# imm_ext_pipe_flat

==> imm_ext_pipe_flat/clock_nets.png <==
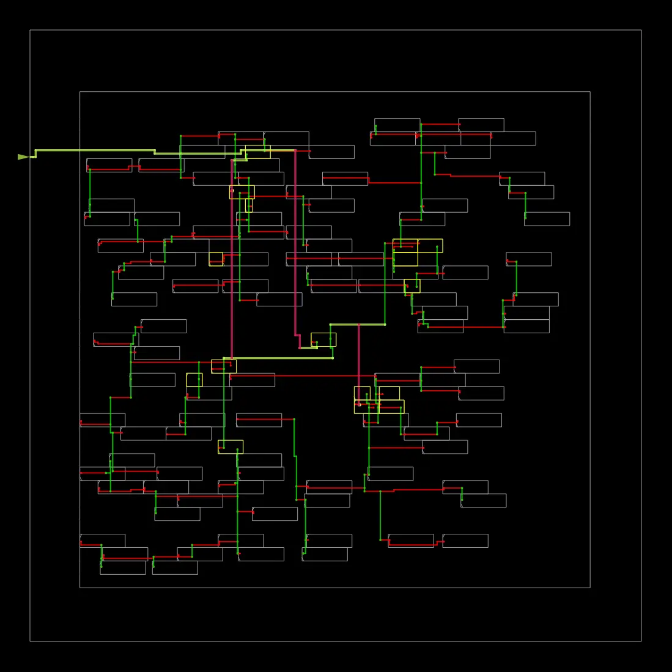
File: src/rtl/imm_ext_pipe_if.sv
`default_nettype none
// ============================================================================
//  Module      : imm_ext_pipe_if
//  Description : Handshake bundle for the immediate-extension stage.
//                Input side: in_valid/in_ready with the instruction word and
//                its sideband tag. Output side: out_valid/out_ready with the
//                formatted immediate, format code, illegal flag and tag.
//                master = producer/consumer environment, slave = the stage.
//  Revision    : 1.0  initial release
// ============================================================================
interface imm_ext_pipe_if #(
    parameter int WIDTH = 32,
    parameter int TAG_W = 5
);
    logic             in_valid;
    logic             in_ready;
    logic [31:0]      ins;
    logic [TAG_W-1:0] in_tag;
    logic             out_valid;
    logic             out_ready;
    logic [WIDTH-1:0] ext_out;
    logic [2:0]       ext_kind;
    logic             illegal;
    logic [TAG_W-1:0] out_tag;

    modport master (
        output in_valid, ins, in_tag, out_ready,
        input  in_ready, out_valid, ext_out, ext_kind, illegal, out_tag
    );

    modport slave (
        input  in_valid, ins, in_tag, out_ready,
        output in_ready, out_valid, ext_out, ext_kind, illegal, out_tag
    );
endinterface
`default_nettype wire

File: src/rtl/imm_ext_pipe.sv
`default_nettype none
// ============================================================================
//  Module      : imm_ext_pipe
//  Description : Pipelined immediate-extension stage for the MIPS-31 datapath.
//                Decodes one instruction per handshake into a WIDTH-bit
//                immediate plus a 3-bit format code and an illegal flag, and
//                queues the result in a 2-entry output buffer.
//  Ports       : clk, rst (async, active-high)
//                bus           - imm_ext_pipe_if.slave handshake bundle
//                illegal_count - saturating count of accepted illegal words
//  Revision    : 1.0  initial release
// ============================================================================
module imm_ext_pipe #(
    parameter int WIDTH        = 32,
    parameter int TAG_W        = 5,
    parameter bit LUI_PRESHIFT = 1'b1
) (
    input  wire logic        clk,
    input  wire logic        rst,
    imm_ext_pipe_if.slave    bus,
    output logic [15:0]      illegal_count
);

    localparam logic [2:0] c_KIND_NONE    = 3'd0;
    localparam logic [2:0] c_KIND_SHAMT   = 3'd1;
    localparam logic [2:0] c_KIND_SEXT16  = 3'd2;
    localparam logic [2:0] c_KIND_ZEXT16  = 3'd3;
    localparam logic [2:0] c_KIND_LUI     = 3'd4;
    localparam logic [2:0] c_KIND_BRANCH  = 3'd5;
    localparam logic [2:0] c_KIND_JUMP    = 3'd6;
    localparam logic [2:0] c_KIND_ILLEGAL = 3'd7;

    logic [5:0]       w_opcode;
    logic [5:0]       w_funct;
    logic [2:0]       w_kind;
    logic [WIDTH-1:0] w_ext;
    logic             w_illegal;
    logic             w_push;
    logic             w_pop;

    // Head entry drives the outputs directly; tail holds the second entry.
    logic [1:0]       r_count;
    logic [WIDTH-1:0] r_head_ext;
    logic [2:0]       r_head_kind;
    logic             r_head_ill;
    logic [TAG_W-1:0] r_head_tag;
    logic [WIDTH-1:0] r_tail_ext;
    logic [2:0]       r_tail_kind;
    logic             r_tail_ill;
    logic [TAG_W-1:0] r_tail_tag;
    logic [15:0]      r_illegal_count;

    assign w_opcode = bus.ins[31:26];
    assign w_funct  = bus.ins[5:0];

    always_comb begin
        w_kind = c_KIND_ILLEGAL;
        w_ext  = '0;
        if (w_opcode == 6'b000000) begin
            case (w_funct)
                6'b100000, 6'b100001, 6'b100010, 6'b100011,
                6'b100100, 6'b100101, 6'b100110, 6'b100111,
                6'b101010, 6'b101011, 6'b000100, 6'b000110,
                6'b000111, 6'b001000: begin
                    w_kind = c_KIND_NONE;
                end
                6'b000000, 6'b000010, 6'b000011: begin
                    w_kind = c_KIND_SHAMT;
                    w_ext  = WIDTH'(bus.ins[10:6]);
                end
                default: w_kind = c_KIND_ILLEGAL;
            endcase
        end else begin
            case (w_opcode)
                6'b001000, 6'b001001, 6'b001010,
                6'b001011, 6'b100011, 6'b101011: begin
                    w_kind = c_KIND_SEXT16;
                    w_ext  = {{(WIDTH-16){bus.ins[15]}}, bus.ins[15:0]};
                end
                6'b001100, 6'b001101, 6'b001110: begin
                    w_kind = c_KIND_ZEXT16;
                    w_ext  = WIDTH'(bus.ins[15:0]);
                end
                6'b001111: begin
                    w_kind = c_KIND_LUI;
                    w_ext  = LUI_PRESHIFT ? WIDTH'({bus.ins[15:0], 16'h0000})
                                          : WIDTH'(bus.ins[15:0]);
                end
                6'b000100, 6'b000101: begin
                    w_kind = c_KIND_BRANCH;
                    w_ext  = {{(WIDTH-18){bus.ins[15]}}, bus.ins[15:0], 2'b00};
                end
                6'b000010, 6'b000011: begin
                    w_kind = c_KIND_JUMP;
                    w_ext  = WIDTH'({bus.ins[25:0], 2'b00});
                end
                default: w_kind = c_KIND_ILLEGAL;
            endcase
        end
    end

    assign w_illegal = (w_kind == c_KIND_ILLEGAL);

    // in_ready comes from registered occupancy only; the reset gate keeps the
    // stage closed while rst is held even though count is already zero.
    assign bus.in_ready  = ~rst & ~r_count[1];
    assign bus.out_valid = (r_count != 2'd0);
    assign w_push        = bus.in_valid & bus.in_ready;
    assign w_pop         = bus.out_valid & bus.out_ready;

    assign bus.ext_out   = r_head_ext;
    assign bus.ext_kind  = r_head_kind;
    assign bus.illegal   = r_head_ill;
    assign bus.out_tag   = r_head_tag;
    assign illegal_count = r_illegal_count;

    always_ff @(posedge clk or posedge rst) begin
        if (rst) begin
            r_count         <= 2'd0;
            r_head_ext      <= '0;
            r_head_kind     <= 3'd0;
            r_head_ill      <= 1'b0;
            r_head_tag      <= '0;
            r_tail_ext      <= '0;
            r_tail_kind     <= 3'd0;
            r_tail_ill      <= 1'b0;
            r_tail_tag      <= '0;
            r_illegal_count <= 16'h0000;
        end else begin
            case (r_count)
                2'd0: begin
                    if (w_push) begin
                        r_head_ext  <= w_ext;
                        r_head_kind <= w_kind;
                        r_head_ill  <= w_illegal;
                        r_head_tag  <= bus.in_tag;
                        r_count     <= 2'd1;
                    end
                end
                2'd1: begin
                    if (w_push && w_pop) begin
                        // Replace the head in place: no bubble.
                        r_head_ext  <= w_ext;
                        r_head_kind <= w_kind;
                        r_head_ill  <= w_illegal;
                        r_head_tag  <= bus.in_tag;
                    end else if (w_push) begin
                        r_tail_ext  <= w_ext;
                        r_tail_kind <= w_kind;
                        r_tail_ill  <= w_illegal;
                        r_tail_tag  <= bus.in_tag;
                        r_count     <= 2'd2;
                    end else if (w_pop) begin
                        // Head registers keep their last values when empty.
                        r_count     <= 2'd0;
                    end
                end
                2'd2: begin
                    // Full: in_ready is low, so only a pop can happen.
                    if (w_pop) begin
                        r_head_ext  <= r_tail_ext;
                        r_head_kind <= r_tail_kind;
                        r_head_ill  <= r_tail_ill;
                        r_head_tag  <= r_tail_tag;
                        r_count     <= 2'd1;
                    end
                end
                default: r_count <= 2'd0;
            endcase

            if (w_push && w_illegal && (r_illegal_count != 16'hFFFF)) begin
                r_illegal_count <= r_illegal_count + 16'd1;
            end
        end
    end

endmodule
`default_nettype wire

File: src/flat_wrapper.sv
// flat-port wrapper written by rule: the top's interface ports become plain ports
module imm_ext_pipe_flat 
#(
    parameter int WIDTH        = 32,
    parameter int TAG_W        = 5,
    parameter bit LUI_PRESHIFT = 1'b1
)
  (clk, rst, illegal_count, bus_in_valid, bus_ins, bus_in_tag, bus_out_ready, bus_in_ready, bus_out_valid, bus_ext_out, bus_ext_kind, bus_illegal, bus_out_tag);
  imm_ext_pipe_if #(.WIDTH(WIDTH), .TAG_W(TAG_W)) bus_i ();
  input  wire logic clk;
  input  wire logic rst;
  output logic [15:0] illegal_count;
  input wire logic [$bits(bus_i.in_valid)-1:0] bus_in_valid;
  input wire logic [$bits(bus_i.ins)-1:0] bus_ins;
  input wire logic [$bits(bus_i.in_tag)-1:0] bus_in_tag;
  input wire logic [$bits(bus_i.out_ready)-1:0] bus_out_ready;
  output wire logic [$bits(bus_i.in_ready)-1:0] bus_in_ready;
  output wire logic [$bits(bus_i.out_valid)-1:0] bus_out_valid;
  output wire logic [$bits(bus_i.ext_out)-1:0] bus_ext_out;
  output wire logic [$bits(bus_i.ext_kind)-1:0] bus_ext_kind;
  output wire logic [$bits(bus_i.illegal)-1:0] bus_illegal;
  output wire logic [$bits(bus_i.out_tag)-1:0] bus_out_tag;
  assign bus_i.in_valid = bus_in_valid;
  assign bus_i.ins = bus_ins;
  assign bus_i.in_tag = bus_in_tag;
  assign bus_i.out_ready = bus_out_ready;
  assign bus_in_ready = bus_i.in_ready;
  assign bus_out_valid = bus_i.out_valid;
  assign bus_ext_out = bus_i.ext_out;
  assign bus_ext_kind = bus_i.ext_kind;
  assign bus_illegal = bus_i.illegal;
  assign bus_out_tag = bus_i.out_tag;
  imm_ext_pipe #(.WIDTH(WIDTH), .TAG_W(TAG_W), .LUI_PRESHIFT(LUI_PRESHIFT)) u_core (.clk(clk), .rst(rst), .bus(bus_i), .illegal_count(illegal_count));
endmodule
File: config.mk
export PLATFORM = sky130hd
export DESIGN_NAME = imm_ext_pipe_flat
export DESIGN_NICKNAME = d
export VERILOG_FILES = /design/src/rtl/imm_ext_pipe_if.sv /design/src/rtl/imm_ext_pipe.sv /design/src/flat_wrapper.sv
export SDC_FILE = /design/constraint.sdc
export NUM_CORES = 1
export LEC_CHECK = 0
export CAP_MARGIN = 20
export CORE_MARGIN = 10
export CORE_UTILIZATION = 45
export CTS_CLUSTER_DIAMETER = 200
export DETAILED_ROUTE_END_ITERATION = 10
export PLACE_DENSITY = 0.83
export SYNTH_ARGS = -nofsm -noshare
export SYNTH_HDL_FRONTEND = slang
export SYNTH_SLANG_ARGS = --single-unit
File: constraint.sdc
create_clock -name clk -period 6.45 [get_ports clk]
set_input_delay 1.29 -clock clk [delete_from_list [all_inputs] [get_ports clk]]
set_output_delay 1.29 -clock clk [all_outputs]
set_load 0.02 [all_outputs]
==> ci_impl_report.md <==
### Metrics collected by this job

| Metric | Value |
|---|---|
| Die X-Extent | 124.0 um |
| Hold crit path type | register to register |
| Clk ins delay skew pair | 360 ps |
| Clock Power Share | 19.7% |
| Total DRC errors in the routed layout | 0 |
| Commonest cells post-synth | 100 x sky130_fd_sc_hd__dfrtp_1, 80 x sky130_fd_sc_hd__nand2_1, 66 x sky130_fd_sc_hd__nor2_1 |
| Total track usage | 16.92% |
| # Post-CTS Setup Buffers | 0 |
| Wire length per cell | 17.25 um |
| Worst Hold Launch | u_core.r_tail_ill$_DFFE_PP0P_ |
| Result of the run | complete, no violations |
| Yosys top cell by instances | sky130_fd_sc_hd__dfrtp_1 |
| Area added between synthesis and finish | 25.67% |
| Req. time, crit path | 5160 ps |
| Cell Count Post-Placement | 732 |
| Proportion of synthesized flip-flops having asynchronous set or reset | 100.0% |
| Clk. pwr | 0.387 mW |
| Number of buffers inserted by port buffering | 99 |
| Fraction of power consumed by combinational cells | 33.2% |
| RePlAce Congestion | 0.8812 |
Notes on imm_ext_pipe_flat/clock_nets.png above:
number of clock buffers inserted by TritonCTS: 9
Max Clock Skew: 16.07 ps
clk sink count: 100
number of clock buffers in the layout: 11

## area by class of cell
cell class	count	area, um2
Fill cell	899	4298
Sequential cell	100	2502
Multi-Input combinational cell	388	2197
Timing Repair Buffer	104	1041
Tap cell	136	170.2
Clock buffer	11	141.4
Clock inverter	5	45.04
Inverter	5	21.27
## metal layers
layer,vias up,global-route usage (%),share of wire (%)
li1,2002,-,-
met1,2075,20.63,42
met2,150,28.38,49
met3,17,4.661,7.4
met4,0,5.612,1.6
met5,-,0,0
## critical path: cells and delay by family
| kind | cells | cell delay, ps |
|---|---|---|
| buf+inv | 2 | 1100 |
| simple gates | 1 | 130 |

# joypad_serializer_flat

==> joypad_serializer_flat/class_map.png <==
Scale bar: 20 um.
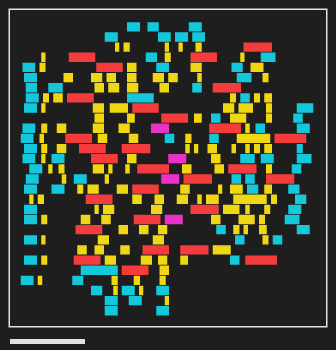
## config.mk

```make
export PLATFORM = sky130hd
export DESIGN_NAME = joypad_serializer_flat
export DESIGN_NICKNAME = d
export VERILOG_FILES = /design/src/rtl/joypad_serializer_if.sv /design/src/rtl/joypad_serializer.sv /design/src/flat_wrapper.sv
export SDC_FILE = /design/constraint.sdc
export NUM_CORES = 1
export LEC_CHECK = 0
export CAP_MARGIN = 20
export CELL_PAD_IN_SITES_DETAIL_PLACEMENT = 1
export CELL_PAD_IN_SITES_GLOBAL_PLACEMENT = 2
export CORE_MARGIN = 2
export CORE_UTILIZATION = 22
export DETAILED_ROUTE_END_ITERATION = 16
export GPL_TIMING_DRIVEN = 0
export PLACE_DENSITY = 0.76
export REMOVE_ABC_BUFFERS = 1
export SYNTH_ARGS = -nofsm -noshare
export SYNTH_HDL_FRONTEND = slang
export SYNTH_SLANG_ARGS = --single-unit
```

## constraint.sdc

```tcl
create_clock -name clk -period 1.37 [get_ports clk]
set_input_delay 0.3425 -clock clk [delete_from_list [all_inputs] [get_ports clk]]
set_output_delay 0.3425 -clock clk [all_outputs]
set_load 0.005 [all_outputs]
```

## src/rtl/joypad_serializer_if.sv

```systemverilog
// Joypad bus between the NES core side (master) and the controller model (slave).
interface joypad_serializer_if #(
  parameter int NUM_PORTS = 2,
  parameter int BITS      = 8,
  parameter int CW        = $clog2(BITS + 1)
);
  logic                      joypad_strobe;
  logic [NUM_PORTS-1:0]      joypad_clock;
  logic [NUM_PORTS*BITS-1:0] buttons;
  logic [NUM_PORTS*BITS-1:0] turbo_mask;
  logic                      frame_tick;
  logic [NUM_PORTS-1:0]      joypad_data;
  logic [NUM_PORTS*CW-1:0]   bit_count;
  logic [NUM_PORTS-1:0]      exhausted;
  logic                      turbo_phase;

  modport master (
    output joypad_strobe, joypad_clock, buttons, turbo_mask, frame_tick,
    input  joypad_data, bit_count, exhausted, turbo_phase
  );

  modport slave (
    input  joypad_strobe, joypad_clock, buttons, turbo_mask, frame_tick,
    output joypad_data, bit_count, exhausted, turbo_phase
  );
endinterface

```

## src/rtl/joypad_serializer.sv

```systemverilog
// Parallel-load / serial-shift controller ports with turbo auto-fire.
// Each port latches its (turbo-gated) buttons while strobe is high and
// shifts one bit per falling edge of its own read clock afterwards.
module joypad_serializer #(
  parameter int NUM_PORTS = 2,
  parameter int BITS      = 8,
  parameter int FILL_BIT  = 1,
  parameter int TURBO_DIV = 2,
  parameter int CW        = $clog2(BITS + 1)
) (
  input logic                clk,
  input logic                reset,
  joypad_serializer_if.slave jp
);

  localparam int DW = (TURBO_DIV > 1) ? $clog2(TURBO_DIV) : 1;

  logic [BITS-1:0]      shift_q [NUM_PORTS];
  logic [BITS-1:0]      shift_d [NUM_PORTS];
  logic [CW-1:0]        cnt_q   [NUM_PORTS];
  logic [CW-1:0]        cnt_d   [NUM_PORTS];
  logic [BITS-1:0]      eff_s   [NUM_PORTS];
  logic [NUM_PORTS-1:0] last_clk_q;
  logic [NUM_PORTS-1:0] fall_s;
  logic [DW-1:0]        div_q, div_d;
  logic                 phase_q, phase_d;

  // Next-state for every port: load beats shift, count saturates at BITS.
  always_comb begin
    for (int i = 0; i < NUM_PORTS; i++) begin
      eff_s[i]  = jp.buttons[i*BITS +: BITS]
                & ~(jp.turbo_mask[i*BITS +: BITS] & {BITS{~phase_q}});
      fall_s[i] = last_clk_q[i] & ~jp.joypad_clock[i];
      shift_d[i] = shift_q[i];
      cnt_d[i]   = cnt_q[i];
      if (jp.joypad_strobe) begin
        shift_d[i] = eff_s[i];
        cnt_d[i]   = '0;
      end else if (fall_s[i]) begin
        shift_d[i] = {1'(FILL_BIT), shift_q[i][BITS-1:1]};
        if (cnt_q[i] == CW'(BITS)) begin
          cnt_d[i] = cnt_q[i];
        end else begin
          cnt_d[i] = cnt_q[i] + CW'(1);
        end
      end else begin
        shift_d[i] = shift_q[i];
        cnt_d[i]   = cnt_q[i];
      end
    end
  end

  // Turbo divider: phase toggles every TURBO_DIV frame ticks.
  always_comb begin
    div_d   = div_q;
    phase_d = phase_q;
    if (jp.frame_tick) begin
      if (div_q == DW'(TURBO_DIV - 1)) begin
        div_d   = '0;
        phase_d = ~phase_q;
      end else begin
        div_d   = div_q + DW'(1);
        phase_d = phase_q;
      end
    end else begin
      div_d   = div_q;
      phase_d = phase_q;
    end
  end

  // State registers; reset clears last_clk so a clock held high makes no edge.
  always_ff @(posedge clk) begin
    if (reset) begin
      for (int i = 0; i < NUM_PORTS; i++) begin
        shift_q[i] <= '0;
        cnt_q[i]   <= '0;
      end
      last_clk_q <= '0;
      div_q      <= '0;
      phase_q    <= 1'b0;
    end else begin
      for (int i = 0; i < NUM_PORTS; i++) begin
        shift_q[i] <= shift_d[i];
        cnt_q[i]   <= cnt_d[i];
      end
      last_clk_q <= jp.joypad_clock;
      div_q      <= div_d;
      phase_q    <= phase_d;
    end
  end

  for (genvar g = 0; g < NUM_PORTS; g++) begin : g_out
    assign jp.joypad_data[g]           = shift_q[g][0];
    assign jp.bit_count[g*CW +: CW]    = cnt_q[g];
    assign jp.exhausted[g]             = (cnt_q[g] == CW'(BITS));
  end
  assign jp.turbo_phase = phase_q;

endmodule

```

## src/flat_wrapper.sv

```systemverilog
// flat-port wrapper written by rule: the top's interface ports become plain ports
module joypad_serializer_flat 
#(
  parameter int NUM_PORTS = 2,
  parameter int BITS      = 8,
  parameter int FILL_BIT  = 1,
  parameter int TURBO_DIV = 2,
  parameter int CW        = $clog2(BITS + 1)
)
  (clk, reset, jp_joypad_strobe, jp_joypad_clock, jp_buttons, jp_turbo_mask, jp_frame_tick, jp_joypad_data, jp_bit_count, jp_exhausted, jp_turbo_phase);
  joypad_serializer_if #(.NUM_PORTS(NUM_PORTS), .BITS(BITS), .CW(CW)) jp_i ();
  input logic clk;
  input logic reset;
  input wire logic [$bits(jp_i.joypad_strobe)-1:0] jp_joypad_strobe;
  input wire logic [$bits(jp_i.joypad_clock)-1:0] jp_joypad_clock;
  input wire logic [$bits(jp_i.buttons)-1:0] jp_buttons;
  input wire logic [$bits(jp_i.turbo_mask)-1:0] jp_turbo_mask;
  input wire logic [$bits(jp_i.frame_tick)-1:0] jp_frame_tick;
  output wire logic [$bits(jp_i.joypad_data)-1:0] jp_joypad_data;
  output wire logic [$bits(jp_i.bit_count)-1:0] jp_bit_count;
  output wire logic [$bits(jp_i.exhausted)-1:0] jp_exhausted;
  output wire logic [$bits(jp_i.turbo_phase)-1:0] jp_turbo_phase;
  assign jp_i.joypad_strobe = jp_joypad_strobe;
  assign jp_i.joypad_clock = jp_joypad_clock;
  assign jp_i.buttons = jp_buttons;
  assign jp_i.turbo_mask = jp_turbo_mask;
  assign jp_i.frame_tick = jp_frame_tick;
  assign jp_joypad_data = jp_i.joypad_data;
  assign jp_bit_count = jp_i.bit_count;
  assign jp_exhausted = jp_i.exhausted;
  assign jp_turbo_phase = jp_i.turbo_phase;
  joypad_serializer #(.NUM_PORTS(NUM_PORTS), .BITS(BITS), .FILL_BIT(FILL_BIT), .TURBO_DIV(TURBO_DIV), .CW(CW)) u_core (.clk(clk), .reset(reset), .jp(jp_i));
endmodule
```

==> ci_impl_report.md <==
### Metrics collected by this job

| Metric | Value |
|---|---|
| Result of the run | complete, but fails checks |
| Failing checks | setup timing |
| RePlAce Congestion | 0.7061 |
| Setup TNS | -598.8 ps |
| WHS Path Cells | 2 |
| Top cells by area in the synthesized netlist | sky130_fd_sc_hd__dfxtp_1 39%, sky130_fd_sc_hd__a211oi_1 15%, sky130_fd_sc_hd__and3b_1 9.8%, sky130_fd_sc_hd__o21ai_0 7.3%, sky130_fd_sc_hd__inv_1 5.5% |
| Switching part of the total power | 24.13% |
| Number of buffers inserted by port buffering | 50 |
| R2R cell count | 6 |
| Largest net degree at the start of global routing | 29 |
| Commonest cells post-synth | 28 x sky130_fd_sc_hd__a211oi_1, 28 x sky130_fd_sc_hd__dfxtp_1, 21 x sky130_fd_sc_hd__inv_1, 21 x sky130_fd_sc_hd__o21ai_0, 16 x sky130_fd_sc_hd__and3b_1 |
| Wire length per cell | 13.59 um |
| Post-CTS Resized | 54 |
| Net total in the final layout | 271 |
| Max Clock Skew | 1.954 ps |
| Count of max-cap constraint violations | 0 |
| Count of antenna diodes in the layout | 0 |
| Comb power | 0.297 mW |
| Cell Count Post-Placement | 283 |
| Leading cell types in the layout, fill and taps excluded | 33 x sky130_fd_sc_hd__clkdlybuf4s50_1, 28 x sky130_fd_sc_hd__a211oi_1, 21 x sky130_fd_sc_hd__o21ai_0 |
| Cell area after synthesis | 1435 um2 |
| Post-layout worst setup margin | -174.3 ps |
| Crit path buf inv count | 2 |
| Final sequential cell count | 28 |
| Proportion of synthesized flip-flops having asynchronous set or reset | 0% |
| Final Hold Viols | 0 |
| Family of cells with the greatest summed delay on the critical path | simple AND/OR/NAND/NOR gates |
| Setup violation total in the final timing report | 5 |
About joypad_serializer_flat/class_map.png:
color	class	cells
magenta	clock drivers and dummy loads	4
cyan	remaining buffers and delay cells	69
yellow	remaining logic cells	127
red	registers	28
fraction of area in registers: 25.76%
final standard cell area without fillers: 2273 um2
Placeable Area: 6314 um2

-- registers in the layout, indices dropped and copies added, names as in the netlist --
| signal | cells |
|---|---|
| u_core.cnt_q | 8 |
| u_core.div_q | 1 |
| u_core.jp.turbo_phase | 1 |
| u_core.last_clk_q | 2 |
| u_core.shift_q | 16 |
-- kinds of logic after synthesis --
kind of cell             count (synthesis)  synth area share [%]
multiplexers                             1                0.6975
adder cells (fa/ha/maj)                  4                 3.487
AND/OR/NAND/NOR                         38                 17.79
flip-flops                              28                 39.06
AND-OR/OR-AND                           61                 27.38
XOR/XNOR                                 2                 1.221
buffers and inverters                   35                 10.37

# mem_access_flat

==> mem_access_flat/sizing.png <==
Scale bar: 20 um.
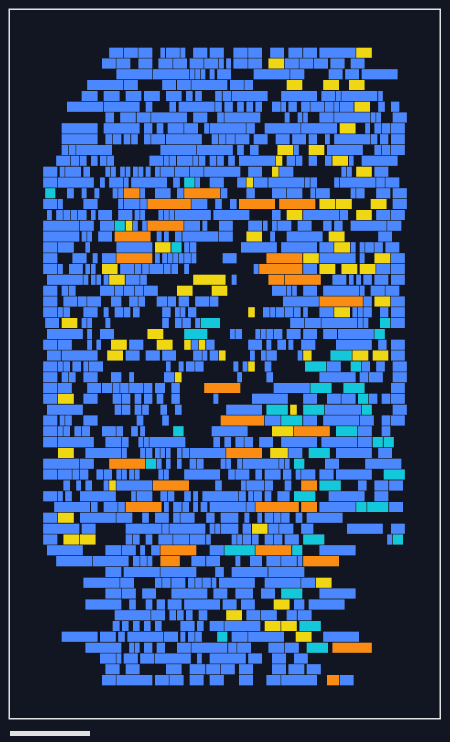
==> mem_access_flat/m4.png <==
Scale bar: 20 um.
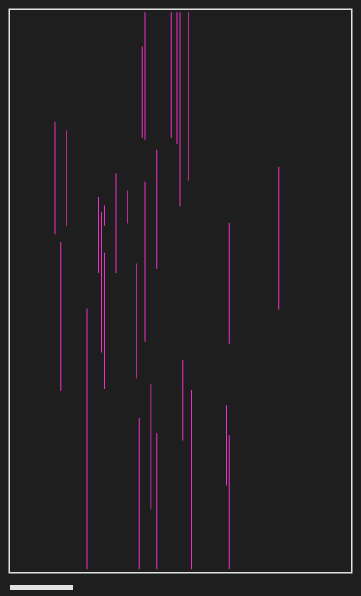
## config.mk

```make
export PLATFORM = sky130hd
export DESIGN_NAME = mem_access_flat
export DESIGN_NICKNAME = d
export VERILOG_FILES = /design/src/rtl/mem_access_pkg.sv /design/src/rtl/mem_access_if.sv /design/src/rtl/mem_align.sv /design/src/rtl/mem_access.sv /design/src/flat_wrapper.sv
export SDC_FILE = /design/constraint.sdc
export NUM_CORES = 1
export LEC_CHECK = 0
export ABC_CLOCK_PERIOD_IN_PS = 4300
export CAP_MARGIN = 20
export CORE_AREA = 8 8 100 170
export CTS_BUF_LIST = sky130_fd_sc_hd__clkbuf_4 sky130_fd_sc_hd__clkbuf_8 sky130_fd_sc_hd__clkbuf_16
export DETAILED_ROUTE_END_ITERATION = 6
export DIE_AREA = 0 0 108 178
export GPL_TIMING_DRIVEN = 0
export PLACE_DENSITY = 0.8
export SYNTH_ARGS = -nofsm -noshare
export SYNTH_HDL_FRONTEND = slang
export SYNTH_HIERARCHICAL = 1
export SYNTH_SLANG_ARGS = --single-unit
```

## constraint.sdc

```tcl
create_clock -name clk -period 4.3 [get_ports clk]
set_input_delay 0.43 -clock clk [delete_from_list [all_inputs] [get_ports clk]]
set_output_delay 0.43 -clock clk [all_outputs]
set_load 0.02 [all_outputs]
```

## src/rtl/mem_access_pkg.sv

```systemverilog
// Shared definitions for the memory-access stage: data width, RV32I load/store
// funct3 codes, FSM state encoding and access-size helpers.
// Pure declarations; no logic of its own.
package mem_access_pkg;

    localparam int XLEN = 32;

    // RV32I load funct3 codes
    localparam logic [2:0] F3_LB  = 3'b000;
    localparam logic [2:0] F3_LH  = 3'b001;
    localparam logic [2:0] F3_LW  = 3'b010;
    localparam logic [2:0] F3_LBU = 3'b100;
    localparam logic [2:0] F3_LHU = 3'b101;

    // RV32I store funct3 codes
    localparam logic [2:0] F3_SB  = 3'b000;
    localparam logic [2:0] F3_SH  = 3'b001;
    localparam logic [2:0] F3_SW  = 3'b010;

    typedef enum logic [1:0] {
        S_IDLE = 2'd0,
        S_REQ  = 2'd1,
        S_WAIT = 2'd2
    } state_e;

    typedef enum logic [1:0] {
        SZ_B = 2'd0,
        SZ_H = 2'd1,
        SZ_W = 2'd2
    } size_e;

    // Access width from funct3; unknown codes fall back to a full word.
    function automatic size_e access_size(input logic [2:0] f3, input logic is_store);
        size_e sz;
        sz = SZ_W;
        if (is_store) begin
            case (f3)
                F3_SB:   sz = SZ_B;
                F3_SH:   sz = SZ_H;
                F3_SW:   sz = SZ_W;
                default: sz = SZ_W;
            endcase
        end else begin
            case (f3)
                F3_LB, F3_LBU: sz = SZ_B;
                F3_LH, F3_LHU: sz = SZ_H;
                F3_LW:         sz = SZ_W;
                default:       sz = SZ_W;
            endcase
        end
        return sz;
    endfunction

    // Halfwords need an even address, words a multiple of four.
    function automatic logic is_misaligned(input size_e sz, input logic [1:0] off);
        logic mis;
        case (sz)
            SZ_B:    mis = 1'b0;
            SZ_H:    mis = off[0];
            default: mis = (off != 2'b00);
        endcase
        return mis;
    endfunction

endpackage

```

## src/rtl/mem_access_if.sv

```systemverilog
// Data-bus bundle between the memory-access stage (master) and memory (slave).
// Request side is held stable by the master until dbus_gnt; read data returns
// later with a single-cycle dbus_rvalid.
interface mem_access_if;
    import mem_access_pkg::*;

    logic            dbus_req;
    logic            dbus_we;
    logic [XLEN-1:0] dbus_addr;
    logic [XLEN-1:0] dbus_wdata;
    logic [3:0]      dbus_be;
    logic            dbus_gnt;
    logic            dbus_rvalid;
    logic [XLEN-1:0] dbus_rdata;

    modport master (
        output dbus_req, dbus_we, dbus_addr, dbus_wdata, dbus_be,
        input  dbus_gnt, dbus_rvalid, dbus_rdata
    );

    modport slave (
        input  dbus_req, dbus_we, dbus_addr, dbus_wdata, dbus_be,
        output dbus_gnt, dbus_rvalid, dbus_rdata
    );

endinterface

```

## src/rtl/mem_align.sv

```systemverilog
// Byte-lane formatting: store byte enables / replicated write data, and load
// lane extraction with sign or zero extension.
// Purely combinational, no latency, no backpressure.
module mem_align
    import mem_access_pkg::*;
(
    input  logic [2:0]      funct3,
    input  logic            is_store,
    input  logic [1:0]      byte_off,
    input  logic [XLEN-1:0] st_data,
    input  logic [XLEN-1:0] ld_word,
    output logic [3:0]      be,
    output logic [XLEN-1:0] wdata,
    output logic [XLEN-1:0] ld_data
);

    size_e           size;
    logic            is_signed;
    logic [XLEN-1:0] ld_shift;

    // Select lanes by access size; the addressed lane is shifted down to bit 0 for loads.
    always_comb begin
        size      = access_size(funct3, is_store);
        is_signed = !is_store && !funct3[2];
        ld_shift  = ld_word >> {byte_off, 3'b000};
        be        = 4'b1111;
        wdata     = st_data;
        ld_data   = ld_word;
        case (size)
            SZ_B: begin
                be      = 4'b0001 << byte_off;
                wdata   = {4{st_data[7:0]}};
                ld_data = {{(XLEN-8){is_signed & ld_shift[7]}}, ld_shift[7:0]};
            end
            SZ_H: begin
                be      = 4'b0011 << byte_off;
                wdata   = {2{st_data[15:0]}};
                ld_data = {{(XLEN-16){is_signed & ld_shift[15]}}, ld_shift[15:0]};
            end
            default: begin
                be      = 4'b1111;
                wdata   = st_data;
                ld_data = ld_word;
            end
        endcase
    end

endmodule

```

## src/rtl/mem_access.sv

```systemverilog
// Pipeline memory-access stage: ALU ops pass through, loads/stores go to the data bus.
// Latency: ALU/misaligned 1 cycle, store >= 2, load >= 3 (more with gnt/rvalid delay).
// Backpressure: mem_stall holds upstream while a bus access is outstanding.
module mem_access
    import mem_access_pkg::*;
(
    input  logic             clk,
    input  logic             rst,
    input  logic             in_valid,
    input  logic [XLEN-1:0]  in_result,
    input  logic [XLEN-1:0]  in_rs2,
    input  logic             in_mem_read,
    input  logic             in_mem_write,
    input  logic [2:0]       in_funct3,
    input  logic [4:0]       in_rd,
    input  logic             in_reg_write,
    output logic             mem_stall,
    mem_access_if.master     dbus,
    output logic             wb_valid,
    output logic [XLEN-1:0]  wb_data,
    output logic [4:0]       wb_rd,
    output logic             wb_reg_write,
    output logic             misalign
);

    state_e          state_q, state_d;
    logic [XLEN-1:0] addr_q, addr_d;
    logic [XLEN-1:0] sdata_q, sdata_d;
    logic [2:0]      f3_q, f3_d;
    logic            we_q, we_d;
    logic [4:0]      rd_q, rd_d;
    logic            rw_q, rw_d;

    logic            wb_valid_q, wb_valid_d;
    logic [XLEN-1:0] wb_data_q, wb_data_d;
    logic [4:0]      wb_rd_q, wb_rd_d;
    logic            wb_rw_q, wb_rw_d;
    logic            mis_q, mis_d;

    logic            is_mem;
    logic            in_req;
    logic [3:0]      al_be;
    logic [XLEN-1:0] al_wdata;
    logic [XLEN-1:0] al_ld_data;

    // Lane formatting always works from the latched access; loads read the live bus word.
    mem_align u_align (
        .funct3   (f3_q),
        .is_store (we_q),
        .byte_off (addr_q[1:0]),
        .st_data  (sdata_q),
        .ld_word  (dbus.dbus_rdata),
        .be       (al_be),
        .wdata    (al_wdata),
        .ld_data  (al_ld_data)
    );

    assign is_mem = in_mem_read | in_mem_write;
    assign in_req = (state_q == S_REQ);

    // Bus outputs are zero outside REQ so nothing leaks while idle or after reset.
    assign mem_stall        = (state_q != S_IDLE);
    assign dbus.dbus_req    = in_req;
    assign dbus.dbus_we     = in_req & we_q;
    assign dbus.dbus_addr   = in_req ? {addr_q[XLEN-1:2], 2'b00} : '0;
    assign dbus.dbus_be     = in_req ? al_be : 4'b0000;
    assign dbus.dbus_wdata  = in_req ? al_wdata : '0;

    assign wb_valid     = wb_valid_q;
    assign wb_data      = wb_data_q;
    assign wb_rd        = wb_rd_q;
    assign wb_reg_write = wb_rw_q;
    assign misalign     = mis_q;

    // Next-state and writeback decode; writeback strobes default low so they pulse.
    always_comb begin
        state_d    = state_q;
        addr_d     = addr_q;
        sdata_d    = sdata_q;
        f3_d       = f3_q;
        we_d       = we_q;
        rd_d       = rd_q;
        rw_d       = rw_q;
        wb_valid_d = 1'b0;
        wb_data_d  = wb_data_q;
        wb_rd_d    = wb_rd_q;
        wb_rw_d    = 1'b0;
        mis_d      = 1'b0;
        case (state_q)
            S_IDLE: begin
                if (in_valid) begin
                    if (!is_mem) begin
                        wb_valid_d = 1'b1;
                        wb_data_d  = in_result;
                        wb_rd_d    = in_rd;
                        wb_rw_d    = in_reg_write && (in_rd != 5'd0);
                    end else if (is_misaligned(access_size(in_funct3, in_mem_write),
                                               in_result[1:0])) begin
                        // Faulting address goes out on wb_data; no bus traffic.
                        wb_valid_d = 1'b1;
                        mis_d      = 1'b1;
                        wb_data_d  = in_result;
                        wb_rd_d    = in_rd;
                    end else begin
                        // mem_write wins when both are set: the op is a store.
                        addr_d  = in_result;
                        sdata_d = in_rs2;
                        f3_d    = in_funct3;
                        we_d    = in_mem_write;
                        rd_d    = in_rd;
                        rw_d    = in_reg_write;
                        state_d = S_REQ;
                    end
                end
            end
            S_REQ: begin
                // rvalid in this state belongs to nobody and is dropped.
                if (dbus.dbus_gnt) begin
                    if (we_q) begin
                        state_d    = S_IDLE;
                        wb_valid_d = 1'b1;
                        wb_data_d  = '0;
                        wb_rd_d    = rd_q;
                    end else begin
                        state_d = S_WAIT;
                    end
                end
            end
            S_WAIT: begin
                if (dbus.dbus_rvalid) begin
                    state_d    = S_IDLE;
                    wb_valid_d = 1'b1;
                    wb_data_d  = al_ld_data;
                    wb_rd_d    = rd_q;
                    wb_rw_d    = rw_q && (rd_q != 5'd0);
                end
            end
            default: state_d = S_IDLE;
        endcase
    end

    // State and output registers; reset abandons any pending access.
    always_ff @(posedge clk or posedge rst) begin
        if (rst) begin
            state_q    <= S_IDLE;
            addr_q     <= '0;
            sdata_q    <= '0;
            f3_q       <= '0;
            we_q       <= 1'b0;
            rd_q       <= '0;
            rw_q       <= 1'b0;
            wb_valid_q <= 1'b0;
            wb_data_q  <= '0;
            wb_rd_q    <= '0;
            wb_rw_q    <= 1'b0;
            mis_q      <= 1'b0;
        end else begin
            state_q    <= state_d;
            addr_q     <= addr_d;
            sdata_q    <= sdata_d;
            f3_q       <= f3_d;
            we_q       <= we_d;
            rd_q       <= rd_d;
            rw_q       <= rw_d;
            wb_valid_q <= wb_valid_d;
            wb_data_q  <= wb_data_d;
            wb_rd_q    <= wb_rd_d;
            wb_rw_q    <= wb_rw_d;
            mis_q      <= mis_d;
        end
    end

endmodule

```

## src/flat_wrapper.sv

```systemverilog
// flat-port wrapper written by rule: the top's interface ports become plain ports
module mem_access_flat import mem_access_pkg::*;
  (clk, rst, in_valid, in_result, in_rs2, in_mem_read, in_mem_write, in_funct3, in_rd, in_reg_write, mem_stall, wb_valid, wb_data, wb_rd, wb_reg_write, misalign, dbus_dbus_req, dbus_dbus_we, dbus_dbus_addr, dbus_dbus_wdata, dbus_dbus_be, dbus_dbus_gnt, dbus_dbus_rvalid, dbus_dbus_rdata);
  mem_access_if dbus_i ();
  input  logic clk;
  input  logic rst;
  input  logic in_valid;
  input  logic [XLEN-1:0] in_result;
  input  logic [XLEN-1:0] in_rs2;
  input  logic in_mem_read;
  input  logic in_mem_write;
  input  logic [2:0] in_funct3;
  input  logic [4:0] in_rd;
  input  logic in_reg_write;
  output logic mem_stall;
  output logic wb_valid;
  output logic [XLEN-1:0] wb_data;
  output logic [4:0] wb_rd;
  output logic wb_reg_write;
  output logic misalign;
  output wire logic [$bits(dbus_i.dbus_req)-1:0] dbus_dbus_req;
  output wire logic [$bits(dbus_i.dbus_we)-1:0] dbus_dbus_we;
  output wire logic [$bits(dbus_i.dbus_addr)-1:0] dbus_dbus_addr;
  output wire logic [$bits(dbus_i.dbus_wdata)-1:0] dbus_dbus_wdata;
  output wire logic [$bits(dbus_i.dbus_be)-1:0] dbus_dbus_be;
  input wire logic [$bits(dbus_i.dbus_gnt)-1:0] dbus_dbus_gnt;
  input wire logic [$bits(dbus_i.dbus_rvalid)-1:0] dbus_dbus_rvalid;
  input wire logic [$bits(dbus_i.dbus_rdata)-1:0] dbus_dbus_rdata;
  assign dbus_dbus_req = dbus_i.dbus_req;
  assign dbus_dbus_we = dbus_i.dbus_we;
  assign dbus_dbus_addr = dbus_i.dbus_addr;
  assign dbus_dbus_wdata = dbus_i.dbus_wdata;
  assign dbus_dbus_be = dbus_i.dbus_be;
  assign dbus_i.dbus_gnt = dbus_dbus_gnt;
  assign dbus_i.dbus_rvalid = dbus_dbus_rvalid;
  assign dbus_i.dbus_rdata = dbus_dbus_rdata;
  mem_access u_core (.clk(clk), .rst(rst), .in_valid(in_valid), .in_result(in_result), .in_rs2(in_rs2), .in_mem_read(in_mem_read), .in_mem_write(in_mem_write), .in_funct3(in_funct3), .in_rd(in_rd), .in_reg_write(in_reg_write), .mem_stall(mem_stall), .dbus(dbus_i), .wb_valid(wb_valid), .wb_data(wb_data), .wb_rd(wb_rd), .wb_reg_write(wb_reg_write), .misalign(misalign));
endmodule
```

==> ci_impl_report.md <==
### Metrics collected by this job

| Metric | Value |
|---|---|
| Filler cell count in the final layout | 1152 |
| Worst setup startpoint | u_core/state_q[1]$_DFFE_PP0P_ |
| Commonest cells post-synth | 116 x sky130_fd_sc_hd__dfrtp_1, 110 x sky130_fd_sc_hd__o21ai_0, 105 x sky130_fd_sc_hd__nand2_1 |
| Arrival time at the worst endpoint | 3100 ps |
| Tally of OpenROAD warnings | 29 |
| Fraction of power consumed by combinational cells | 53.8% |
| Total cell area reported by yosys after synthesis | 6741 um2 |
| H-tree depth reported by CTS | 4 |
| Top cells by area in the synthesized netlist | sky130_fd_sc_hd__dfrtp_1 43%, sky130_fd_sc_hd__mux2_2 8.4%, sky130_fd_sc_hd__o21ai_0 8.2%, sky130_fd_sc_hd__and2_1 6.6%, sky130_fd_sc_hd__mux2_1 5.8% |
| Final core utilization | 67.12% |
| Critical Path Sink | dbus_dbus_be[0] |
| Mux cell area share | 19.51% |
| Fraction of the mapped netlist area in simple logic gates | 15.24% |
| Slowest stage delay, CP | 650 ps |
| Result of the run | complete, no violations |
| Cell Chain, Critical Path | inv_1 -> ha_1 -> buf_1 -> clkbuf_1 -> and2_1 -> clkdlybuf4s50_1 |
| Final Hold Viols | 0 |
| Data-path buffer share of cell area in the final layout | 25.85% |
| Main synth FF type | sky130_fd_sc_hd__dfrtp_1 |
| Floorplan row count | 59 |
| Share of synthesized cell area in and-or and or-and compound cells | 14.66% |
| I/O Pins | 223 |
| Final sequential cell count | 116 |
| Met3 wire len | 1563 um |
| Number of buffers inserted by port buffering | 220 |
## Picture notes: mem_access_flat/sizing.png
color	size	cells
blue	x1 and smaller	827
yellow	x2	66
cyan	x3 and x4	38
orange	x6 and larger	29
final standard cell area without fillers: 9861 um2
area added between synthesis and finish: 46.27%

## Picture notes: mem_access_flat/m4.png
wire length on this layer	1100 um
longest straight run	82.3 um
share of all routed wire	4.6%
nets with wire on the layer	26
Via Count: 6294
total wirelength of the detailed-routed design: 23860 um

[power groups by stage]
stage | sequential (mW) | clock [mW] | combinational [mW]
2_1_floorplan | 2.11 | 0 | 2.36
3_3_place_gp | 1.98 | 0 | 4.05
3_5_place_dp | 2.01 | 0 | 4.11
4_1_cts | 1.99 | 1.57 | 4.13
5_1_grt | 2.06 | 1.63 | 4.43
6_report | 2.00 | 1.55 | 4.13

# alu_arbiter_flat

==> alu_arbiter_flat/clock_wires.png <==
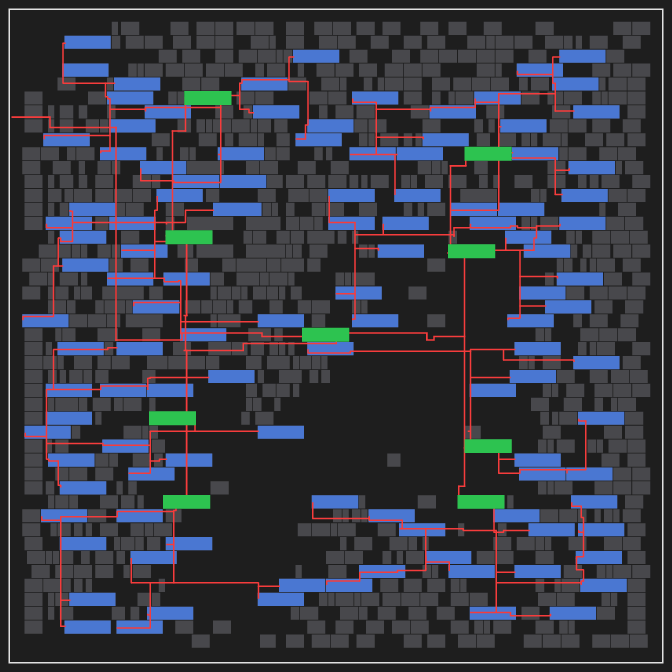
==> alu_arbiter_flat/pinout.png <==
Pins as bars across the die edge, other pins in gray.
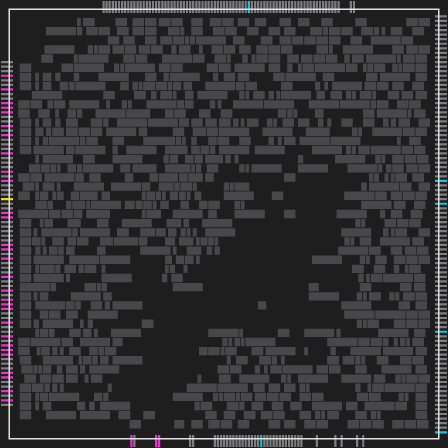
[src/rtl/alu_arbiter_if.sv]
`timescale 1ns/1ps
`default_nettype none
// ============================================================================
// Module  : alu_arbiter_if
// Purpose : Bundles the two requester channels, the response channel, the
//           shared-ALU channel and the BUSY flag of alu_arbiter.
// Ports   : none (signal bundle only)
//   req0_*/req1_* : valid, op1, op2, oprn in; ready out of the arbiter
//   rsp_*         : valid, id, out, zero, err out; rsp_ready in
//   alu_*         : op1, op2, oprn out; alu_out, alu_zero in
//   busy          : arbiter not in IDLE
// Modports: slave  = the arbiter side
//           master = the environment (requesters, consumer, ALU)
// Revision: 1.0  initial release
// ============================================================================
interface alu_arbiter_if;
  logic        req0_valid;
  logic [31:0] req0_op1;
  logic [31:0] req0_op2;
  logic [5:0]  req0_oprn;
  logic        req0_ready;

  logic        req1_valid;
  logic [31:0] req1_op1;
  logic [31:0] req1_op2;
  logic [5:0]  req1_oprn;
  logic        req1_ready;

  logic        rsp_valid;
  logic        rsp_id;
  logic [31:0] rsp_out;
  logic        rsp_zero;
  logic        rsp_err;
  logic        rsp_ready;

  logic [31:0] alu_op1;
  logic [31:0] alu_op2;
  logic [5:0]  alu_oprn;
  logic [31:0] alu_out;
  logic        alu_zero;

  logic        busy;

  modport slave (
    input  req0_valid, req0_op1, req0_op2, req0_oprn,
    input  req1_valid, req1_op1, req1_op2, req1_oprn,
    output req0_ready, req1_ready,
    output rsp_valid, rsp_id, rsp_out, rsp_zero, rsp_err,
    input  rsp_ready,
    output alu_op1, alu_op2, alu_oprn,
    input  alu_out, alu_zero,
    output busy
  );

  modport master (
    output req0_valid, req0_op1, req0_op2, req0_oprn,
    output req1_valid, req1_op1, req1_op2, req1_oprn,
    input  req0_ready, req1_ready,
    input  rsp_valid, rsp_id, rsp_out, rsp_zero, rsp_err,
    output rsp_ready,
    input  alu_op1, alu_op2, alu_oprn,
    output alu_out, alu_zero,
    input  busy
  );
endinterface
`default_nettype wire

[src/rtl/alu_arbiter.sv]
`timescale 1ns/1ps
`default_nettype none
// ============================================================================
// Module  : alu_arbiter
// Purpose : Round-robin arbiter sharing one external ALU between two
//           requesters. One operation in flight at a time; the result is
//           held on the response channel until consumed.
// Ports   :
//   clk   in  system clock, rising edge
//   rst_n in  asynchronous active-low reset
//   bus   alu_arbiter_if.slave (requests, response, ALU drive, busy)
// Params  : MUL_WAIT (0..15) extra cycles granted to opcode 0x03
// Revision: 1.0  initial release
// ============================================================================
module alu_arbiter #(
  parameter int MUL_WAIT = 1
) (
  input  logic          clk,
  input  logic          rst_n,
  alu_arbiter_if.slave  bus
);

  typedef enum logic [1:0] {
    IDLE = 2'd0,
    EXEC = 2'd1,
    WAIT = 2'd2,
    RESP = 2'd3
  } state_t;

  localparam logic [5:0] OPRN_MUL   = 6'h03;
  localparam logic [5:0] OPRN_MAX   = 6'h09;
  localparam logic [3:0] WAIT_LOAD  = 4'(MUL_WAIT);
  localparam logic       HAS_WAIT   = (MUL_WAIT > 0);

  state_t      state_q,    state_d;
  logic        last_gnt_q, last_gnt_d;
  logic [3:0]  cnt_q,      cnt_d;
  logic [31:0] op1_q,      op1_d;
  logic [31:0] op2_q,      op2_d;
  logic [5:0]  oprn_q,     oprn_d;
  logic        id_q,       id_d;
  logic [31:0] out_q,      out_d;
  logic        zero_q,     zero_d;
  logic        err_q,      err_d;

  logic        win;
  logic        accept;
  logic        sel_legal;
  logic [31:0] sel_op1;
  logic [31:0] sel_op2;
  logic [5:0]  sel_oprn;

  // Arbitration: a lone requester wins; on a tie the one not granted
  // last time wins. last_gnt resets to 1 so requester 0 takes the first tie.
  always_comb begin
    win       = bus.req1_valid & (~bus.req0_valid | ~last_gnt_q);
    sel_op1   = win ? bus.req1_op1  : bus.req0_op1;
    sel_op2   = win ? bus.req1_op2  : bus.req0_op2;
    sel_oprn  = win ? bus.req1_oprn : bus.req0_oprn;
    sel_legal = (sel_oprn != 6'd0) && (sel_oprn <= OPRN_MAX);
  end

  // READY is gated by rst_n so it reads 0 while reset is held even though
  // the requester inputs may be active.
  always_comb begin
    bus.req0_ready = rst_n && (state_q == IDLE) && bus.req0_valid && !win;
    bus.req1_ready = rst_n && (state_q == IDLE) && bus.req1_valid &&  win;
  end

  assign accept = bus.req0_ready | bus.req1_ready;

  always_comb begin
    state_d    = state_q;
    last_gnt_d = last_gnt_q;
    cnt_d      = cnt_q;
    op1_d      = op1_q;
    op2_d      = op2_q;
    oprn_d     = oprn_q;
    id_d       = id_q;
    out_d      = out_q;
    zero_d     = zero_q;
    err_d      = err_q;

    case (state_q)
      IDLE: begin
        if (accept) begin
          op1_d      = sel_op1;
          op2_d      = sel_op2;
          oprn_d     = sel_oprn;
          id_d       = win;
          last_gnt_d = win;
          if (sel_legal) begin
            err_d   = 1'b0;
            state_d = EXEC;
          end else begin
            // Illegal opcode: answer directly without touching the ALU.
            out_d   = 32'd0;
            zero_d  = 1'b1;
            err_d   = 1'b1;
            state_d = RESP;
          end
        end
      end

      EXEC: begin
        if ((oprn_q == OPRN_MUL) && HAS_WAIT) begin
          cnt_d   = WAIT_LOAD;
          state_d = WAIT;
        end else begin
          out_d   = bus.alu_out;
          zero_d  = bus.alu_zero;
          err_d   = 1'b0;
          state_d = RESP;
        end
      end

      WAIT: begin
        // Counter holds the remaining wait cycles including this one.
        if (cnt_q <= 4'd1) begin
          cnt_d   = 4'd0;
          out_d   = bus.alu_out;
          zero_d  = bus.alu_zero;
          err_d   = 1'b0;
          state_d = RESP;
        end else begin
          cnt_d = cnt_q - 4'd1;
        end
      end

      RESP: begin
        if (bus.rsp_ready) begin
          state_d = IDLE;
        end
      end

      default: state_d = IDLE;
    endcase
  end

  always_ff @(posedge clk or negedge rst_n) begin
    if (!rst_n) begin
      state_q    <= IDLE;
      last_gnt_q <= 1'b1;
      cnt_q      <= 4'd0;
      op1_q      <= 32'd0;
      op2_q      <= 32'd0;
      oprn_q     <= 6'd0;
      id_q       <= 1'b0;
      out_q      <= 32'd0;
      zero_q     <= 1'b0;
      err_q      <= 1'b0;
    end else begin
      state_q    <= state_d;
      last_gnt_q <= last_gnt_d;
      cnt_q      <= cnt_d;
      op1_q      <= op1_d;
      op2_q      <= op2_d;
      oprn_q     <= oprn_d;
      id_q       <= id_d;
      out_q      <= out_d;
      zero_q     <= zero_d;
      err_q      <= err_d;
    end
  end

  assign bus.alu_op1   = op1_q;
  assign bus.alu_op2   = op2_q;
  assign bus.alu_oprn  = oprn_q;
  assign bus.rsp_valid = (state_q == RESP);
  assign bus.rsp_id    = id_q;
  assign bus.rsp_out   = out_q;
  assign bus.rsp_zero  = zero_q;
  assign bus.rsp_err   = err_q;
  assign bus.busy      = (state_q != IDLE);

endmodule
`default_nettype wire

[src/flat_wrapper.sv]
// flat-port wrapper written by rule: the top's interface ports become plain ports
module alu_arbiter_flat 
#(
  parameter int MUL_WAIT = 1
)
  (clk, rst_n, bus_req0_valid, bus_req0_op1, bus_req0_op2, bus_req0_oprn, bus_req1_valid, bus_req1_op1, bus_req1_op2, bus_req1_oprn, bus_req0_ready, bus_req1_ready, bus_rsp_valid, bus_rsp_id, bus_rsp_out, bus_rsp_zero, bus_rsp_err, bus_rsp_ready, bus_alu_op1, bus_alu_op2, bus_alu_oprn, bus_alu_out, bus_alu_zero, bus_busy);
  alu_arbiter_if bus_i ();
  input  logic clk;
  input  logic rst_n;
  input wire logic [$bits(bus_i.req0_valid)-1:0] bus_req0_valid;
  input wire logic [$bits(bus_i.req0_op1)-1:0] bus_req0_op1;
  input wire logic [$bits(bus_i.req0_op2)-1:0] bus_req0_op2;
  input wire logic [$bits(bus_i.req0_oprn)-1:0] bus_req0_oprn;
  input wire logic [$bits(bus_i.req1_valid)-1:0] bus_req1_valid;
  input wire logic [$bits(bus_i.req1_op1)-1:0] bus_req1_op1;
  input wire logic [$bits(bus_i.req1_op2)-1:0] bus_req1_op2;
  input wire logic [$bits(bus_i.req1_oprn)-1:0] bus_req1_oprn;
  output wire logic [$bits(bus_i.req0_ready)-1:0] bus_req0_ready;
  output wire logic [$bits(bus_i.req1_ready)-1:0] bus_req1_ready;
  output wire logic [$bits(bus_i.rsp_valid)-1:0] bus_rsp_valid;
  output wire logic [$bits(bus_i.rsp_id)-1:0] bus_rsp_id;
  output wire logic [$bits(bus_i.rsp_out)-1:0] bus_rsp_out;
  output wire logic [$bits(bus_i.rsp_zero)-1:0] bus_rsp_zero;
  output wire logic [$bits(bus_i.rsp_err)-1:0] bus_rsp_err;
  input wire logic [$bits(bus_i.rsp_ready)-1:0] bus_rsp_ready;
  output wire logic [$bits(bus_i.alu_op1)-1:0] bus_alu_op1;
  output wire logic [$bits(bus_i.alu_op2)-1:0] bus_alu_op2;
  output wire logic [$bits(bus_i.alu_oprn)-1:0] bus_alu_oprn;
  input wire logic [$bits(bus_i.alu_out)-1:0] bus_alu_out;
  input wire logic [$bits(bus_i.alu_zero)-1:0] bus_alu_zero;
  output wire logic [$bits(bus_i.busy)-1:0] bus_busy;
  assign bus_i.req0_valid = bus_req0_valid;
  assign bus_i.req0_op1 = bus_req0_op1;
  assign bus_i.req0_op2 = bus_req0_op2;
  assign bus_i.req0_oprn = bus_req0_oprn;
  assign bus_i.req1_valid = bus_req1_valid;
  assign bus_i.req1_op1 = bus_req1_op1;
  assign bus_i.req1_op2 = bus_req1_op2;
  assign bus_i.req1_oprn = bus_req1_oprn;
  assign bus_req0_ready = bus_i.req0_ready;
  assign bus_req1_ready = bus_i.req1_ready;
  assign bus_rsp_valid = bus_i.rsp_valid;
  assign bus_rsp_id = bus_i.rsp_id;
  assign bus_rsp_out = bus_i.rsp_out;
  assign bus_rsp_zero = bus_i.rsp_zero;
  assign bus_rsp_err = bus_i.rsp_err;
  assign bus_i.rsp_ready = bus_rsp_ready;
  assign bus_alu_op1 = bus_i.alu_op1;
  assign bus_alu_op2 = bus_i.alu_op2;
  assign bus_alu_oprn = bus_i.alu_oprn;
  assign bus_i.alu_out = bus_alu_out;
  assign bus_i.alu_zero = bus_alu_zero;
  assign bus_busy = bus_i.busy;
  alu_arbiter #(.MUL_WAIT(MUL_WAIT)) u_core (.clk(clk), .rst_n(rst_n), .bus(bus_i));
endmodule
[config.mk]
export PLATFORM = sky130hd
export DESIGN_NAME = alu_arbiter_flat
export DESIGN_NICKNAME = d
export VERILOG_FILES = /design/src/rtl/alu_arbiter_if.sv /design/src/rtl/alu_arbiter.sv /design/src/flat_wrapper.sv
export SDC_FILE = /design/constraint.sdc
export NUM_CORES = 1
export LEC_CHECK = 0
export ABC_CLOCK_PERIOD_IN_PS = 2000
export CAP_MARGIN = 15
export CORE_MARGIN = 2
export CORE_UTILIZATION = 35
export DETAILED_ROUTE_END_ITERATION = 6
export HOLD_SLACK_MARGIN = 0.02
export PLACE_DENSITY = 0.76
export SYNTH_ARGS = -nofsm -noshare
export SYNTH_HDL_FRONTEND = slang
export SYNTH_SLANG_ARGS = --single-unit
[constraint.sdc]
create_clock -name clk -period 2 [get_ports clk]
set_input_delay 0.4 -clock clk [delete_from_list [all_inputs] [get_ports clk]]
set_output_delay 0.4 -clock clk [all_outputs]
set_load 0.03 [all_outputs]
==> ci_impl_report.md <==
### Metrics collected by this job

| Metric | Value |
|---|---|
| Global-route layer with the greatest usage | met2 |
| RePlAce Congestion | 0.7847 |
| Filler cell count in the final layout | 1305 |
| Post-synthesis adder-cell area fraction | 1.410% |
| Final Instance Count excl. Fillers | 1013 |
| Net total in the final layout | 1004 |
| H-tree depth reported by CTS | 3 |
| Count of different cell masters after synthesis | 37 |
| Cell area after synthesis | 5325 um2 |
| Switching part of the total power | 43.87% |
| Fraction of final layout cells with drive strength greater than 1 | 8.252% |
| Arrival time at the worst endpoint | 1520 ps |
| Yosys top cell by instances | sky130_fd_sc_hd__dfrtp_1 |
| Result of the run | complete, no violations |
| Via Count | 4953 |
| Most area-hungry cell type in the Yosys netlist | sky130_fd_sc_hd__dfrtp_1 |
| Amount of wire on met2 after detailed routing | 7581 um |
| Setup violation total in the final timing report | 0 |
| Number of nets with antenna violations after detailed routing | 0 |
| Via count of the first global-routing pass | 4858 |
| Max-area cell share | 52.16% |
| Number of cells on the critical path | 3 |
| Hold crit path type | input pin to asynchronous set/reset pin |
| Max Used Layer | met5 |
## Picture notes: alu_arbiter_flat/clock_wires.png
[red] clock wires | length: 1490 um
[green] clock-net drivers | count: 9
[blue] flip-flops | count: 112
flops lie	widely spread
clk ins delay skew pair: 350 ps
Max Clock Skew: 6.618 ps
Clk. pwr: 1.67 mW

## Picture notes: alu_arbiter_flat/pinout.png
color	port	pins	direction	edge
cyan	bus_alu_oprn	6	output	4 right, 1 top, 1 bottom
magenta	bus_rsp_out	32	output	29 left, 3 bottom
yellow	bus_alu_zero	1	input	left
all pins by edge	92 right, 79 top, 76 left, 40 bottom
number of buffers inserted by port buffering: 286
Die Y: 127.3 um
Die X-Extent: 127.3 um

-- area by class of cell --
class | instances | area share, %
Clock buffer | 10 | 2.589
Clock inverter | 5 | 0.3679
Antenna cell | 1 | 0.02830
Inverter | 8 | 0.3396
Timing Repair Buffer | 322 | 36.15
Tap cell | 188 | 2.660
Multi-Input combinational cell | 367 | 26.16
Sequential cell | 112 | 31.71
-- kinds of logic after synthesis --
group / Yosys count
buffers and inverters: 49
AOI/OAI and AO/OA: 160
adders and majority gates: 6
and+or+nand+nor: 130
DFF: 112
muxes: 71

# twi_slave

### src/rtl/twi_slave.sv
// TWI (I2C) target with a 2**REG_AW byte register bank and an auto-incrementing pointer.
// Define TWI_SLAVE_FILTER_EN to add a 3-sample glitch filter on the synchronised SCL/SDA.
module twi_slave #(
  parameter logic [6:0] SLAVE_ADDR = 7'h28,
  parameter int         REG_AW     = 2
) (
  input  logic              clk,
  input  logic              rst,
  input  logic              scl_i,
  input  logic              sda_i,
  output logic              sda_oe,
  input  logic [REG_AW-1:0] reg_addr,
  output logic [7:0]        reg_data,
  output logic              wr_valid,
  output logic [REG_AW-1:0] wr_addr,
  output logic              busy,
  output logic [2:0]        dbg_state_o
);

  typedef enum logic [2:0] {
    ST_IDLE, ST_ADDR, ST_ACK_A, ST_PTR, ST_WDATA, ST_ACK_W, ST_TX, ST_MACK
  } state_t;

  // Line conditioning: bit [1] of each sync pair is the synchronised value.
  logic [1:0] scl_sync_q, sda_sync_q;
  logic       scl_hist_q, sda_hist_q;
  logic       scl_cur, sda_cur;

  always_ff @(posedge clk) begin
    if (rst) begin
      scl_sync_q <= 2'b11;
      sda_sync_q <= 2'b11;
      scl_hist_q <= 1'b1;
      sda_hist_q <= 1'b1;
    end else begin
      scl_sync_q <= {scl_sync_q[0], scl_i};
      sda_sync_q <= {sda_sync_q[0], sda_i};
      scl_hist_q <= scl_cur;
      sda_hist_q <= sda_cur;
    end
  end

`ifdef TWI_SLAVE_FILTER_EN
  // The filtered level follows the input only once three consecutive samples agree.
  logic [1:0] scl_prev_q, sda_prev_q;
  logic       scl_flt_q, sda_flt_q;

  always_comb begin
    scl_cur = scl_flt_q;
    sda_cur = sda_flt_q;
    if (scl_sync_q[1] == scl_prev_q[0] && scl_prev_q[0] == scl_prev_q[1]) scl_cur = scl_sync_q[1];
    if (sda_sync_q[1] == sda_prev_q[0] && sda_prev_q[0] == sda_prev_q[1]) sda_cur = sda_sync_q[1];
  end

  always_ff @(posedge clk) begin
    if (rst) begin
      scl_prev_q <= 2'b11;
      sda_prev_q <= 2'b11;
      scl_flt_q  <= 1'b1;
      sda_flt_q  <= 1'b1;
    end else begin
      scl_prev_q <= {scl_prev_q[0], scl_sync_q[1]};
      sda_prev_q <= {sda_prev_q[0], sda_sync_q[1]};
      scl_flt_q  <= scl_cur;
      sda_flt_q  <= sda_cur;
    end
  end
`else
  assign scl_cur = scl_sync_q[1];
  assign sda_cur = sda_sync_q[1];
`endif

  logic scl_rise, scl_fall, start_det, stop_det;

  assign scl_rise  = scl_cur & ~scl_hist_q;
  assign scl_fall  = ~scl_cur & scl_hist_q;
  assign start_det = scl_cur & scl_hist_q & sda_hist_q & ~sda_cur;
  assign stop_det  = scl_cur & scl_hist_q & ~sda_hist_q & sda_cur;

  // Protocol state. sh_q holds 7 bits: received bits during RX, remaining bits during TX.
  state_t            state_q, state_d;
  logic [2:0]        cnt_q, cnt_d;
  logic [6:0]        sh_q, sh_d;
  logic              rw_q, rw_d;
  logic              phase_q, phase_d;
  logic [REG_AW-1:0] ptr_q, ptr_d;
  logic              sda_oe_q, sda_oe_d;
  logic              busy_q, busy_d;
  logic              wr_valid_q, wr_valid_d;
  logic [REG_AW-1:0] wr_addr_q, wr_addr_d;
  logic [7:0]        wdata_q, wdata_d;
  logic [7:0]        regs_q [0:(1<<REG_AW)-1];
  logic [7:0]        rx_byte, tx_byte;

  always_ff @(posedge clk) begin
    if (rst) begin
      state_q    <= ST_IDLE;
      cnt_q      <= 3'd0;
      sh_q       <= 7'd0;
      rw_q       <= 1'b0;
      phase_q    <= 1'b0;
      ptr_q      <= '0;
      sda_oe_q   <= 1'b0;
      busy_q     <= 1'b0;
      wr_valid_q <= 1'b0;
      wr_addr_q  <= '0;
      wdata_q    <= 8'h00;
    end else begin
      state_q    <= state_d;
      cnt_q      <= cnt_d;
      sh_q       <= sh_d;
      rw_q       <= rw_d;
      phase_q    <= phase_d;
      ptr_q      <= ptr_d;
      sda_oe_q   <= sda_oe_d;
      busy_q     <= busy_d;
      wr_valid_q <= wr_valid_d;
      wr_addr_q  <= wr_addr_d;
      wdata_q    <= wdata_d;
    end
  end

  // The bank is written in the cycle after wr_valid rises, so a local read
  // during the wr_valid cycle still sees the old byte.
  always_ff @(posedge clk) begin
    if (rst) begin
      for (int i = 0; i < (1 << REG_AW); i++) regs_q[i] <= 8'h00;
    end else if (wr_valid_q) begin
      regs_q[wr_addr_q] <= wdata_q;
    end
  end

  always_comb begin
    state_d    = state_q;
    cnt_d      = cnt_q;
    sh_d       = sh_q;
    rw_d       = rw_q;
    phase_d    = phase_q;
    ptr_d      = ptr_q;
    sda_oe_d   = sda_oe_q;
    busy_d     = busy_q;
    wr_valid_d = 1'b0;
    wr_addr_d  = wr_addr_q;
    wdata_d    = wdata_q;
    rx_byte    = {sh_q, sda_cur};
    tx_byte    = regs_q[ptr_q];

    if (stop_det) begin
      state_d  = ST_IDLE;
      cnt_d    = 3'd0;
      phase_d  = 1'b0;
      sda_oe_d = 1'b0;
      busy_d   = 1'b0;
    end else if (start_det) begin
      state_d  = ST_ADDR;
      cnt_d    = 3'd0;
      phase_d  = 1'b0;
      sda_oe_d = 1'b0;
      busy_d   = 1'b0;
    end else begin
      case (state_q)
        ST_IDLE: begin
        end
        ST_ADDR: begin
          if (scl_rise) begin
            sh_d  = rx_byte[6:0];
            cnt_d = cnt_q + 3'd1;
            if (cnt_q == 3'd7) begin
              rw_d    = rx_byte[0];
              state_d = (rx_byte[7:1] == SLAVE_ADDR) ? ST_ACK_A : ST_IDLE;
            end
          end
        end
        ST_PTR: begin
          if (scl_rise) begin
            sh_d  = rx_byte[6:0];
            cnt_d = cnt_q + 3'd1;
            if (cnt_q == 3'd7) begin
              ptr_d   = rx_byte[REG_AW-1:0];
              state_d = ST_ACK_W;
            end
          end
        end
        ST_WDATA: begin
          if (scl_rise) begin
            sh_d  = rx_byte[6:0];
            cnt_d = cnt_q + 3'd1;
            if (cnt_q == 3'd7) begin
              wdata_d    = rx_byte;
              wr_valid_d = 1'b1;
              wr_addr_d  = ptr_q;
              ptr_d      = ptr_q + REG_AW'(1);
              state_d    = ST_ACK_W;
            end
          end
        end
        ST_ACK_A, ST_ACK_W: begin
          // phase_q marks that ACK is being driven; the following fall ends it.
          if (scl_fall) begin
            if (!phase_q) begin
              sda_oe_d = 1'b1;
              busy_d   = 1'b1;
              phase_d  = 1'b1;
            end else begin
              phase_d  = 1'b0;
              sda_oe_d = 1'b0;
              cnt_d    = 3'd0;
              if (state_q == ST_ACK_A && rw_q) begin
                state_d  = ST_TX;
                sh_d     = tx_byte[6:0];
                sda_oe_d = ~tx_byte[7];
              end else if (state_q == ST_ACK_A) begin
                state_d = ST_PTR;
              end else begin
                state_d = ST_WDATA;
              end
            end
          end
        end
        ST_TX: begin
          if (scl_fall) begin
            if (cnt_q == 3'd7) begin
              sda_oe_d = 1'b0;
              ptr_d    = ptr_q + REG_AW'(1);
              cnt_d    = 3'd0;
              state_d  = ST_MACK;
            end else begin
              sda_oe_d = ~sh_q[6];
              sh_d     = {sh_q[5:0], 1'b0};
              cnt_d    = cnt_q + 3'd1;
            end
          end
        end
        ST_MACK: begin
          // phase_q records a master ACK; the next byte starts on the following fall.
          if (scl_rise) begin
            if (sda_cur) begin
              state_d = ST_IDLE;
              busy_d  = 1'b0;
            end else begin
              phase_d = 1'b1;
            end
          end else if (scl_fall && phase_q) begin
            phase_d  = 1'b0;
            state_d  = ST_TX;
            sh_d     = tx_byte[6:0];
            sda_oe_d = ~tx_byte[7];
            cnt_d    = 3'd0;
          end
        end
        default: state_d = ST_IDLE;
      endcase
    end
  end

  // wr_valid is a single-cycle event with no backpressure: the consumer
  // must take wr_addr in the cycle wr_valid is high.
  assign sda_oe      = sda_oe_q;
  assign busy        = busy_q;
  assign wr_valid    = wr_valid_q;
  assign wr_addr     = wr_addr_q;
  assign reg_data    = regs_q[reg_addr];
  assign dbg_state_o = state_q;

endmodule

### config.mk
export PLATFORM = sky130hd
export DESIGN_NAME = twi_slave
export DESIGN_NICKNAME = d
export VERILOG_FILES = /design/src/rtl/twi_slave.sv
export SDC_FILE = /design/constraint.sdc
export NUM_CORES = 1
export LEC_CHECK = 0
export ABC_CLOCK_PERIOD_IN_PS = 2800
export CORE_MARGIN = 1.5
export CORE_UTILIZATION = 35
export DETAILED_ROUTE_END_ITERATION = 6
export PLACE_DENSITY = 0.63
export SLEW_MARGIN = 10
export SYNTH_ARGS = -nofsm -noshare
export SYNTH_HDL_FRONTEND = slang
export SYNTH_SLANG_ARGS = --single-unit
### constraint.sdc
create_clock -name clk -period 2.8 [get_ports clk]
set_clock_uncertainty 0.1 [all_clocks]
set_input_delay 0.42 -clock clk [delete_from_list [all_inputs] [get_ports clk]]
set_output_delay 0.42 -clock clk [all_outputs]
set_load 0.005 [all_outputs]
==> twi_slave/clock_nets.png <==
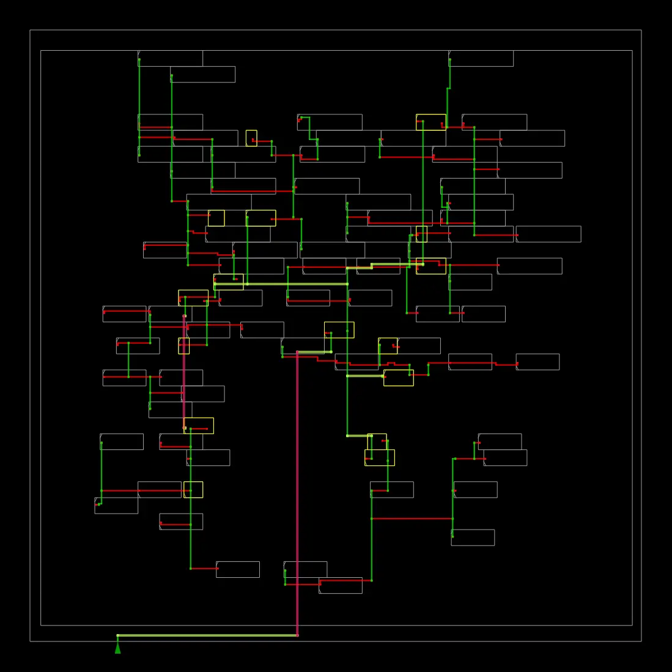
clk ins delay skew pair: 340 ps
number of clock buffers inserted by TritonCTS: 9
Clk. pwr: 0.718 mW

==> ci_impl_report.md <==
### Metrics collected by this job

| Metric | Value |
|---|---|
| Area added between synthesis and finish | 14.12% |
| Slew at the pin closest to its max-slew limit | 644.5 ps |
| Number of nets with antenna violations after detailed routing | 0 |
| First-pass iteration count of the detailed router | 4 |
| R2R cell count | 5 |
| Number of design-rule violations left by the first detailed-router iteration | 189 |
| Crit share post-route | 91.59% |
| Max Used Layer | met4 |
| Setup Crit Path Kind | input pin to primary output |
| Most area-hungry cell type in the Yosys netlist | sky130_fd_sc_hd__edfxtp_1 |
| Total track usage | 15.40% |
| Max-area cell share | 26.84% |
| Final Hold Viols | 0 |
| Fraction of power consumed by combinational cells | 6.9% |
| Capturing element type of the critical path | primary output |
| Clk sink count | 70 |
| # Post-CTS Setup Buffers | 0 |
| Launch point of the worst reg-to-reg path | dbg_state_o[2]$_SDFFE_PP0P_ |
| Result of the run | complete, no violations |
| Met1 routed wirelength after detailed routing | 3710 um |
| Data-path buffer share of cell area in the final layout | 7.289% |
| Wire length per cell | 16.66 um |
| Fraction of the mapped netlist area in simple logic gates | 21.32% |
| Post-layout worst setup margin | 235.4 ps |
| Via count of the first global-routing pass | 2445 |
| Dominant comb cell | simple AND/OR/NAND/NOR gates |
==> kinds of logic after synthesis <==
| logic type | after synthesis |
|---|---|
| flip-flops | 70 |
| XOR/XNOR | 1 |
| AND-OR/OR-AND | 62 |
| AND/OR/NAND/NOR | 127 |
| buffers and inverters | 26 |
| multiplexers | 33 |
| adder cells (fa/ha/maj) | 2 |

# data_mem_responder

File: src/rtl/data_mem_responder_pkg.sv
// Shared definitions for the data memory responder: state encodings and word size.
package data_mem_responder_pkg;

  localparam int WORD_SIZE = 16;

  typedef enum logic [1:0] {
    DMR_IDLE = 2'd0,
    DMR_WAIT = 2'd1,
    DMR_RESP = 2'd2
  } dmr_state_e;

endpackage

File: src/rtl/data_mem_responder_mem_array.sv
// Word-addressed storage: synchronous write port, combinational read port, no reset.
module dmr_mem_array
  import data_mem_responder_pkg::*;
#(
  parameter int WORD_WIDTH = WORD_SIZE,
  parameter int ADDR_WIDTH = 8
) (
  input  logic                  clk,
  input  logic                  we,
  input  logic [ADDR_WIDTH-1:0] waddr,
  input  logic [WORD_WIDTH-1:0] wdata,
  input  logic [ADDR_WIDTH-1:0] raddr,
  output logic [WORD_WIDTH-1:0] rdata
);

  logic [WORD_WIDTH-1:0] mem_q [2**ADDR_WIDTH];

  // Commit writes on the rising edge; contents survive reset by design.
  always_ff @(posedge clk) begin
    if (we) mem_q[waddr] <= wdata;
  end

  assign rdata = mem_q[raddr];

endmodule

File: src/rtl/data_mem_responder.sv
// Memory-side responder for the core data port: one request at a time,
// fixed-latency single-cycle response pulse, sticky protocol-error flag.
module data_mem_responder
  import data_mem_responder_pkg::*;
#(
  parameter int WORD_WIDTH = WORD_SIZE,
  parameter int ADDR_WIDTH = 8,
  parameter int LATENCY    = 2   // 1..15, bounded by the 4-bit counter
) (
  input  logic                  clk,
  input  logic                  reset,
  input  logic                  req_read,
  input  logic                  req_write,
  input  logic [15:0]           req_addr,
  input  logic [WORD_WIDTH-1:0] req_wdata,
  output logic                  req_ready,
  output logic                  resp_valid,
  output logic                  resp_is_read,
  output logic [WORD_WIDTH-1:0] resp_rdata,
  output logic                  busy,
  output logic                  err
);

  localparam int CNT_W = 4;

  dmr_state_e            state_q, state_d;
  logic [CNT_W-1:0]      cnt_q, cnt_d;
  logic [ADDR_WIDTH-1:0] addr_q, addr_d;
  logic                  is_read_q, is_read_d;
  logic [WORD_WIDTH-1:0] rdata_q, rdata_d;
  logic                  err_q, err_d;

  logic                  one_req;
  logic                  accept;
  logic [WORD_WIDTH-1:0] mem_rdata;

  // Upper address bits alias onto the array; deliberately dropped.
  logic unused_addr_hi;
  assign unused_addr_hi = ^req_addr[15:ADDR_WIDTH];

  assign one_req = req_read ^ req_write;
  assign accept  = (state_q == DMR_IDLE) && one_req;

  // Writes commit on the accept edge so a following read always sees them.
  dmr_mem_array #(
    .WORD_WIDTH (WORD_WIDTH),
    .ADDR_WIDTH (ADDR_WIDTH)
  ) u_mem (
    .clk   (clk),
    .we    (accept && req_write),
    .waddr (req_addr[ADDR_WIDTH-1:0]),
    .wdata (req_wdata),
    .raddr (addr_q),
    .rdata (mem_rdata)
  );

  // Next-state: accept/error in IDLE, count down in WAIT, one-cycle RESP.
  always_comb begin
    state_d   = state_q;
    cnt_d     = cnt_q;
    addr_d    = addr_q;
    is_read_d = is_read_q;
    rdata_d   = rdata_q;
    err_d     = err_q;
    case (state_q)
      DMR_IDLE: begin
        if (req_read && req_write) begin
          err_d = 1'b1;
        end else if (one_req) begin
          addr_d    = req_addr[ADDR_WIDTH-1:0];
          is_read_d = req_read;
          cnt_d     = CNT_W'(LATENCY - 1);
          state_d   = DMR_WAIT;
        end
      end
      DMR_WAIT: begin
        if (cnt_q == '0) begin
          state_d = DMR_RESP;
          // Sample the array on entry to RESP so earlier writes are visible.
          if (is_read_q) rdata_d = mem_rdata;
        end else begin
          cnt_d = cnt_q - 1'b1;
        end
      end
      DMR_RESP: state_d = DMR_IDLE;
      default:  state_d = DMR_IDLE;
    endcase
  end

  // State and response registers; reset abandons any pending transaction.
  always_ff @(posedge clk or posedge reset) begin
    if (reset) begin
      state_q   <= DMR_IDLE;
      cnt_q     <= '0;
      addr_q    <= '0;
      is_read_q <= 1'b0;
      rdata_q   <= '0;
      err_q     <= 1'b0;
    end else begin
      state_q   <= state_d;
      cnt_q     <= cnt_d;
      addr_q    <= addr_d;
      is_read_q <= is_read_d;
      rdata_q   <= rdata_d;
      err_q     <= err_d;
    end
  end

  // Outputs come from registers/state only; nothing passes through from req_*.
  assign req_ready    = (state_q == DMR_IDLE);
  assign busy         = (state_q == DMR_WAIT) || (state_q == DMR_RESP);
  assign resp_valid   = (state_q == DMR_RESP);
  assign resp_is_read = (state_q == DMR_RESP) && is_read_q;
  assign resp_rdata   = rdata_q;
  assign err          = err_q;

endmodule

File: config.mk
export PLATFORM = sky130hd
export DESIGN_NAME = data_mem_responder
export DESIGN_NICKNAME = d
export VERILOG_FILES = /design/src/rtl/data_mem_responder_pkg.sv /design/src/rtl/data_mem_responder_mem_array.sv /design/src/rtl/data_mem_responder.sv
export SDC_FILE = /design/constraint.sdc
export NUM_CORES = 2
export LEC_CHECK = 0
export ABC_AREA = 1
export CORE_MARGIN = 4
export CORE_UTILIZATION = 35
export CTS_CLUSTER_DIAMETER = 50
export DETAILED_ROUTE_END_ITERATION = 10
export PLACE_DENSITY_LB_ADDON = 0.08
export SYNTH_ARGS = -nofsm -noshare
export SYNTH_HDL_FRONTEND = slang
export SYNTH_SLANG_ARGS = --single-unit
File: constraint.sdc
create_clock -name clk -period 3.1 [get_ports clk]
set_input_delay 0.93 -clock clk [delete_from_list [all_inputs] [get_ports clk]]
set_output_delay 0.93 -clock clk [all_outputs]
set_load 0.1 [all_outputs]
==> data_mem_responder/clock_wires.png <==
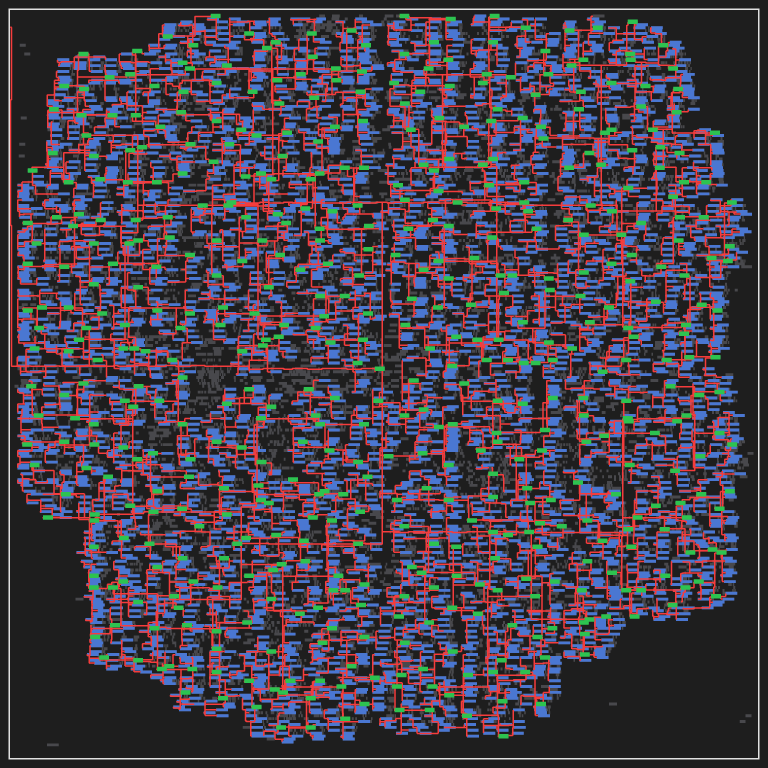
[blue] flip-flops | count: 4128
[red] clock wires | length: 53.6 mm
[green] clock-net drivers | count: 529
flops lie	widely spread
clk ins delay skew pair: 1050 ps
Max Clock Skew: 44.60 ps

==> ci_impl_report.md <==
### Metrics collected by this job

| Metric | Value |
|---|---|
| Total track usage | 21.78% |
| Post-synth EDFFs | 4096 |
| Clock Tree Root | sky130_fd_sc_hd__clkbuf_16 |
| Capturing element type of the critical path | register |
| Number of pins with negative max-slew slack in the final report | 0 |
| Max-area cell share | 73.84% |
| Share of power burned in registers | 33.8% |
| Met2 Usage GRT | 34.91% |
| Result of the run | complete, no violations |
| Worst Hold Launch | req_wdata[4] |
| Met1 routed wirelength after detailed routing | 244300 um |
| Global-route layer with the greatest usage | met2 |
| Met1 Use GR | 31.06% |
| Worst-case setup slack after placement | -406.3 ps |
| Maximum number of buffers from clock root to sink | 4 |
| Max IR drop VDD | 611.2 uV |
| Floorplan row count | 253 |
| R2R Setup Slk | 20 ps |
| Mean number of vias per cell | 5.225 |
| Count of max-cap constraint violations | 0 |
| Cell Chain, Critical Path | buf_12 -> clkinv_16 -> buf_12 -> buf_16 -> nand2_1 -> nand3_1 -> nand3_1 -> nand3_1 -> nand3_1 -> nand3_1 -> nand3_1 -> nand3_1 -> nand3_1 -> nand2_1 |
| Crit share post-route | 99.28% |
| Final standard cell area without fillers | 200900 um2 |
| Net total in the final layout | 14390 |
| Biggest power consumer among the groups | sequential cells |
| Count of different cell masters after synthesis | 24 |
| FMAX | 324.9 MHz |
| Internal Power | 116.3 mW |
==> data_mem_responder/pinout.png <==
Pins as bars across the die edge, other pins in gray.
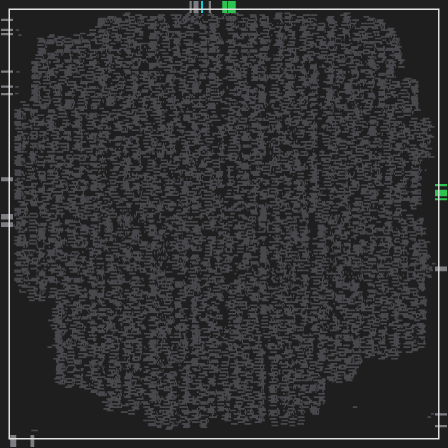
color	port	pins	direction	edge
cyan	err	1	output	top
green	resp_rdata	16	output	10 top, 6 right
all pins by edge	18 top, 17 left, 12 right, 10 bottom
Die Y: 697.9 um
Die X-Extent: 697.9 um
number of buffers inserted by port buffering: 48

final cells by class:
class / instances / area (um2) / share of cell area (%)
Sequential cell: 4128 / 123800 / 61.62
Multi-Input combinational cell: 8578 / 37820 / 18.82
Timing Repair Buffer: 1055 / 14230 / 7.081
Clock buffer: 627 / 13920 / 6.930
Tap cell: 6247 / 7816 / 3.890
Clock inverter: 306 / 3028 / 1.507
Inverter: 53 / 262.8 / 0.1308
Antenna cell: 15 / 37.54 / 0.01868
registers in the layout, indices dropped and copies added, names as in the netlist:
name         count
err              1
is_read_q        1
cnt_q            4
state_q          2
u_mem.mem_q   4096
addr_q           8
resp_rdata      16

# upg_frame_loader_flat

==> config.mk <==
export PLATFORM = sky130hd
export DESIGN_NAME = upg_frame_loader_flat
export DESIGN_NICKNAME = d
export VERILOG_FILES = /design/src/rtl/upg_frame_loader_pkg.sv /design/src/rtl/upg_frame_loader_if.sv /design/src/rtl/upg_frame_loader_word_packer.sv /design/src/rtl/upg_frame_loader.sv /design/src/flat_wrapper.sv
export SDC_FILE = /design/constraint.sdc
export NUM_CORES = 1
export LEC_CHECK = 0
export ABC_AREA = 1
export CORE_UTILIZATION = 52
export DETAILED_ROUTE_END_ITERATION = 10
export PLACE_DENSITY = 0.71
export SLEW_MARGIN = 20
export SYNTH_ARGS = -nofsm -noshare
export SYNTH_HDL_FRONTEND = slang
export SYNTH_HIERARCHICAL = 1
export SYNTH_SLANG_ARGS = --single-unit
==> constraint.sdc <==
create_clock -name clock -period 3.5 [get_ports clock]
set_input_delay 0.875 -clock clock [delete_from_list [all_inputs] [get_ports clock]]
set_output_delay 0.875 -clock clock [all_outputs]
set_load 0.1 [all_outputs]
==> src/rtl/upg_frame_loader_pkg.sv <==
// upg_pkg: parser states, framing bytes and error codes shared by the frame loader.
package upg_pkg;
  typedef enum logic [2:0] {IDLE, BANK, ADDR_H, ADDR_L, LEN, DATA, CSUM, DONE} state_t;
  localparam logic [7:0] SYNC_BYTE = 8'hA5;
  localparam logic [7:0] END_BANK = 8'hFF;
  localparam logic [1:0] ERR_CSUM = 2'b01;
  localparam logic [1:0] ERR_BANK = 2'b10;
  localparam logic [1:0] ERR_TMO = 2'b11;
  function automatic int min_width(input int n);
    return n > 1 ? $clog2(n) : 1;
  endfunction
endpackage

==> src/rtl/upg_frame_loader_if.sv <==
// upg_frame_loader_if: received byte stream in, memory write port and load status out.
interface upg_frame_loader_if #(
  parameter int WORD_BYTES = 4,
  parameter int ADDR_W = 14,
  parameter int BANKS = 2
);
  localparam int DATA_W = 8 * WORD_BYTES;
  localparam int BANK_W = upg_pkg::min_width(BANKS);
  logic rx_valid;
  logic [7:0] rx_data;
  logic wr_en;
  logic [BANK_W-1:0] wr_bank;
  logic [ADDR_W-1:0] wr_addr;
  logic [DATA_W-1:0] wr_data;
  logic frame_ok;
  logic frame_err;
  logic [1:0] err_code;
  logic done;
  modport master (output rx_valid, rx_data,
                  input wr_en, wr_bank, wr_addr, wr_data, frame_ok, frame_err, err_code, done);
  modport slave (input rx_valid, rx_data,
                 output wr_en, wr_bank, wr_addr, wr_data, frame_ok, frame_err, err_code, done);
endinterface

==> src/rtl/upg_frame_loader_word_packer.sv <==
// upg_word_packer: assembles little-endian words from bytes; word/word_ready show the word completed by this byte.
module upg_word_packer #(
  parameter int WORD_BYTES = 4
) (
  input  logic clock,
  input  logic reset,
  input  logic clear,
  input  logic load,
  input  logic [7:0] data,
  output logic word_ready,
  output logic [8*WORD_BYTES-1:0] word
);
  localparam int DATA_W = 8 * WORD_BYTES;
  localparam int CNT_W = upg_pkg::min_width(WORD_BYTES);
  logic [CNT_W-1:0] cnt;
  assign word_ready = load && cnt == CNT_W'(WORD_BYTES - 1);
  if (WORD_BYTES > 1) begin : g_shift
    logic [DATA_W-9:0] sr;
    assign word = {data, sr};
    always_ff @(posedge clock)
      sr <= (!reset || clear) ? '0 : load ? word[DATA_W-1:8] : sr;
  end else begin : g_single
    assign word = data;
  end
  always_ff @(posedge clock)
    cnt <= (!reset || clear || word_ready) ? '0 : load ? cnt + 1'b1 : cnt;
endmodule

==> src/rtl/upg_frame_loader.sv <==
// upg_frame_loader: parses A5-framed load records from a byte stream into bank/word writes,
// with checksum, inter-byte timeout and a sticky end-of-load flag.
module upg_frame_loader import upg_pkg::*; #(
  parameter int WORD_BYTES = 4,
  parameter int ADDR_W = 14,
  parameter int BANKS = 2,
  parameter int TIMEOUT_CYC = 100000
) (
  input logic clock,
  input logic reset,
  upg_frame_loader_if.slave bus
);
  localparam int DATA_W = 8 * WORD_BYTES;
  localparam int BANK_W = min_width(BANKS);
  localparam int TMO_W = $clog2(TIMEOUT_CYC + 1);
  state_t st;
  logic [BANK_W-1:0] bank;
  logic [ADDR_W-1:0] addr;
  logic [7:0] addr_h, sum, words_left;
  logic [TMO_W-1:0] tcnt;
  logic in_frame, expired, word_ready;
  logic [DATA_W-1:0] word;
  assign in_frame = st != IDLE && st != DONE;
  // an arriving byte on the last allowed cycle keeps the frame alive
  assign expired = in_frame && !bus.rx_valid && tcnt == TMO_W'(TIMEOUT_CYC - 1);
  upg_word_packer #(.WORD_BYTES(WORD_BYTES)) packer (
    .clock(clock),
    .reset(reset),
    .clear(st != DATA),
    .load(bus.rx_valid && st == DATA),
    .data(bus.rx_data),
    .word_ready(word_ready),
    .word(word)
  );
  always_ff @(posedge clock) begin
    if (!reset) begin
      st <= IDLE;
      bank <= '0;
      addr <= '0;
      addr_h <= '0;
      sum <= '0;
      words_left <= '0;
      tcnt <= '0;
      bus.wr_en <= 1'b0;
      bus.wr_bank <= '0;
      bus.wr_addr <= '0;
      bus.wr_data <= '0;
      bus.frame_ok <= 1'b0;
      bus.frame_err <= 1'b0;
      bus.err_code <= 2'b00;
      bus.done <= 1'b0;
    end else begin
      bus.wr_en <= 1'b0;
      bus.frame_ok <= 1'b0;
      bus.frame_err <= 1'b0;
      tcnt <= (bus.rx_valid || !in_frame) ? '0 : tcnt + 1'b1;
      if (expired) begin
        st <= IDLE;
        bus.frame_err <= 1'b1;
        bus.err_code <= ERR_TMO;
      end else if (bus.rx_valid) begin
        case (st)
          IDLE: st <= bus.rx_data == SYNC_BYTE ? BANK : IDLE;
          BANK: begin
            if (bus.rx_data == END_BANK) begin
              st <= DONE;
              bus.done <= 1'b1;
            end else if (32'(bus.rx_data) >= BANKS) begin
              st <= IDLE;
              bus.frame_err <= 1'b1;
              bus.err_code <= ERR_BANK;
            end else begin
              st <= ADDR_H;
              bank <= bus.rx_data[BANK_W-1:0];
              sum <= bus.rx_data;
            end
          end
          ADDR_H: begin
            st <= ADDR_L;
            addr_h <= bus.rx_data;
            sum <= sum + bus.rx_data;
          end
          ADDR_L: begin
            st <= LEN;
            addr <= ADDR_W'({addr_h, bus.rx_data});
            sum <= sum + bus.rx_data;
          end
          LEN: begin
            st <= bus.rx_data == 8'd0 ? CSUM : DATA;
            words_left <= bus.rx_data;
            sum <= sum + bus.rx_data;
          end
          DATA: begin
            sum <= sum + bus.rx_data;
            if (word_ready) begin
              bus.wr_en <= 1'b1;
              bus.wr_bank <= bank;
              bus.wr_addr <= addr;
              bus.wr_data <= word;
              addr <= addr + 1'b1;
              words_left <= words_left - 1'b1;
              st <= words_left == 8'd1 ? CSUM : DATA;
            end
          end
          CSUM: begin
            st <= IDLE;
            bus.frame_ok <= 8'(sum + bus.rx_data) == 8'd0;
            bus.frame_err <= 8'(sum + bus.rx_data) != 8'd0;
            bus.err_code <= 8'(sum + bus.rx_data) == 8'd0 ? 2'b00 : ERR_CSUM;
          end
          default: ;
        endcase
      end
    end
  end
endmodule
==> src/flat_wrapper.sv <==
// flat-port wrapper written by rule: the top's interface ports become plain ports
module upg_frame_loader_flat import upg_pkg::*;
#(
  parameter int WORD_BYTES = 4,
  parameter int ADDR_W = 14,
  parameter int BANKS = 2,
  parameter int TIMEOUT_CYC = 100000
)
  (clock, reset, bus_rx_valid, bus_rx_data, bus_wr_en, bus_wr_bank, bus_wr_addr, bus_wr_data, bus_frame_ok, bus_frame_err, bus_err_code, bus_done);
  upg_frame_loader_if #(.WORD_BYTES(WORD_BYTES), .ADDR_W(ADDR_W), .BANKS(BANKS)) bus_i ();
  input logic clock;
  input logic reset;
  input wire logic [$bits(bus_i.rx_valid)-1:0] bus_rx_valid;
  input wire logic [$bits(bus_i.rx_data)-1:0] bus_rx_data;
  output wire logic [$bits(bus_i.wr_en)-1:0] bus_wr_en;
  output wire logic [$bits(bus_i.wr_bank)-1:0] bus_wr_bank;
  output wire logic [$bits(bus_i.wr_addr)-1:0] bus_wr_addr;
  output wire logic [$bits(bus_i.wr_data)-1:0] bus_wr_data;
  output wire logic [$bits(bus_i.frame_ok)-1:0] bus_frame_ok;
  output wire logic [$bits(bus_i.frame_err)-1:0] bus_frame_err;
  output wire logic [$bits(bus_i.err_code)-1:0] bus_err_code;
  output wire logic [$bits(bus_i.done)-1:0] bus_done;
  assign bus_i.rx_valid = bus_rx_valid;
  assign bus_i.rx_data = bus_rx_data;
  assign bus_wr_en = bus_i.wr_en;
  assign bus_wr_bank = bus_i.wr_bank;
  assign bus_wr_addr = bus_i.wr_addr;
  assign bus_wr_data = bus_i.wr_data;
  assign bus_frame_ok = bus_i.frame_ok;
  assign bus_frame_err = bus_i.frame_err;
  assign bus_err_code = bus_i.err_code;
  assign bus_done = bus_i.done;
  upg_frame_loader #(.WORD_BYTES(WORD_BYTES), .ADDR_W(ADDR_W), .BANKS(BANKS), .TIMEOUT_CYC(TIMEOUT_CYC)) u_core (.clock(clock), .reset(reset), .bus(bus_i));
endmodule
==> ci_impl_report.md <==
### Metrics collected by this job

| Metric | Value |
|---|---|
| Result of the run | complete, no violations |
| Total area of sequential cells | 2723 um2 |
| Yosys top cell by instances | sky130_fd_sc_hd__nand2_1 |
| RePlAce Congestion | 0.8492 |
| Final standard cell area without fillers | 7528 um2 |
| Arrival time at the worst endpoint | 2970 ps |
| Post-CTS Resized | 0 |
| Flop+latch power | 1.55 mW |
| Launch point of the worst reg-to-reg path | u_core/st[0]$_SDFFE_PP0P_ |
| Cell area after synthesis | 6439 um2 |
| Fraction of area in clock buffers and inverters | 7.678% |
| Fin Hold WS | 449.6 ps |
| Worst Hold Launch | u_core/tcnt[0]$_SDFF_PP0_ |
| Total wirelength of the detailed-routed design | 14870 um |
| Setup Crit Path Kind | input pin to register |
| First-pass GRT wire length | 24940 um |
| Slowest stage delay, CP | 500 ps |
| # Post-CTS Setup Buffers | 0 |
| Kind of start point of the critical path | input pin |
| TritonCTS clock tree | yes |
[worst max-delay path, delay by kind of cell]
kind | cells | cell delay [ps]
buffers and inverters | 6 | 1390
and+or+nand+nor | 5 | 700
[logic make-up after synthesis]
kind of cell | count (synthesis) | share of synthesized area [%]
DFF | 136 | 42.29
adders and majority gates | 13 | 2.643
xor gates and xnor gates | 9 | 1.224
AOI/OAI and AO/OA | 195 | 16.83
and+or+nand+nor | 418 | 27.67
buffers and inverters | 131 | 9.347
==> upg_frame_loader_flat/clock_nets.png <==
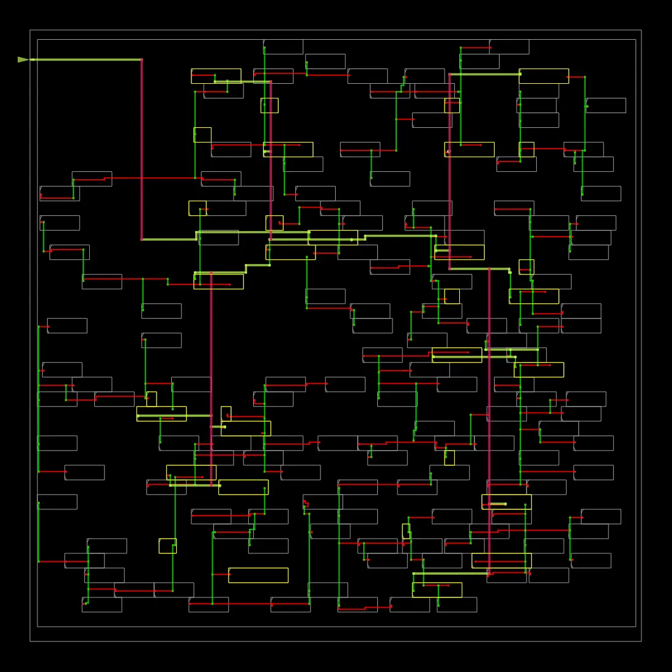
clk ins delay skew pair: 420 ps
clk sink count: 136
final sequential cell count: 136
Max Clock Skew: 5.499 ps

==> upg_frame_loader_flat/clock_wires.png <==
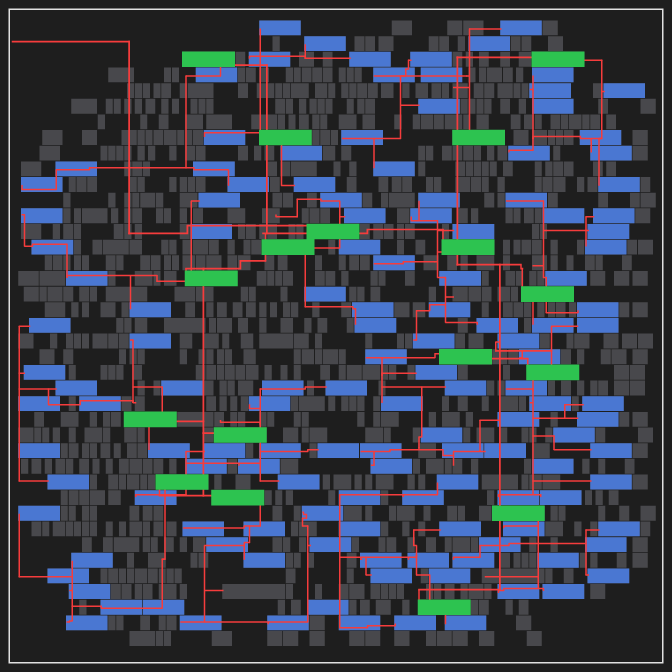
[red] clock wires | length: 1650 um
[green] clock-net drivers | count: 17
[blue] flip-flops | count: 136
flops lie	widely spread
routed clock nets	18
Clock Power Share: 51.6%
Clk. pwr: 1.75 mW


# mem_port_arbiter

`src/rtl/mem_port_arbiter.sv`:
```
// -----------------------------------------------------------------------------
// mem_port_arbiter
//   Shares one single-port data RAM between the CPU load/store path and the
//   read-only VGA framebuffer fetch path. The arbiter is round-robin, and RAM
//   reads have a fixed latency. Each transaction ends with a one-cycle ack.
//
// Handshake (both requesters):
//   The requester raises *_req and holds its address/data stable until the
//   arbiter grants it. Address, data and we are sampled on the grant edge, so
//   later changes are ignored. The arbiter pulses *_ack for exactly one cycle
//   when the transaction completes. Read data is valid in that cycle and is
//   held afterwards. A req dropped after the grant does not abort the access.
//
// Ports:
//   clock, resetn             rising-edge clock, synchronous active-low reset
//   cpu_req/we/addr/wdata     CPU request (we=1 write, we=0 read)
//   cpu_ack, cpu_rdata        CPU completion pulse and read data
//   vga_req/addr              VGA read request
//   vga_ack, vga_rdata        VGA completion pulse and read data
//   mem_addr/wdata/we         registered RAM controls
//   mem_rdata                 RAM read data, READ_LATENCY cycles after mem_addr
//   busy                      high in any state other than IDLE
//   dbg_state_o               current FSM state (0 IDLE, 1 ACCESS, 2 WAIT, 3 DONE)
// -----------------------------------------------------------------------------
module mem_port_arbiter #(
  parameter int AW           = 16,
  parameter int DW           = 16,
  parameter int READ_LATENCY = 1
) (
  input  logic          clock,
  input  logic          resetn,
  input  logic          cpu_req,
  input  logic          cpu_we,
  input  logic [AW-1:0] cpu_addr,
  input  logic [DW-1:0] cpu_wdata,
  output logic          cpu_ack,
  output logic [DW-1:0] cpu_rdata,
  input  logic          vga_req,
  input  logic [AW-1:0] vga_addr,
  output logic          vga_ack,
  output logic [DW-1:0] vga_rdata,
  output logic [AW-1:0] mem_addr,
  output logic [DW-1:0] mem_wdata,
  output logic          mem_we,
  input  logic [DW-1:0] mem_rdata,
  output logic          busy,
  output logic [1:0]    dbg_state_o
);

  typedef enum logic [1:0] {
    S_IDLE   = 2'd0,
    S_ACCESS = 2'd1,
    S_WAIT   = 2'd2,
    S_DONE   = 2'd3
  } state_t;

  // The WAIT state lasts READ_LATENCY cycles, so the counter starts one below.
  localparam logic [1:0] CNT_INIT = 2'(READ_LATENCY - 1);

  state_t          state_q;
  logic [1:0]      cnt_q;
  logic            owner_cpu_q;    // 1: current transaction belongs to the CPU
  logic            we_q;           // latched write flag of current transaction
  logic            last_cpu_q;     // 1: CPU was granted most recently
  logic [AW-1:0]   mem_addr_q;
  logic [DW-1:0]   mem_wdata_q;
  logic            mem_we_q;
  logic            cpu_ack_q;
  logic            vga_ack_q;
  logic [DW-1:0]   cpu_rdata_q;
  logic [DW-1:0]   vga_rdata_q;
  logic            busy_q;

  // Round-robin decision. On a tie the side that was not granted last wins.
  logic grant_cpu;
  logic grant_vga;
  assign grant_cpu = cpu_req & (~vga_req | ~last_cpu_q);
  assign grant_vga = vga_req & (~cpu_req |  last_cpu_q);

  always_ff @(posedge clock) begin
    if (!resetn) begin
      state_q     <= S_IDLE;
      cnt_q       <= 2'd0;
      owner_cpu_q <= 1'b0;
      we_q        <= 1'b0;
      last_cpu_q  <= 1'b0;      // last grant = VGA, so the CPU wins the first tie
      mem_addr_q  <= '0;
      mem_wdata_q <= '0;
      mem_we_q    <= 1'b0;
      cpu_ack_q   <= 1'b0;
      vga_ack_q   <= 1'b0;
      cpu_rdata_q <= '0;
      vga_rdata_q <= '0;
      busy_q      <= 1'b0;
    end else begin
      // Pulse outputs default low; the states below raise them for one cycle.
      mem_we_q  <= 1'b0;
      cpu_ack_q <= 1'b0;
      vga_ack_q <= 1'b0;
      case (state_q)
        S_IDLE: begin
          if (grant_cpu) begin
            owner_cpu_q <= 1'b1;
            we_q        <= cpu_we;
            last_cpu_q  <= 1'b1;
            mem_addr_q  <= cpu_addr;
            mem_wdata_q <= cpu_wdata;
            mem_we_q    <= cpu_we;
            busy_q      <= 1'b1;
            state_q     <= S_ACCESS;
          end else if (grant_vga) begin
            // The VGA path never writes, so mem_wdata keeps its old value.
            owner_cpu_q <= 1'b0;
            we_q        <= 1'b0;
            last_cpu_q  <= 1'b0;
            mem_addr_q  <= vga_addr;
            busy_q      <= 1'b1;
            state_q     <= S_ACCESS;
          end
        end
        S_ACCESS: begin
          if (we_q) begin
            // Only the CPU can write, so the ack goes to the owner.
            cpu_ack_q <= owner_cpu_q;
            vga_ack_q <= ~owner_cpu_q;
            state_q   <= S_DONE;
          end else begin
            cnt_q   <= CNT_INIT;
            state_q <= S_WAIT;
          end
        end
        S_WAIT: begin
          if (cnt_q == 2'd0) begin
            if (owner_cpu_q) begin
              cpu_rdata_q <= mem_rdata;
              cpu_ack_q   <= 1'b1;
            end else begin
              vga_rdata_q <= mem_rdata;
              vga_ack_q   <= 1'b1;
            end
            state_q <= S_DONE;
          end else begin
            cnt_q <= cnt_q - 2'd1;
          end
        end
        S_DONE: begin
          // Requests are ignored here. This dead cycle keeps a req that is
          // still high during the ack from being granted a second time.
          busy_q  <= 1'b0;
          state_q <= S_IDLE;
        end
        default: begin
          busy_q  <= 1'b0;
          state_q <= S_IDLE;
        end
      endcase
    end
  end

  assign mem_addr    = mem_addr_q;
  assign mem_wdata   = mem_wdata_q;
  assign mem_we      = mem_we_q;
  assign cpu_ack     = cpu_ack_q;
  assign vga_ack     = vga_ack_q;
  assign cpu_rdata   = cpu_rdata_q;
  assign vga_rdata   = vga_rdata_q;
  assign busy        = busy_q;
  assign dbg_state_o = state_q;

endmodule

```
`config.mk`:
```
export PLATFORM = sky130hd
export DESIGN_NAME = mem_port_arbiter
export DESIGN_NICKNAME = d
export VERILOG_FILES = /design/src/rtl/mem_port_arbiter.sv
export SDC_FILE = /design/constraint.sdc
export NUM_CORES = 1
export LEC_CHECK = 0
export ABC_AREA = 1
export CAP_MARGIN = 20
export CORE_MARGIN = 2
export CORE_UTILIZATION = 41
export DETAILED_ROUTE_END_ITERATION = 10
export PLACE_DENSITY = 0.78
export SYNTH_ARGS = -nofsm -noshare
export SYNTH_HDL_FRONTEND = slang
export SYNTH_SLANG_ARGS = --single-unit
```
`constraint.sdc`:
```
create_clock -name clock -period 1.93 [get_ports clock]
set_input_delay 0.2895 -clock clock [delete_from_list [all_inputs] [get_ports clock]]
set_output_delay 0.2895 -clock clock [all_outputs]
set_load 0.005 [all_outputs]
```
==> mem_port_arbiter/pinout.png <==
Pins as bars across the die edge, other pins in gray.
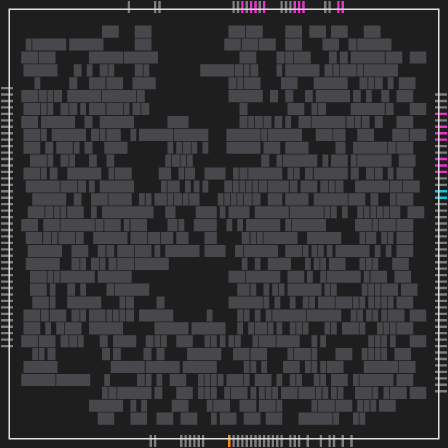
color	port	pins	direction	edge
magenta	mem_wdata	16	output	9 top, 7 right
cyan	dbg_state_o	2	output	right
orange	cpu_we	1	input	bottom
Die Y: 90.24 um
number of buffers inserted by port buffering: 138
Die X-Extent: 90.24 um

==> ci_impl_report.md <==
### Metrics collected by this job

| Metric | Value |
|---|---|
| Result of the run | complete, no violations |
| Launch point of the worst reg-to-reg path | dbg_state_o[0]$_SDFFE_PN0P_ |
| Max-area cell share | 48.58% |
| Fraction of area in clock buffers and inverters | 4.073% |
| Yosys stat cell total | 436 |
| Met2 Usage GRT | 36.78% |
| Family of cells with the greatest summed delay on the critical path | adder cells |
| PnR Total Power | 5.680 mW |
| Main synth FF type | sky130_fd_sc_hd__dfxtp_1 |
| Fraction of area in registers | 31.11% |
| Comb power | 2.37 mW |
| Worst Hold Launch | mem_wdata[7]$_SDFFE_PN0P_ |
| Net count after synthesis | 511 |
| Share of synthesized cell area in and-or and or-and compound cells | 9.027% |
| Number of clock buffers in the layout | 9 |
| Total area of sequential cells | 1481 um2 |
| Max Clock Skew | 6.625 ps |
| Fraction of the mapped netlist area in simple logic gates | 32.54% |
| Commonest cells post-synth | 127 x sky130_fd_sc_hd__nand2_1, 75 x sky130_fd_sc_hd__nor2_1, 74 x sky130_fd_sc_hd__dfxtp_1 |
| Setup violation total in the final timing report | 0 |
| Top fanout value on the critical path | 13 |
| Number of hold buffers added after cts | 0 |
| Yosys top cell by instances | sky130_fd_sc_hd__nand2_1 |
| Number of antenna violations at the first check in global routing | 0 |
| # Post-CTS Setup Buffers | 0 |
| Slowest stage delay, CP | 490 ps |
| Arrival time at the worst endpoint | 1980 ps |
==> mem_port_arbiter/sizing.png <==
Scale bar: 20 um.
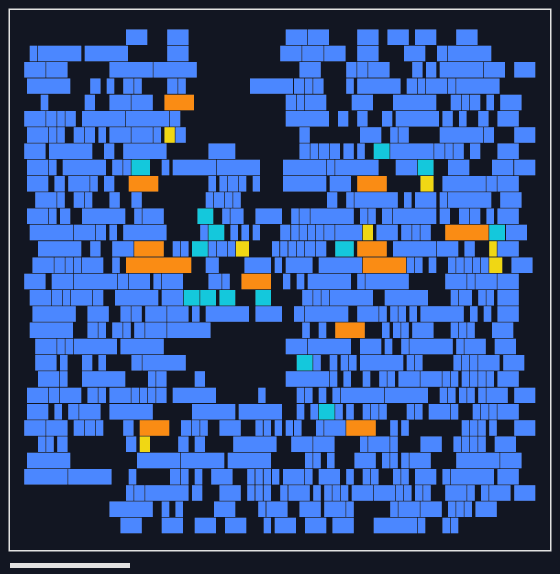
color	size	cells
cyan	x3 and x4	14
yellow	x2	7
orange	x6 and larger	12
blue	x1 and smaller	547
final standard cell area without fillers: 4762 um2
post-layout worst setup margin: 190.4 ps
bufs w/o clock: 151
area added between synthesis and finish: 56.18%

==> state kept, by name, indices dropped and copies added (netlist names) <==
register,count
we_q,1
cpu_ack,1
cpu_rdata,16
mem_addr,16
vga_rdata,16
mem_wdata,16
last_cpu_q,1
mem_we,1
cnt_q,2
dbg_state_o,2
busy,1
vga_ack,1
==> layer usage <==
| metal | share of wire [%] | routed length [um] |
|---|---|---|
| met3 | 9.5 | 834 |
| met2 | 46 | 4017 |
| met5 | 0 | 0 |
| met4 | 1.1 | 97 |
| met1 | 44 | 3841 |

# stdp_array_flat

==> stdp_array_flat/clock_wires.png <==
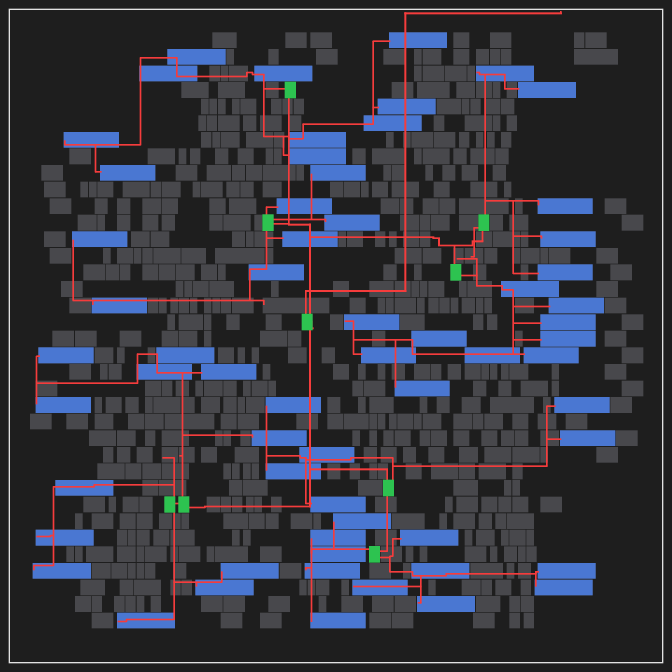
==> stdp_array_flat/pinout.png <==
Pins as bars across the die edge, other pins in gray.
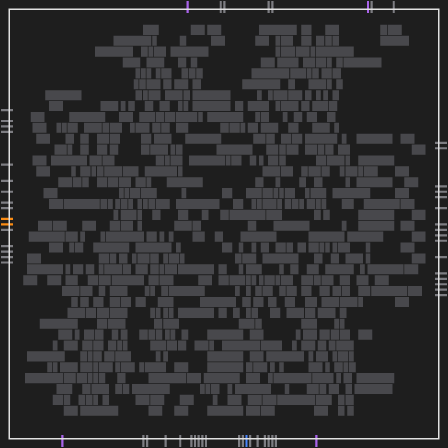
===== src/rtl/stdp_pkg.sv =====
// stdp_pkg: timing-decay delta and saturating weight arithmetic helpers.
package stdp_pkg;
  function automatic int stdp_delta(int base, int dt, int sh, int w);
    int s;
    s = dt >> sh;
    return (s >= w) ? 0 : base >> s;
  endfunction
  function automatic int sat_add(int a, int d, int mx);
    return (a + d > mx) ? mx : a + d;
  endfunction
  function automatic int sat_sub(int a, int d, int mn);
    return (a - d < mn) ? mn : a - d;
  endfunction
  function automatic int clamp(int v, int mn, int mx);
    return (v < mn) ? mn : (v > mx) ? mx : v;
  endfunction
endpackage


===== src/rtl/stdp_array_if.sv =====
// stdp_array_if: spike inputs, weight load port and learning outputs of stdp_array.
interface stdp_array_if #(
  parameter int N_SYN   = 4,
  parameter int W_WIDTH = 8
);
  localparam int IW = (N_SYN > 1) ? $clog2(N_SYN) : 1;
  logic [N_SYN-1:0]         pre_spike;
  logic                     post_spike;
  logic                     learn_en;
  logic                     wr_en;
  logic [IW-1:0]            wr_idx;
  logic [W_WIDTH-1:0]       wr_data;
  logic [N_SYN*W_WIDTH-1:0] weight;
  logic                     upd_valid;
  logic [N_SYN-1:0]         ltp_mask;
  logic [N_SYN-1:0]         ltd_mask;
  modport master (
    output pre_spike, post_spike, learn_en, wr_en, wr_idx, wr_data,
    input  weight, upd_valid, ltp_mask, ltd_mask
  );
  modport slave (
    input  pre_spike, post_spike, learn_en, wr_en, wr_idx, wr_data,
    output weight, upd_valid, ltp_mask, ltd_mask
  );
endinterface


===== src/rtl/stdp_syn.sv =====
// stdp_syn: one synapse -- pre timer, weight register and LTP/LTD update.
// Depression is built only when STDP_LTD_EN is defined.
module stdp_syn
  import stdp_pkg::*;
#(
  parameter int W_WIDTH  = 8,
  parameter int WINDOW   = 31,
  parameter int DECAY_SH = 2,
  parameter int A_PLUS   = 16,
  parameter int A_MINUS  = 12,
  parameter int W_INIT   = 64,
  parameter int W_MIN    = 0,
  parameter int W_MAX    = 255,
  localparam int TW      = $clog2(WINDOW + 1)
) (
  input  logic               clk,
  input  logic               rst_n,
  input  logic               pre_spike,
  input  logic               post_spike,
  input  logic               learn_en,
  input  logic [TW-1:0]      post_t,
  input  logic               wr_hit,
  input  logic [W_WIDTH-1:0] wr_data,
  output logic [W_WIDTH-1:0] weight,
  output logic               ltp,
  output logic               ltd
);
  logic [TW-1:0] pre_t;
  int ltp_d;
`ifdef STDP_LTD_EN
  int ltd_d;
`else
  logic unused_post;
  assign unused_post = ^post_t;
`endif
  always_comb begin
    ltp_d = stdp_delta(A_PLUS, int'(pre_t) + 1, DECAY_SH, W_WIDTH);
    ltp = learn_en && !wr_hit && post_spike && !pre_spike && int'(pre_t) < WINDOW && ltp_d != 0;
`ifdef STDP_LTD_EN
    ltd_d = stdp_delta(A_MINUS, int'(post_t) + 1, DECAY_SH, W_WIDTH);
    ltd = learn_en && !wr_hit && pre_spike && !post_spike && int'(post_t) < WINDOW && ltd_d != 0;
`else
    ltd = 1'b0;
`endif
  end
  always_ff @(posedge clk or negedge rst_n) begin
    if (!rst_n) begin
      pre_t  <= TW'(WINDOW);
      weight <= W_WIDTH'(W_INIT);
    end else begin
      pre_t  <= pre_spike ? '0 : (int'(pre_t) == WINDOW) ? pre_t : pre_t + TW'(1);
      weight <= wr_hit ? W_WIDTH'(clamp(int'(wr_data), W_MIN, W_MAX))
              : ltp    ? W_WIDTH'(sat_add(int'(weight), ltp_d, W_MAX))
`ifdef STDP_LTD_EN
              : ltd    ? W_WIDTH'(sat_sub(int'(weight), ltd_d, W_MIN))
`endif
              : weight;
    end
  end
endmodule


===== src/rtl/stdp_array.sv =====
// stdp_array: N_SYN-input spike-timing-dependent plasticity weight array.
// Depression (LTD) is compiled in only when STDP_LTD_EN is defined.
module stdp_array
  import stdp_pkg::*;
#(
  parameter int N_SYN    = 4,
  parameter int W_WIDTH  = 8,
  parameter int WINDOW   = 31,
  parameter int DECAY_SH = 2,
  parameter int A_PLUS   = 16,
  parameter int A_MINUS  = 12,
  parameter int W_INIT   = 64,
  parameter int W_MIN    = 0,
  parameter int W_MAX    = 255
) (
  input logic         clk,
  input logic         rst_n,
  stdp_array_if.slave bus
);
  localparam int TW = $clog2(WINDOW + 1);
  logic [TW-1:0]    post_t;
  logic [N_SYN-1:0] ltp;
  logic [N_SYN-1:0] ltd;
  always_ff @(posedge clk or negedge rst_n) begin
    if (!rst_n) begin
      post_t        <= TW'(WINDOW);
      bus.upd_valid <= 1'b0;
      bus.ltp_mask  <= '0;
      bus.ltd_mask  <= '0;
    end else begin
      post_t        <= bus.post_spike ? '0 : (int'(post_t) == WINDOW) ? post_t : post_t + TW'(1);
      bus.upd_valid <= |{ltp, ltd};
      bus.ltp_mask  <= ltp;
      bus.ltd_mask  <= ltd;
    end
  end
  // Out-of-range wr_idx matches no synapse, so such writes are dropped.
  for (genvar i = 0; i < N_SYN; i++) begin : g_syn
    stdp_syn #(
      .W_WIDTH(W_WIDTH), .WINDOW(WINDOW), .DECAY_SH(DECAY_SH), .A_PLUS(A_PLUS),
      .A_MINUS(A_MINUS), .W_INIT(W_INIT), .W_MIN(W_MIN), .W_MAX(W_MAX)
    ) u_syn (
      .clk       (clk),
      .rst_n     (rst_n),
      .pre_spike (bus.pre_spike[i]),
      .post_spike(bus.post_spike),
      .learn_en  (bus.learn_en),
      .post_t    (post_t),
      .wr_hit    (bus.wr_en && 32'(bus.wr_idx) == i),
      .wr_data   (bus.wr_data),
      .weight    (bus.weight[i*W_WIDTH +: W_WIDTH]),
      .ltp       (ltp[i]),
      .ltd       (ltd[i])
    );
  end
endmodule


===== src/flat_wrapper.sv =====
// flat-port wrapper written by rule: the top's interface ports become plain ports
module stdp_array_flat import stdp_pkg::*;
#(
  parameter int N_SYN    = 4,
  parameter int W_WIDTH  = 8,
  parameter int WINDOW   = 31,
  parameter int DECAY_SH = 2,
  parameter int A_PLUS   = 16,
  parameter int A_MINUS  = 12,
  parameter int W_INIT   = 64,
  parameter int W_MIN    = 0,
  parameter int W_MAX    = 255
)
  (clk, rst_n, bus_pre_spike, bus_post_spike, bus_learn_en, bus_wr_en, bus_wr_idx, bus_wr_data, bus_weight, bus_upd_valid, bus_ltp_mask, bus_ltd_mask);
  stdp_array_if #(.N_SYN(N_SYN), .W_WIDTH(W_WIDTH)) bus_i ();
  input logic clk;
  input logic rst_n;
  input wire logic [$bits(bus_i.pre_spike)-1:0] bus_pre_spike;
  input wire logic [$bits(bus_i.post_spike)-1:0] bus_post_spike;
  input wire logic [$bits(bus_i.learn_en)-1:0] bus_learn_en;
  input wire logic [$bits(bus_i.wr_en)-1:0] bus_wr_en;
  input wire logic [$bits(bus_i.wr_idx)-1:0] bus_wr_idx;
  input wire logic [$bits(bus_i.wr_data)-1:0] bus_wr_data;
  output wire logic [$bits(bus_i.weight)-1:0] bus_weight;
  output wire logic [$bits(bus_i.upd_valid)-1:0] bus_upd_valid;
  output wire logic [$bits(bus_i.ltp_mask)-1:0] bus_ltp_mask;
  output wire logic [$bits(bus_i.ltd_mask)-1:0] bus_ltd_mask;
  assign bus_i.pre_spike = bus_pre_spike;
  assign bus_i.post_spike = bus_post_spike;
  assign bus_i.learn_en = bus_learn_en;
  assign bus_i.wr_en = bus_wr_en;
  assign bus_i.wr_idx = bus_wr_idx;
  assign bus_i.wr_data = bus_wr_data;
  assign bus_weight = bus_i.weight;
  assign bus_upd_valid = bus_i.upd_valid;
  assign bus_ltp_mask = bus_i.ltp_mask;
  assign bus_ltd_mask = bus_i.ltd_mask;
  stdp_array #(.N_SYN(N_SYN), .W_WIDTH(W_WIDTH), .WINDOW(WINDOW), .DECAY_SH(DECAY_SH), .A_PLUS(A_PLUS), .A_MINUS(A_MINUS), .W_INIT(W_INIT), .W_MIN(W_MIN), .W_MAX(W_MAX)) u_core (.clk(clk), .rst_n(rst_n), .bus(bus_i));
endmodule

===== config.mk =====
export PLATFORM = sky130hd
export DESIGN_NAME = stdp_array_flat
export DESIGN_NICKNAME = d
export VERILOG_FILES = /design/src/rtl/stdp_pkg.sv /design/src/rtl/stdp_array_if.sv /design/src/rtl/stdp_syn.sv /design/src/rtl/stdp_array.sv /design/src/flat_wrapper.sv
export SDC_FILE = /design/constraint.sdc
export NUM_CORES = 1
export LEC_CHECK = 0
export ABC_AREA = 0
export ABC_CLOCK_PERIOD_IN_PS = 3470
export CAP_MARGIN = 30
export CORE_MARGIN = 3
export CORE_UTILIZATION = 44
export CTS_BUF_LIST = sky130_fd_sc_hd__clkbuf_2
export CTS_CLUSTER_DIAMETER = 100
export DETAILED_ROUTE_END_ITERATION = 12
export MAX_ROUTING_LAYER = met4
export PLACE_DENSITY = 0.68
export REMOVE_ABC_BUFFERS = 1
export SYNTH_ARGS = -nofsm -noshare
export SYNTH_HDL_FRONTEND = slang
export SYNTH_HIERARCHICAL = 1
export SYNTH_SLANG_ARGS = --single-unit
export TNS_END_PERCENT = 50

===== constraint.sdc =====
create_clock -name clk -period 3.47 [get_ports clk]
set_clock_uncertainty 0.15 [all_clocks]
set_input_delay 0.694 -clock clk [delete_from_list [all_inputs] [get_ports clk]]
set_output_delay 0.694 -clock clk [all_outputs]
set_load 0.02 [all_outputs]

==> ci_impl_report.md <==
### Metrics collected by this job

| Metric | Value |
|---|---|
| Number of clock buffers in the layout | 11 |
| TritonCTS clock tree | yes |
| Cell mode on critical path | sky130_fd_sc_hd__ha_1 |
| Worst-case setup slack after placement | 63.51 ps |
| Destination of the worst hold path | u_core/g_syn[3].u_syn/pre_t[2]$_DFFE_PN1P_ |
| Number of nets with antenna violations after detailed routing | 0 |
| Setup Crit Path Kind | register to register |
| Placeable Area | 9864 um2 |
| Full die area | 11440 um2 |
| Area added between synthesis and finish | 22.68% |
| Result of the run | complete, no violations |
| Arrival time at the worst endpoint | 3590 ps |
| Fraction of final layout cells with drive strength greater than 1 | 16.70% |
| Final core utilization | 55.78% |
| Number of hold buffers added after cts | 1 |
| Largest net degree at the start of global routing | 62 |
| Switching part of the total power | 38.59% |
| Standard cell with the maximum stage delay on the critical path | sky130_fd_sc_hd__dfstp_2 |
| Clk sink count | 61 |
| Clock Tree Root | sky130_fd_sc_hd__clkbuf_2 |
| Number of clock buffers inserted by TritonCTS | 9 |
| H-tree depth reported by CTS | 3 |
| Final Hold Viols | 0 |
| Area post-placement | 5295 um2 |
| Total area of sequential cells | 1556 um2 |
| RePlAce Congestion | 0.8778 |
| Final standard cell area without fillers | 5503 um2 |
Notes on stdp_array_flat/clock_wires.png above:
[red] clock wires | length: 948 um
[green] clock-net drivers | count: 9
[blue] flip-flops | count: 61
flops lie	widely spread
Clk. pwr: 0.466 mW
Clock Power Share: 19.3%
clk ins delay skew pair: 500 ps

Notes on stdp_array_flat/pinout.png above:
color	port	pins	direction	edge
orange	bus_wr_idx	2	input	left
purple	bus_pre_spike	4	input	2 top, 2 bottom
blue	bus_upd_valid	1	output	bottom
all pins by edge	20 bottom, 16 right, 16 left, 8 top
number of buffers inserted by port buffering: 59
Die X-Extent: 107.0 um
Die Y: 107.0 um

## flip-flops by register name, summed over array words and instances (netlist names)
register                   flops
u_core/bus.ltd_mask            4
u_core/bus.ltp_mask            4
u_core/bus.upd_valid           1
u_core/g_syn.u_syn/pre_t      20
u_core/g_syn.u_syn/weight     32
## layer usage
| metal | global-route usage (%) | vias up | part of all wire, % |
|---|---|---|---|
| li1 | - | 2006 | - |
| met1 | 28.23 | 1943 | 47 |
| met2 | 33.32 | 96 | 47 |
| met3 | 3.552 | 19 | 4.2 |
| met4 | 7.671 | 0 | 2.1 |
| met5 | - | - | 0 |


==> gallery <==
Drive-strength map.
(a)
Scale bar: 50 um.
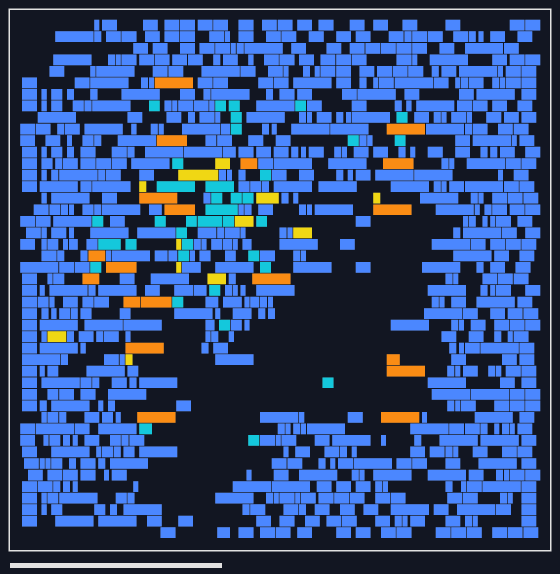
(b)
Scale bar: 20 um.
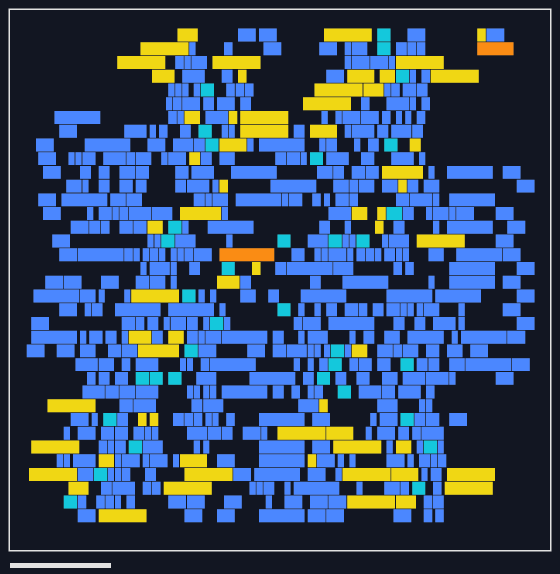
(c)
Scale bar: 20 um.
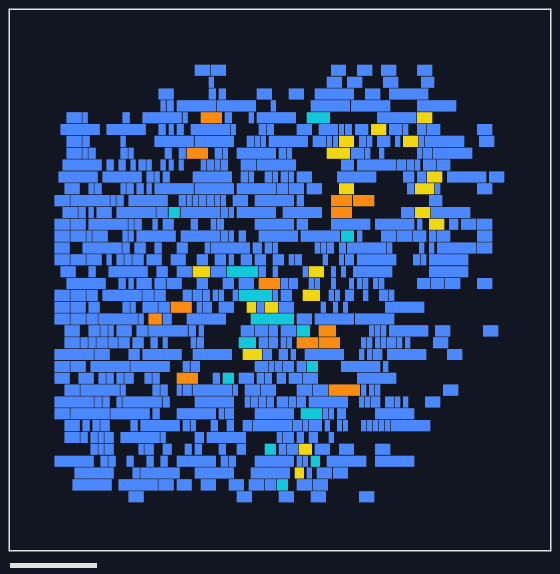
(d)
Scale bar: 20 um.
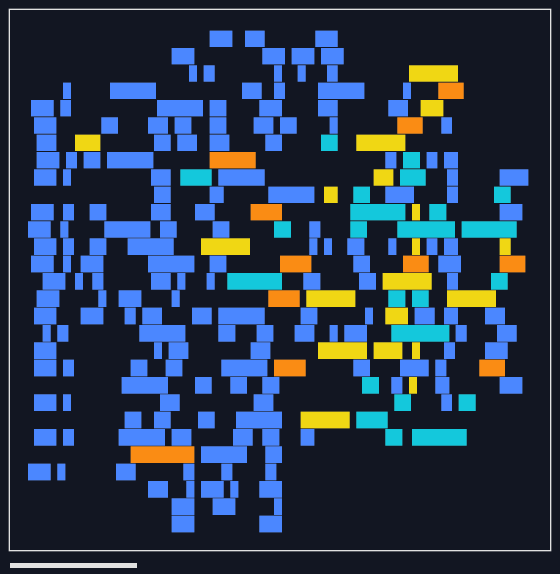
(e)
Scale bar: 20 um.
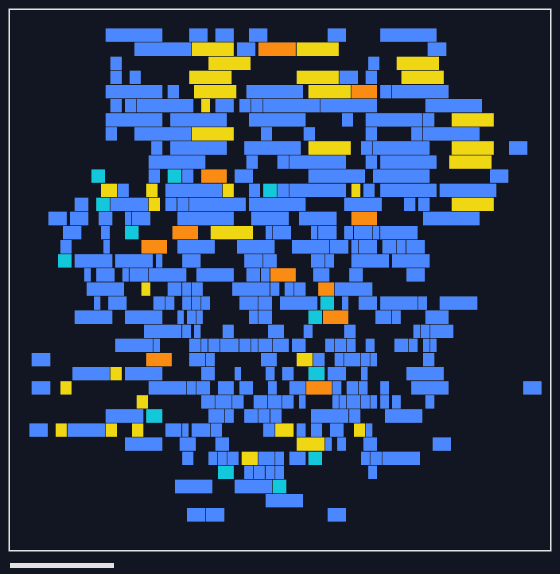
(f)
Scale bar: 20 um.
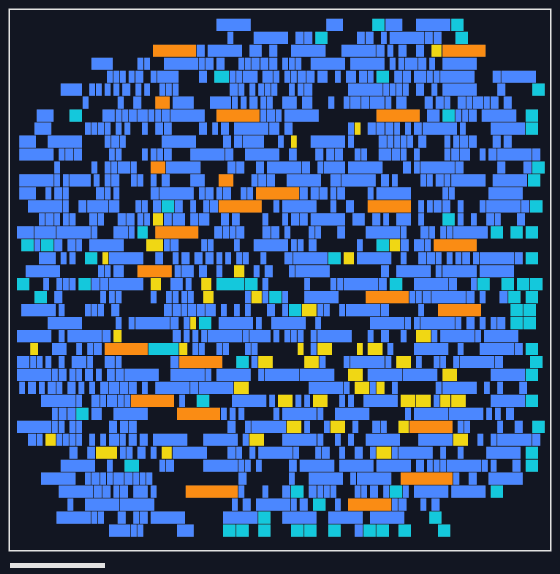
(c): imm_ext_pipe_flat
(e): twi_slave
(f): upg_frame_loader_flat
(d): joypad_serializer_flat
(a): alu_arbiter_flat
(b): stdp_array_flat
- fewest cells: (d)
- smallest die: (d)

Key to (e):
color	size	cells
cyan	x3 and x4	13
orange	x6 and larger	11
yellow	x2	34
blue	x1 and smaller	287


==> screenshots <==
Met4 routing.
shot_01.png
Scale bar: 20 um.
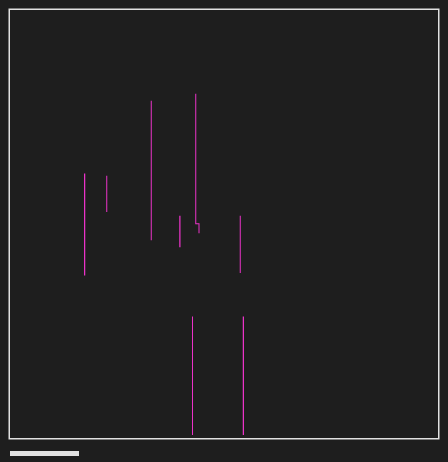
shot_02.png
Scale bar: 200 um.
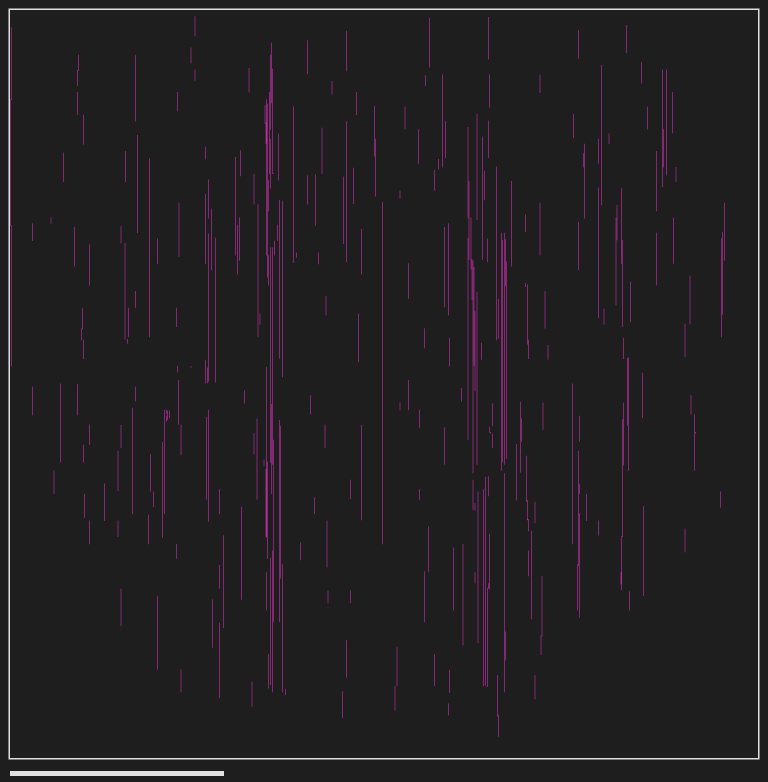
shot_03.png
Scale bar: 50 um.
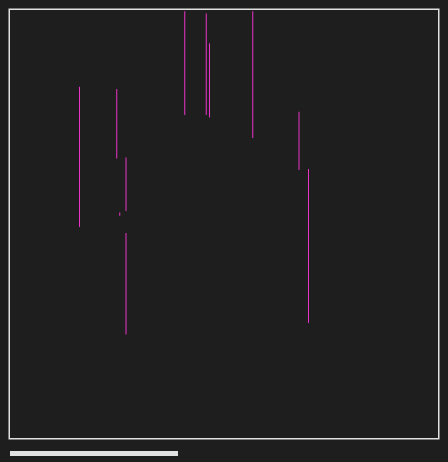
shot_01.png: imm_ext_pipe_flat
shot_02.png: data_mem_responder
shot_03.png: alu_arbiter_flat
Of these, largest die: shot_02.png

Power is estimated from default activity; no workload was simulated.
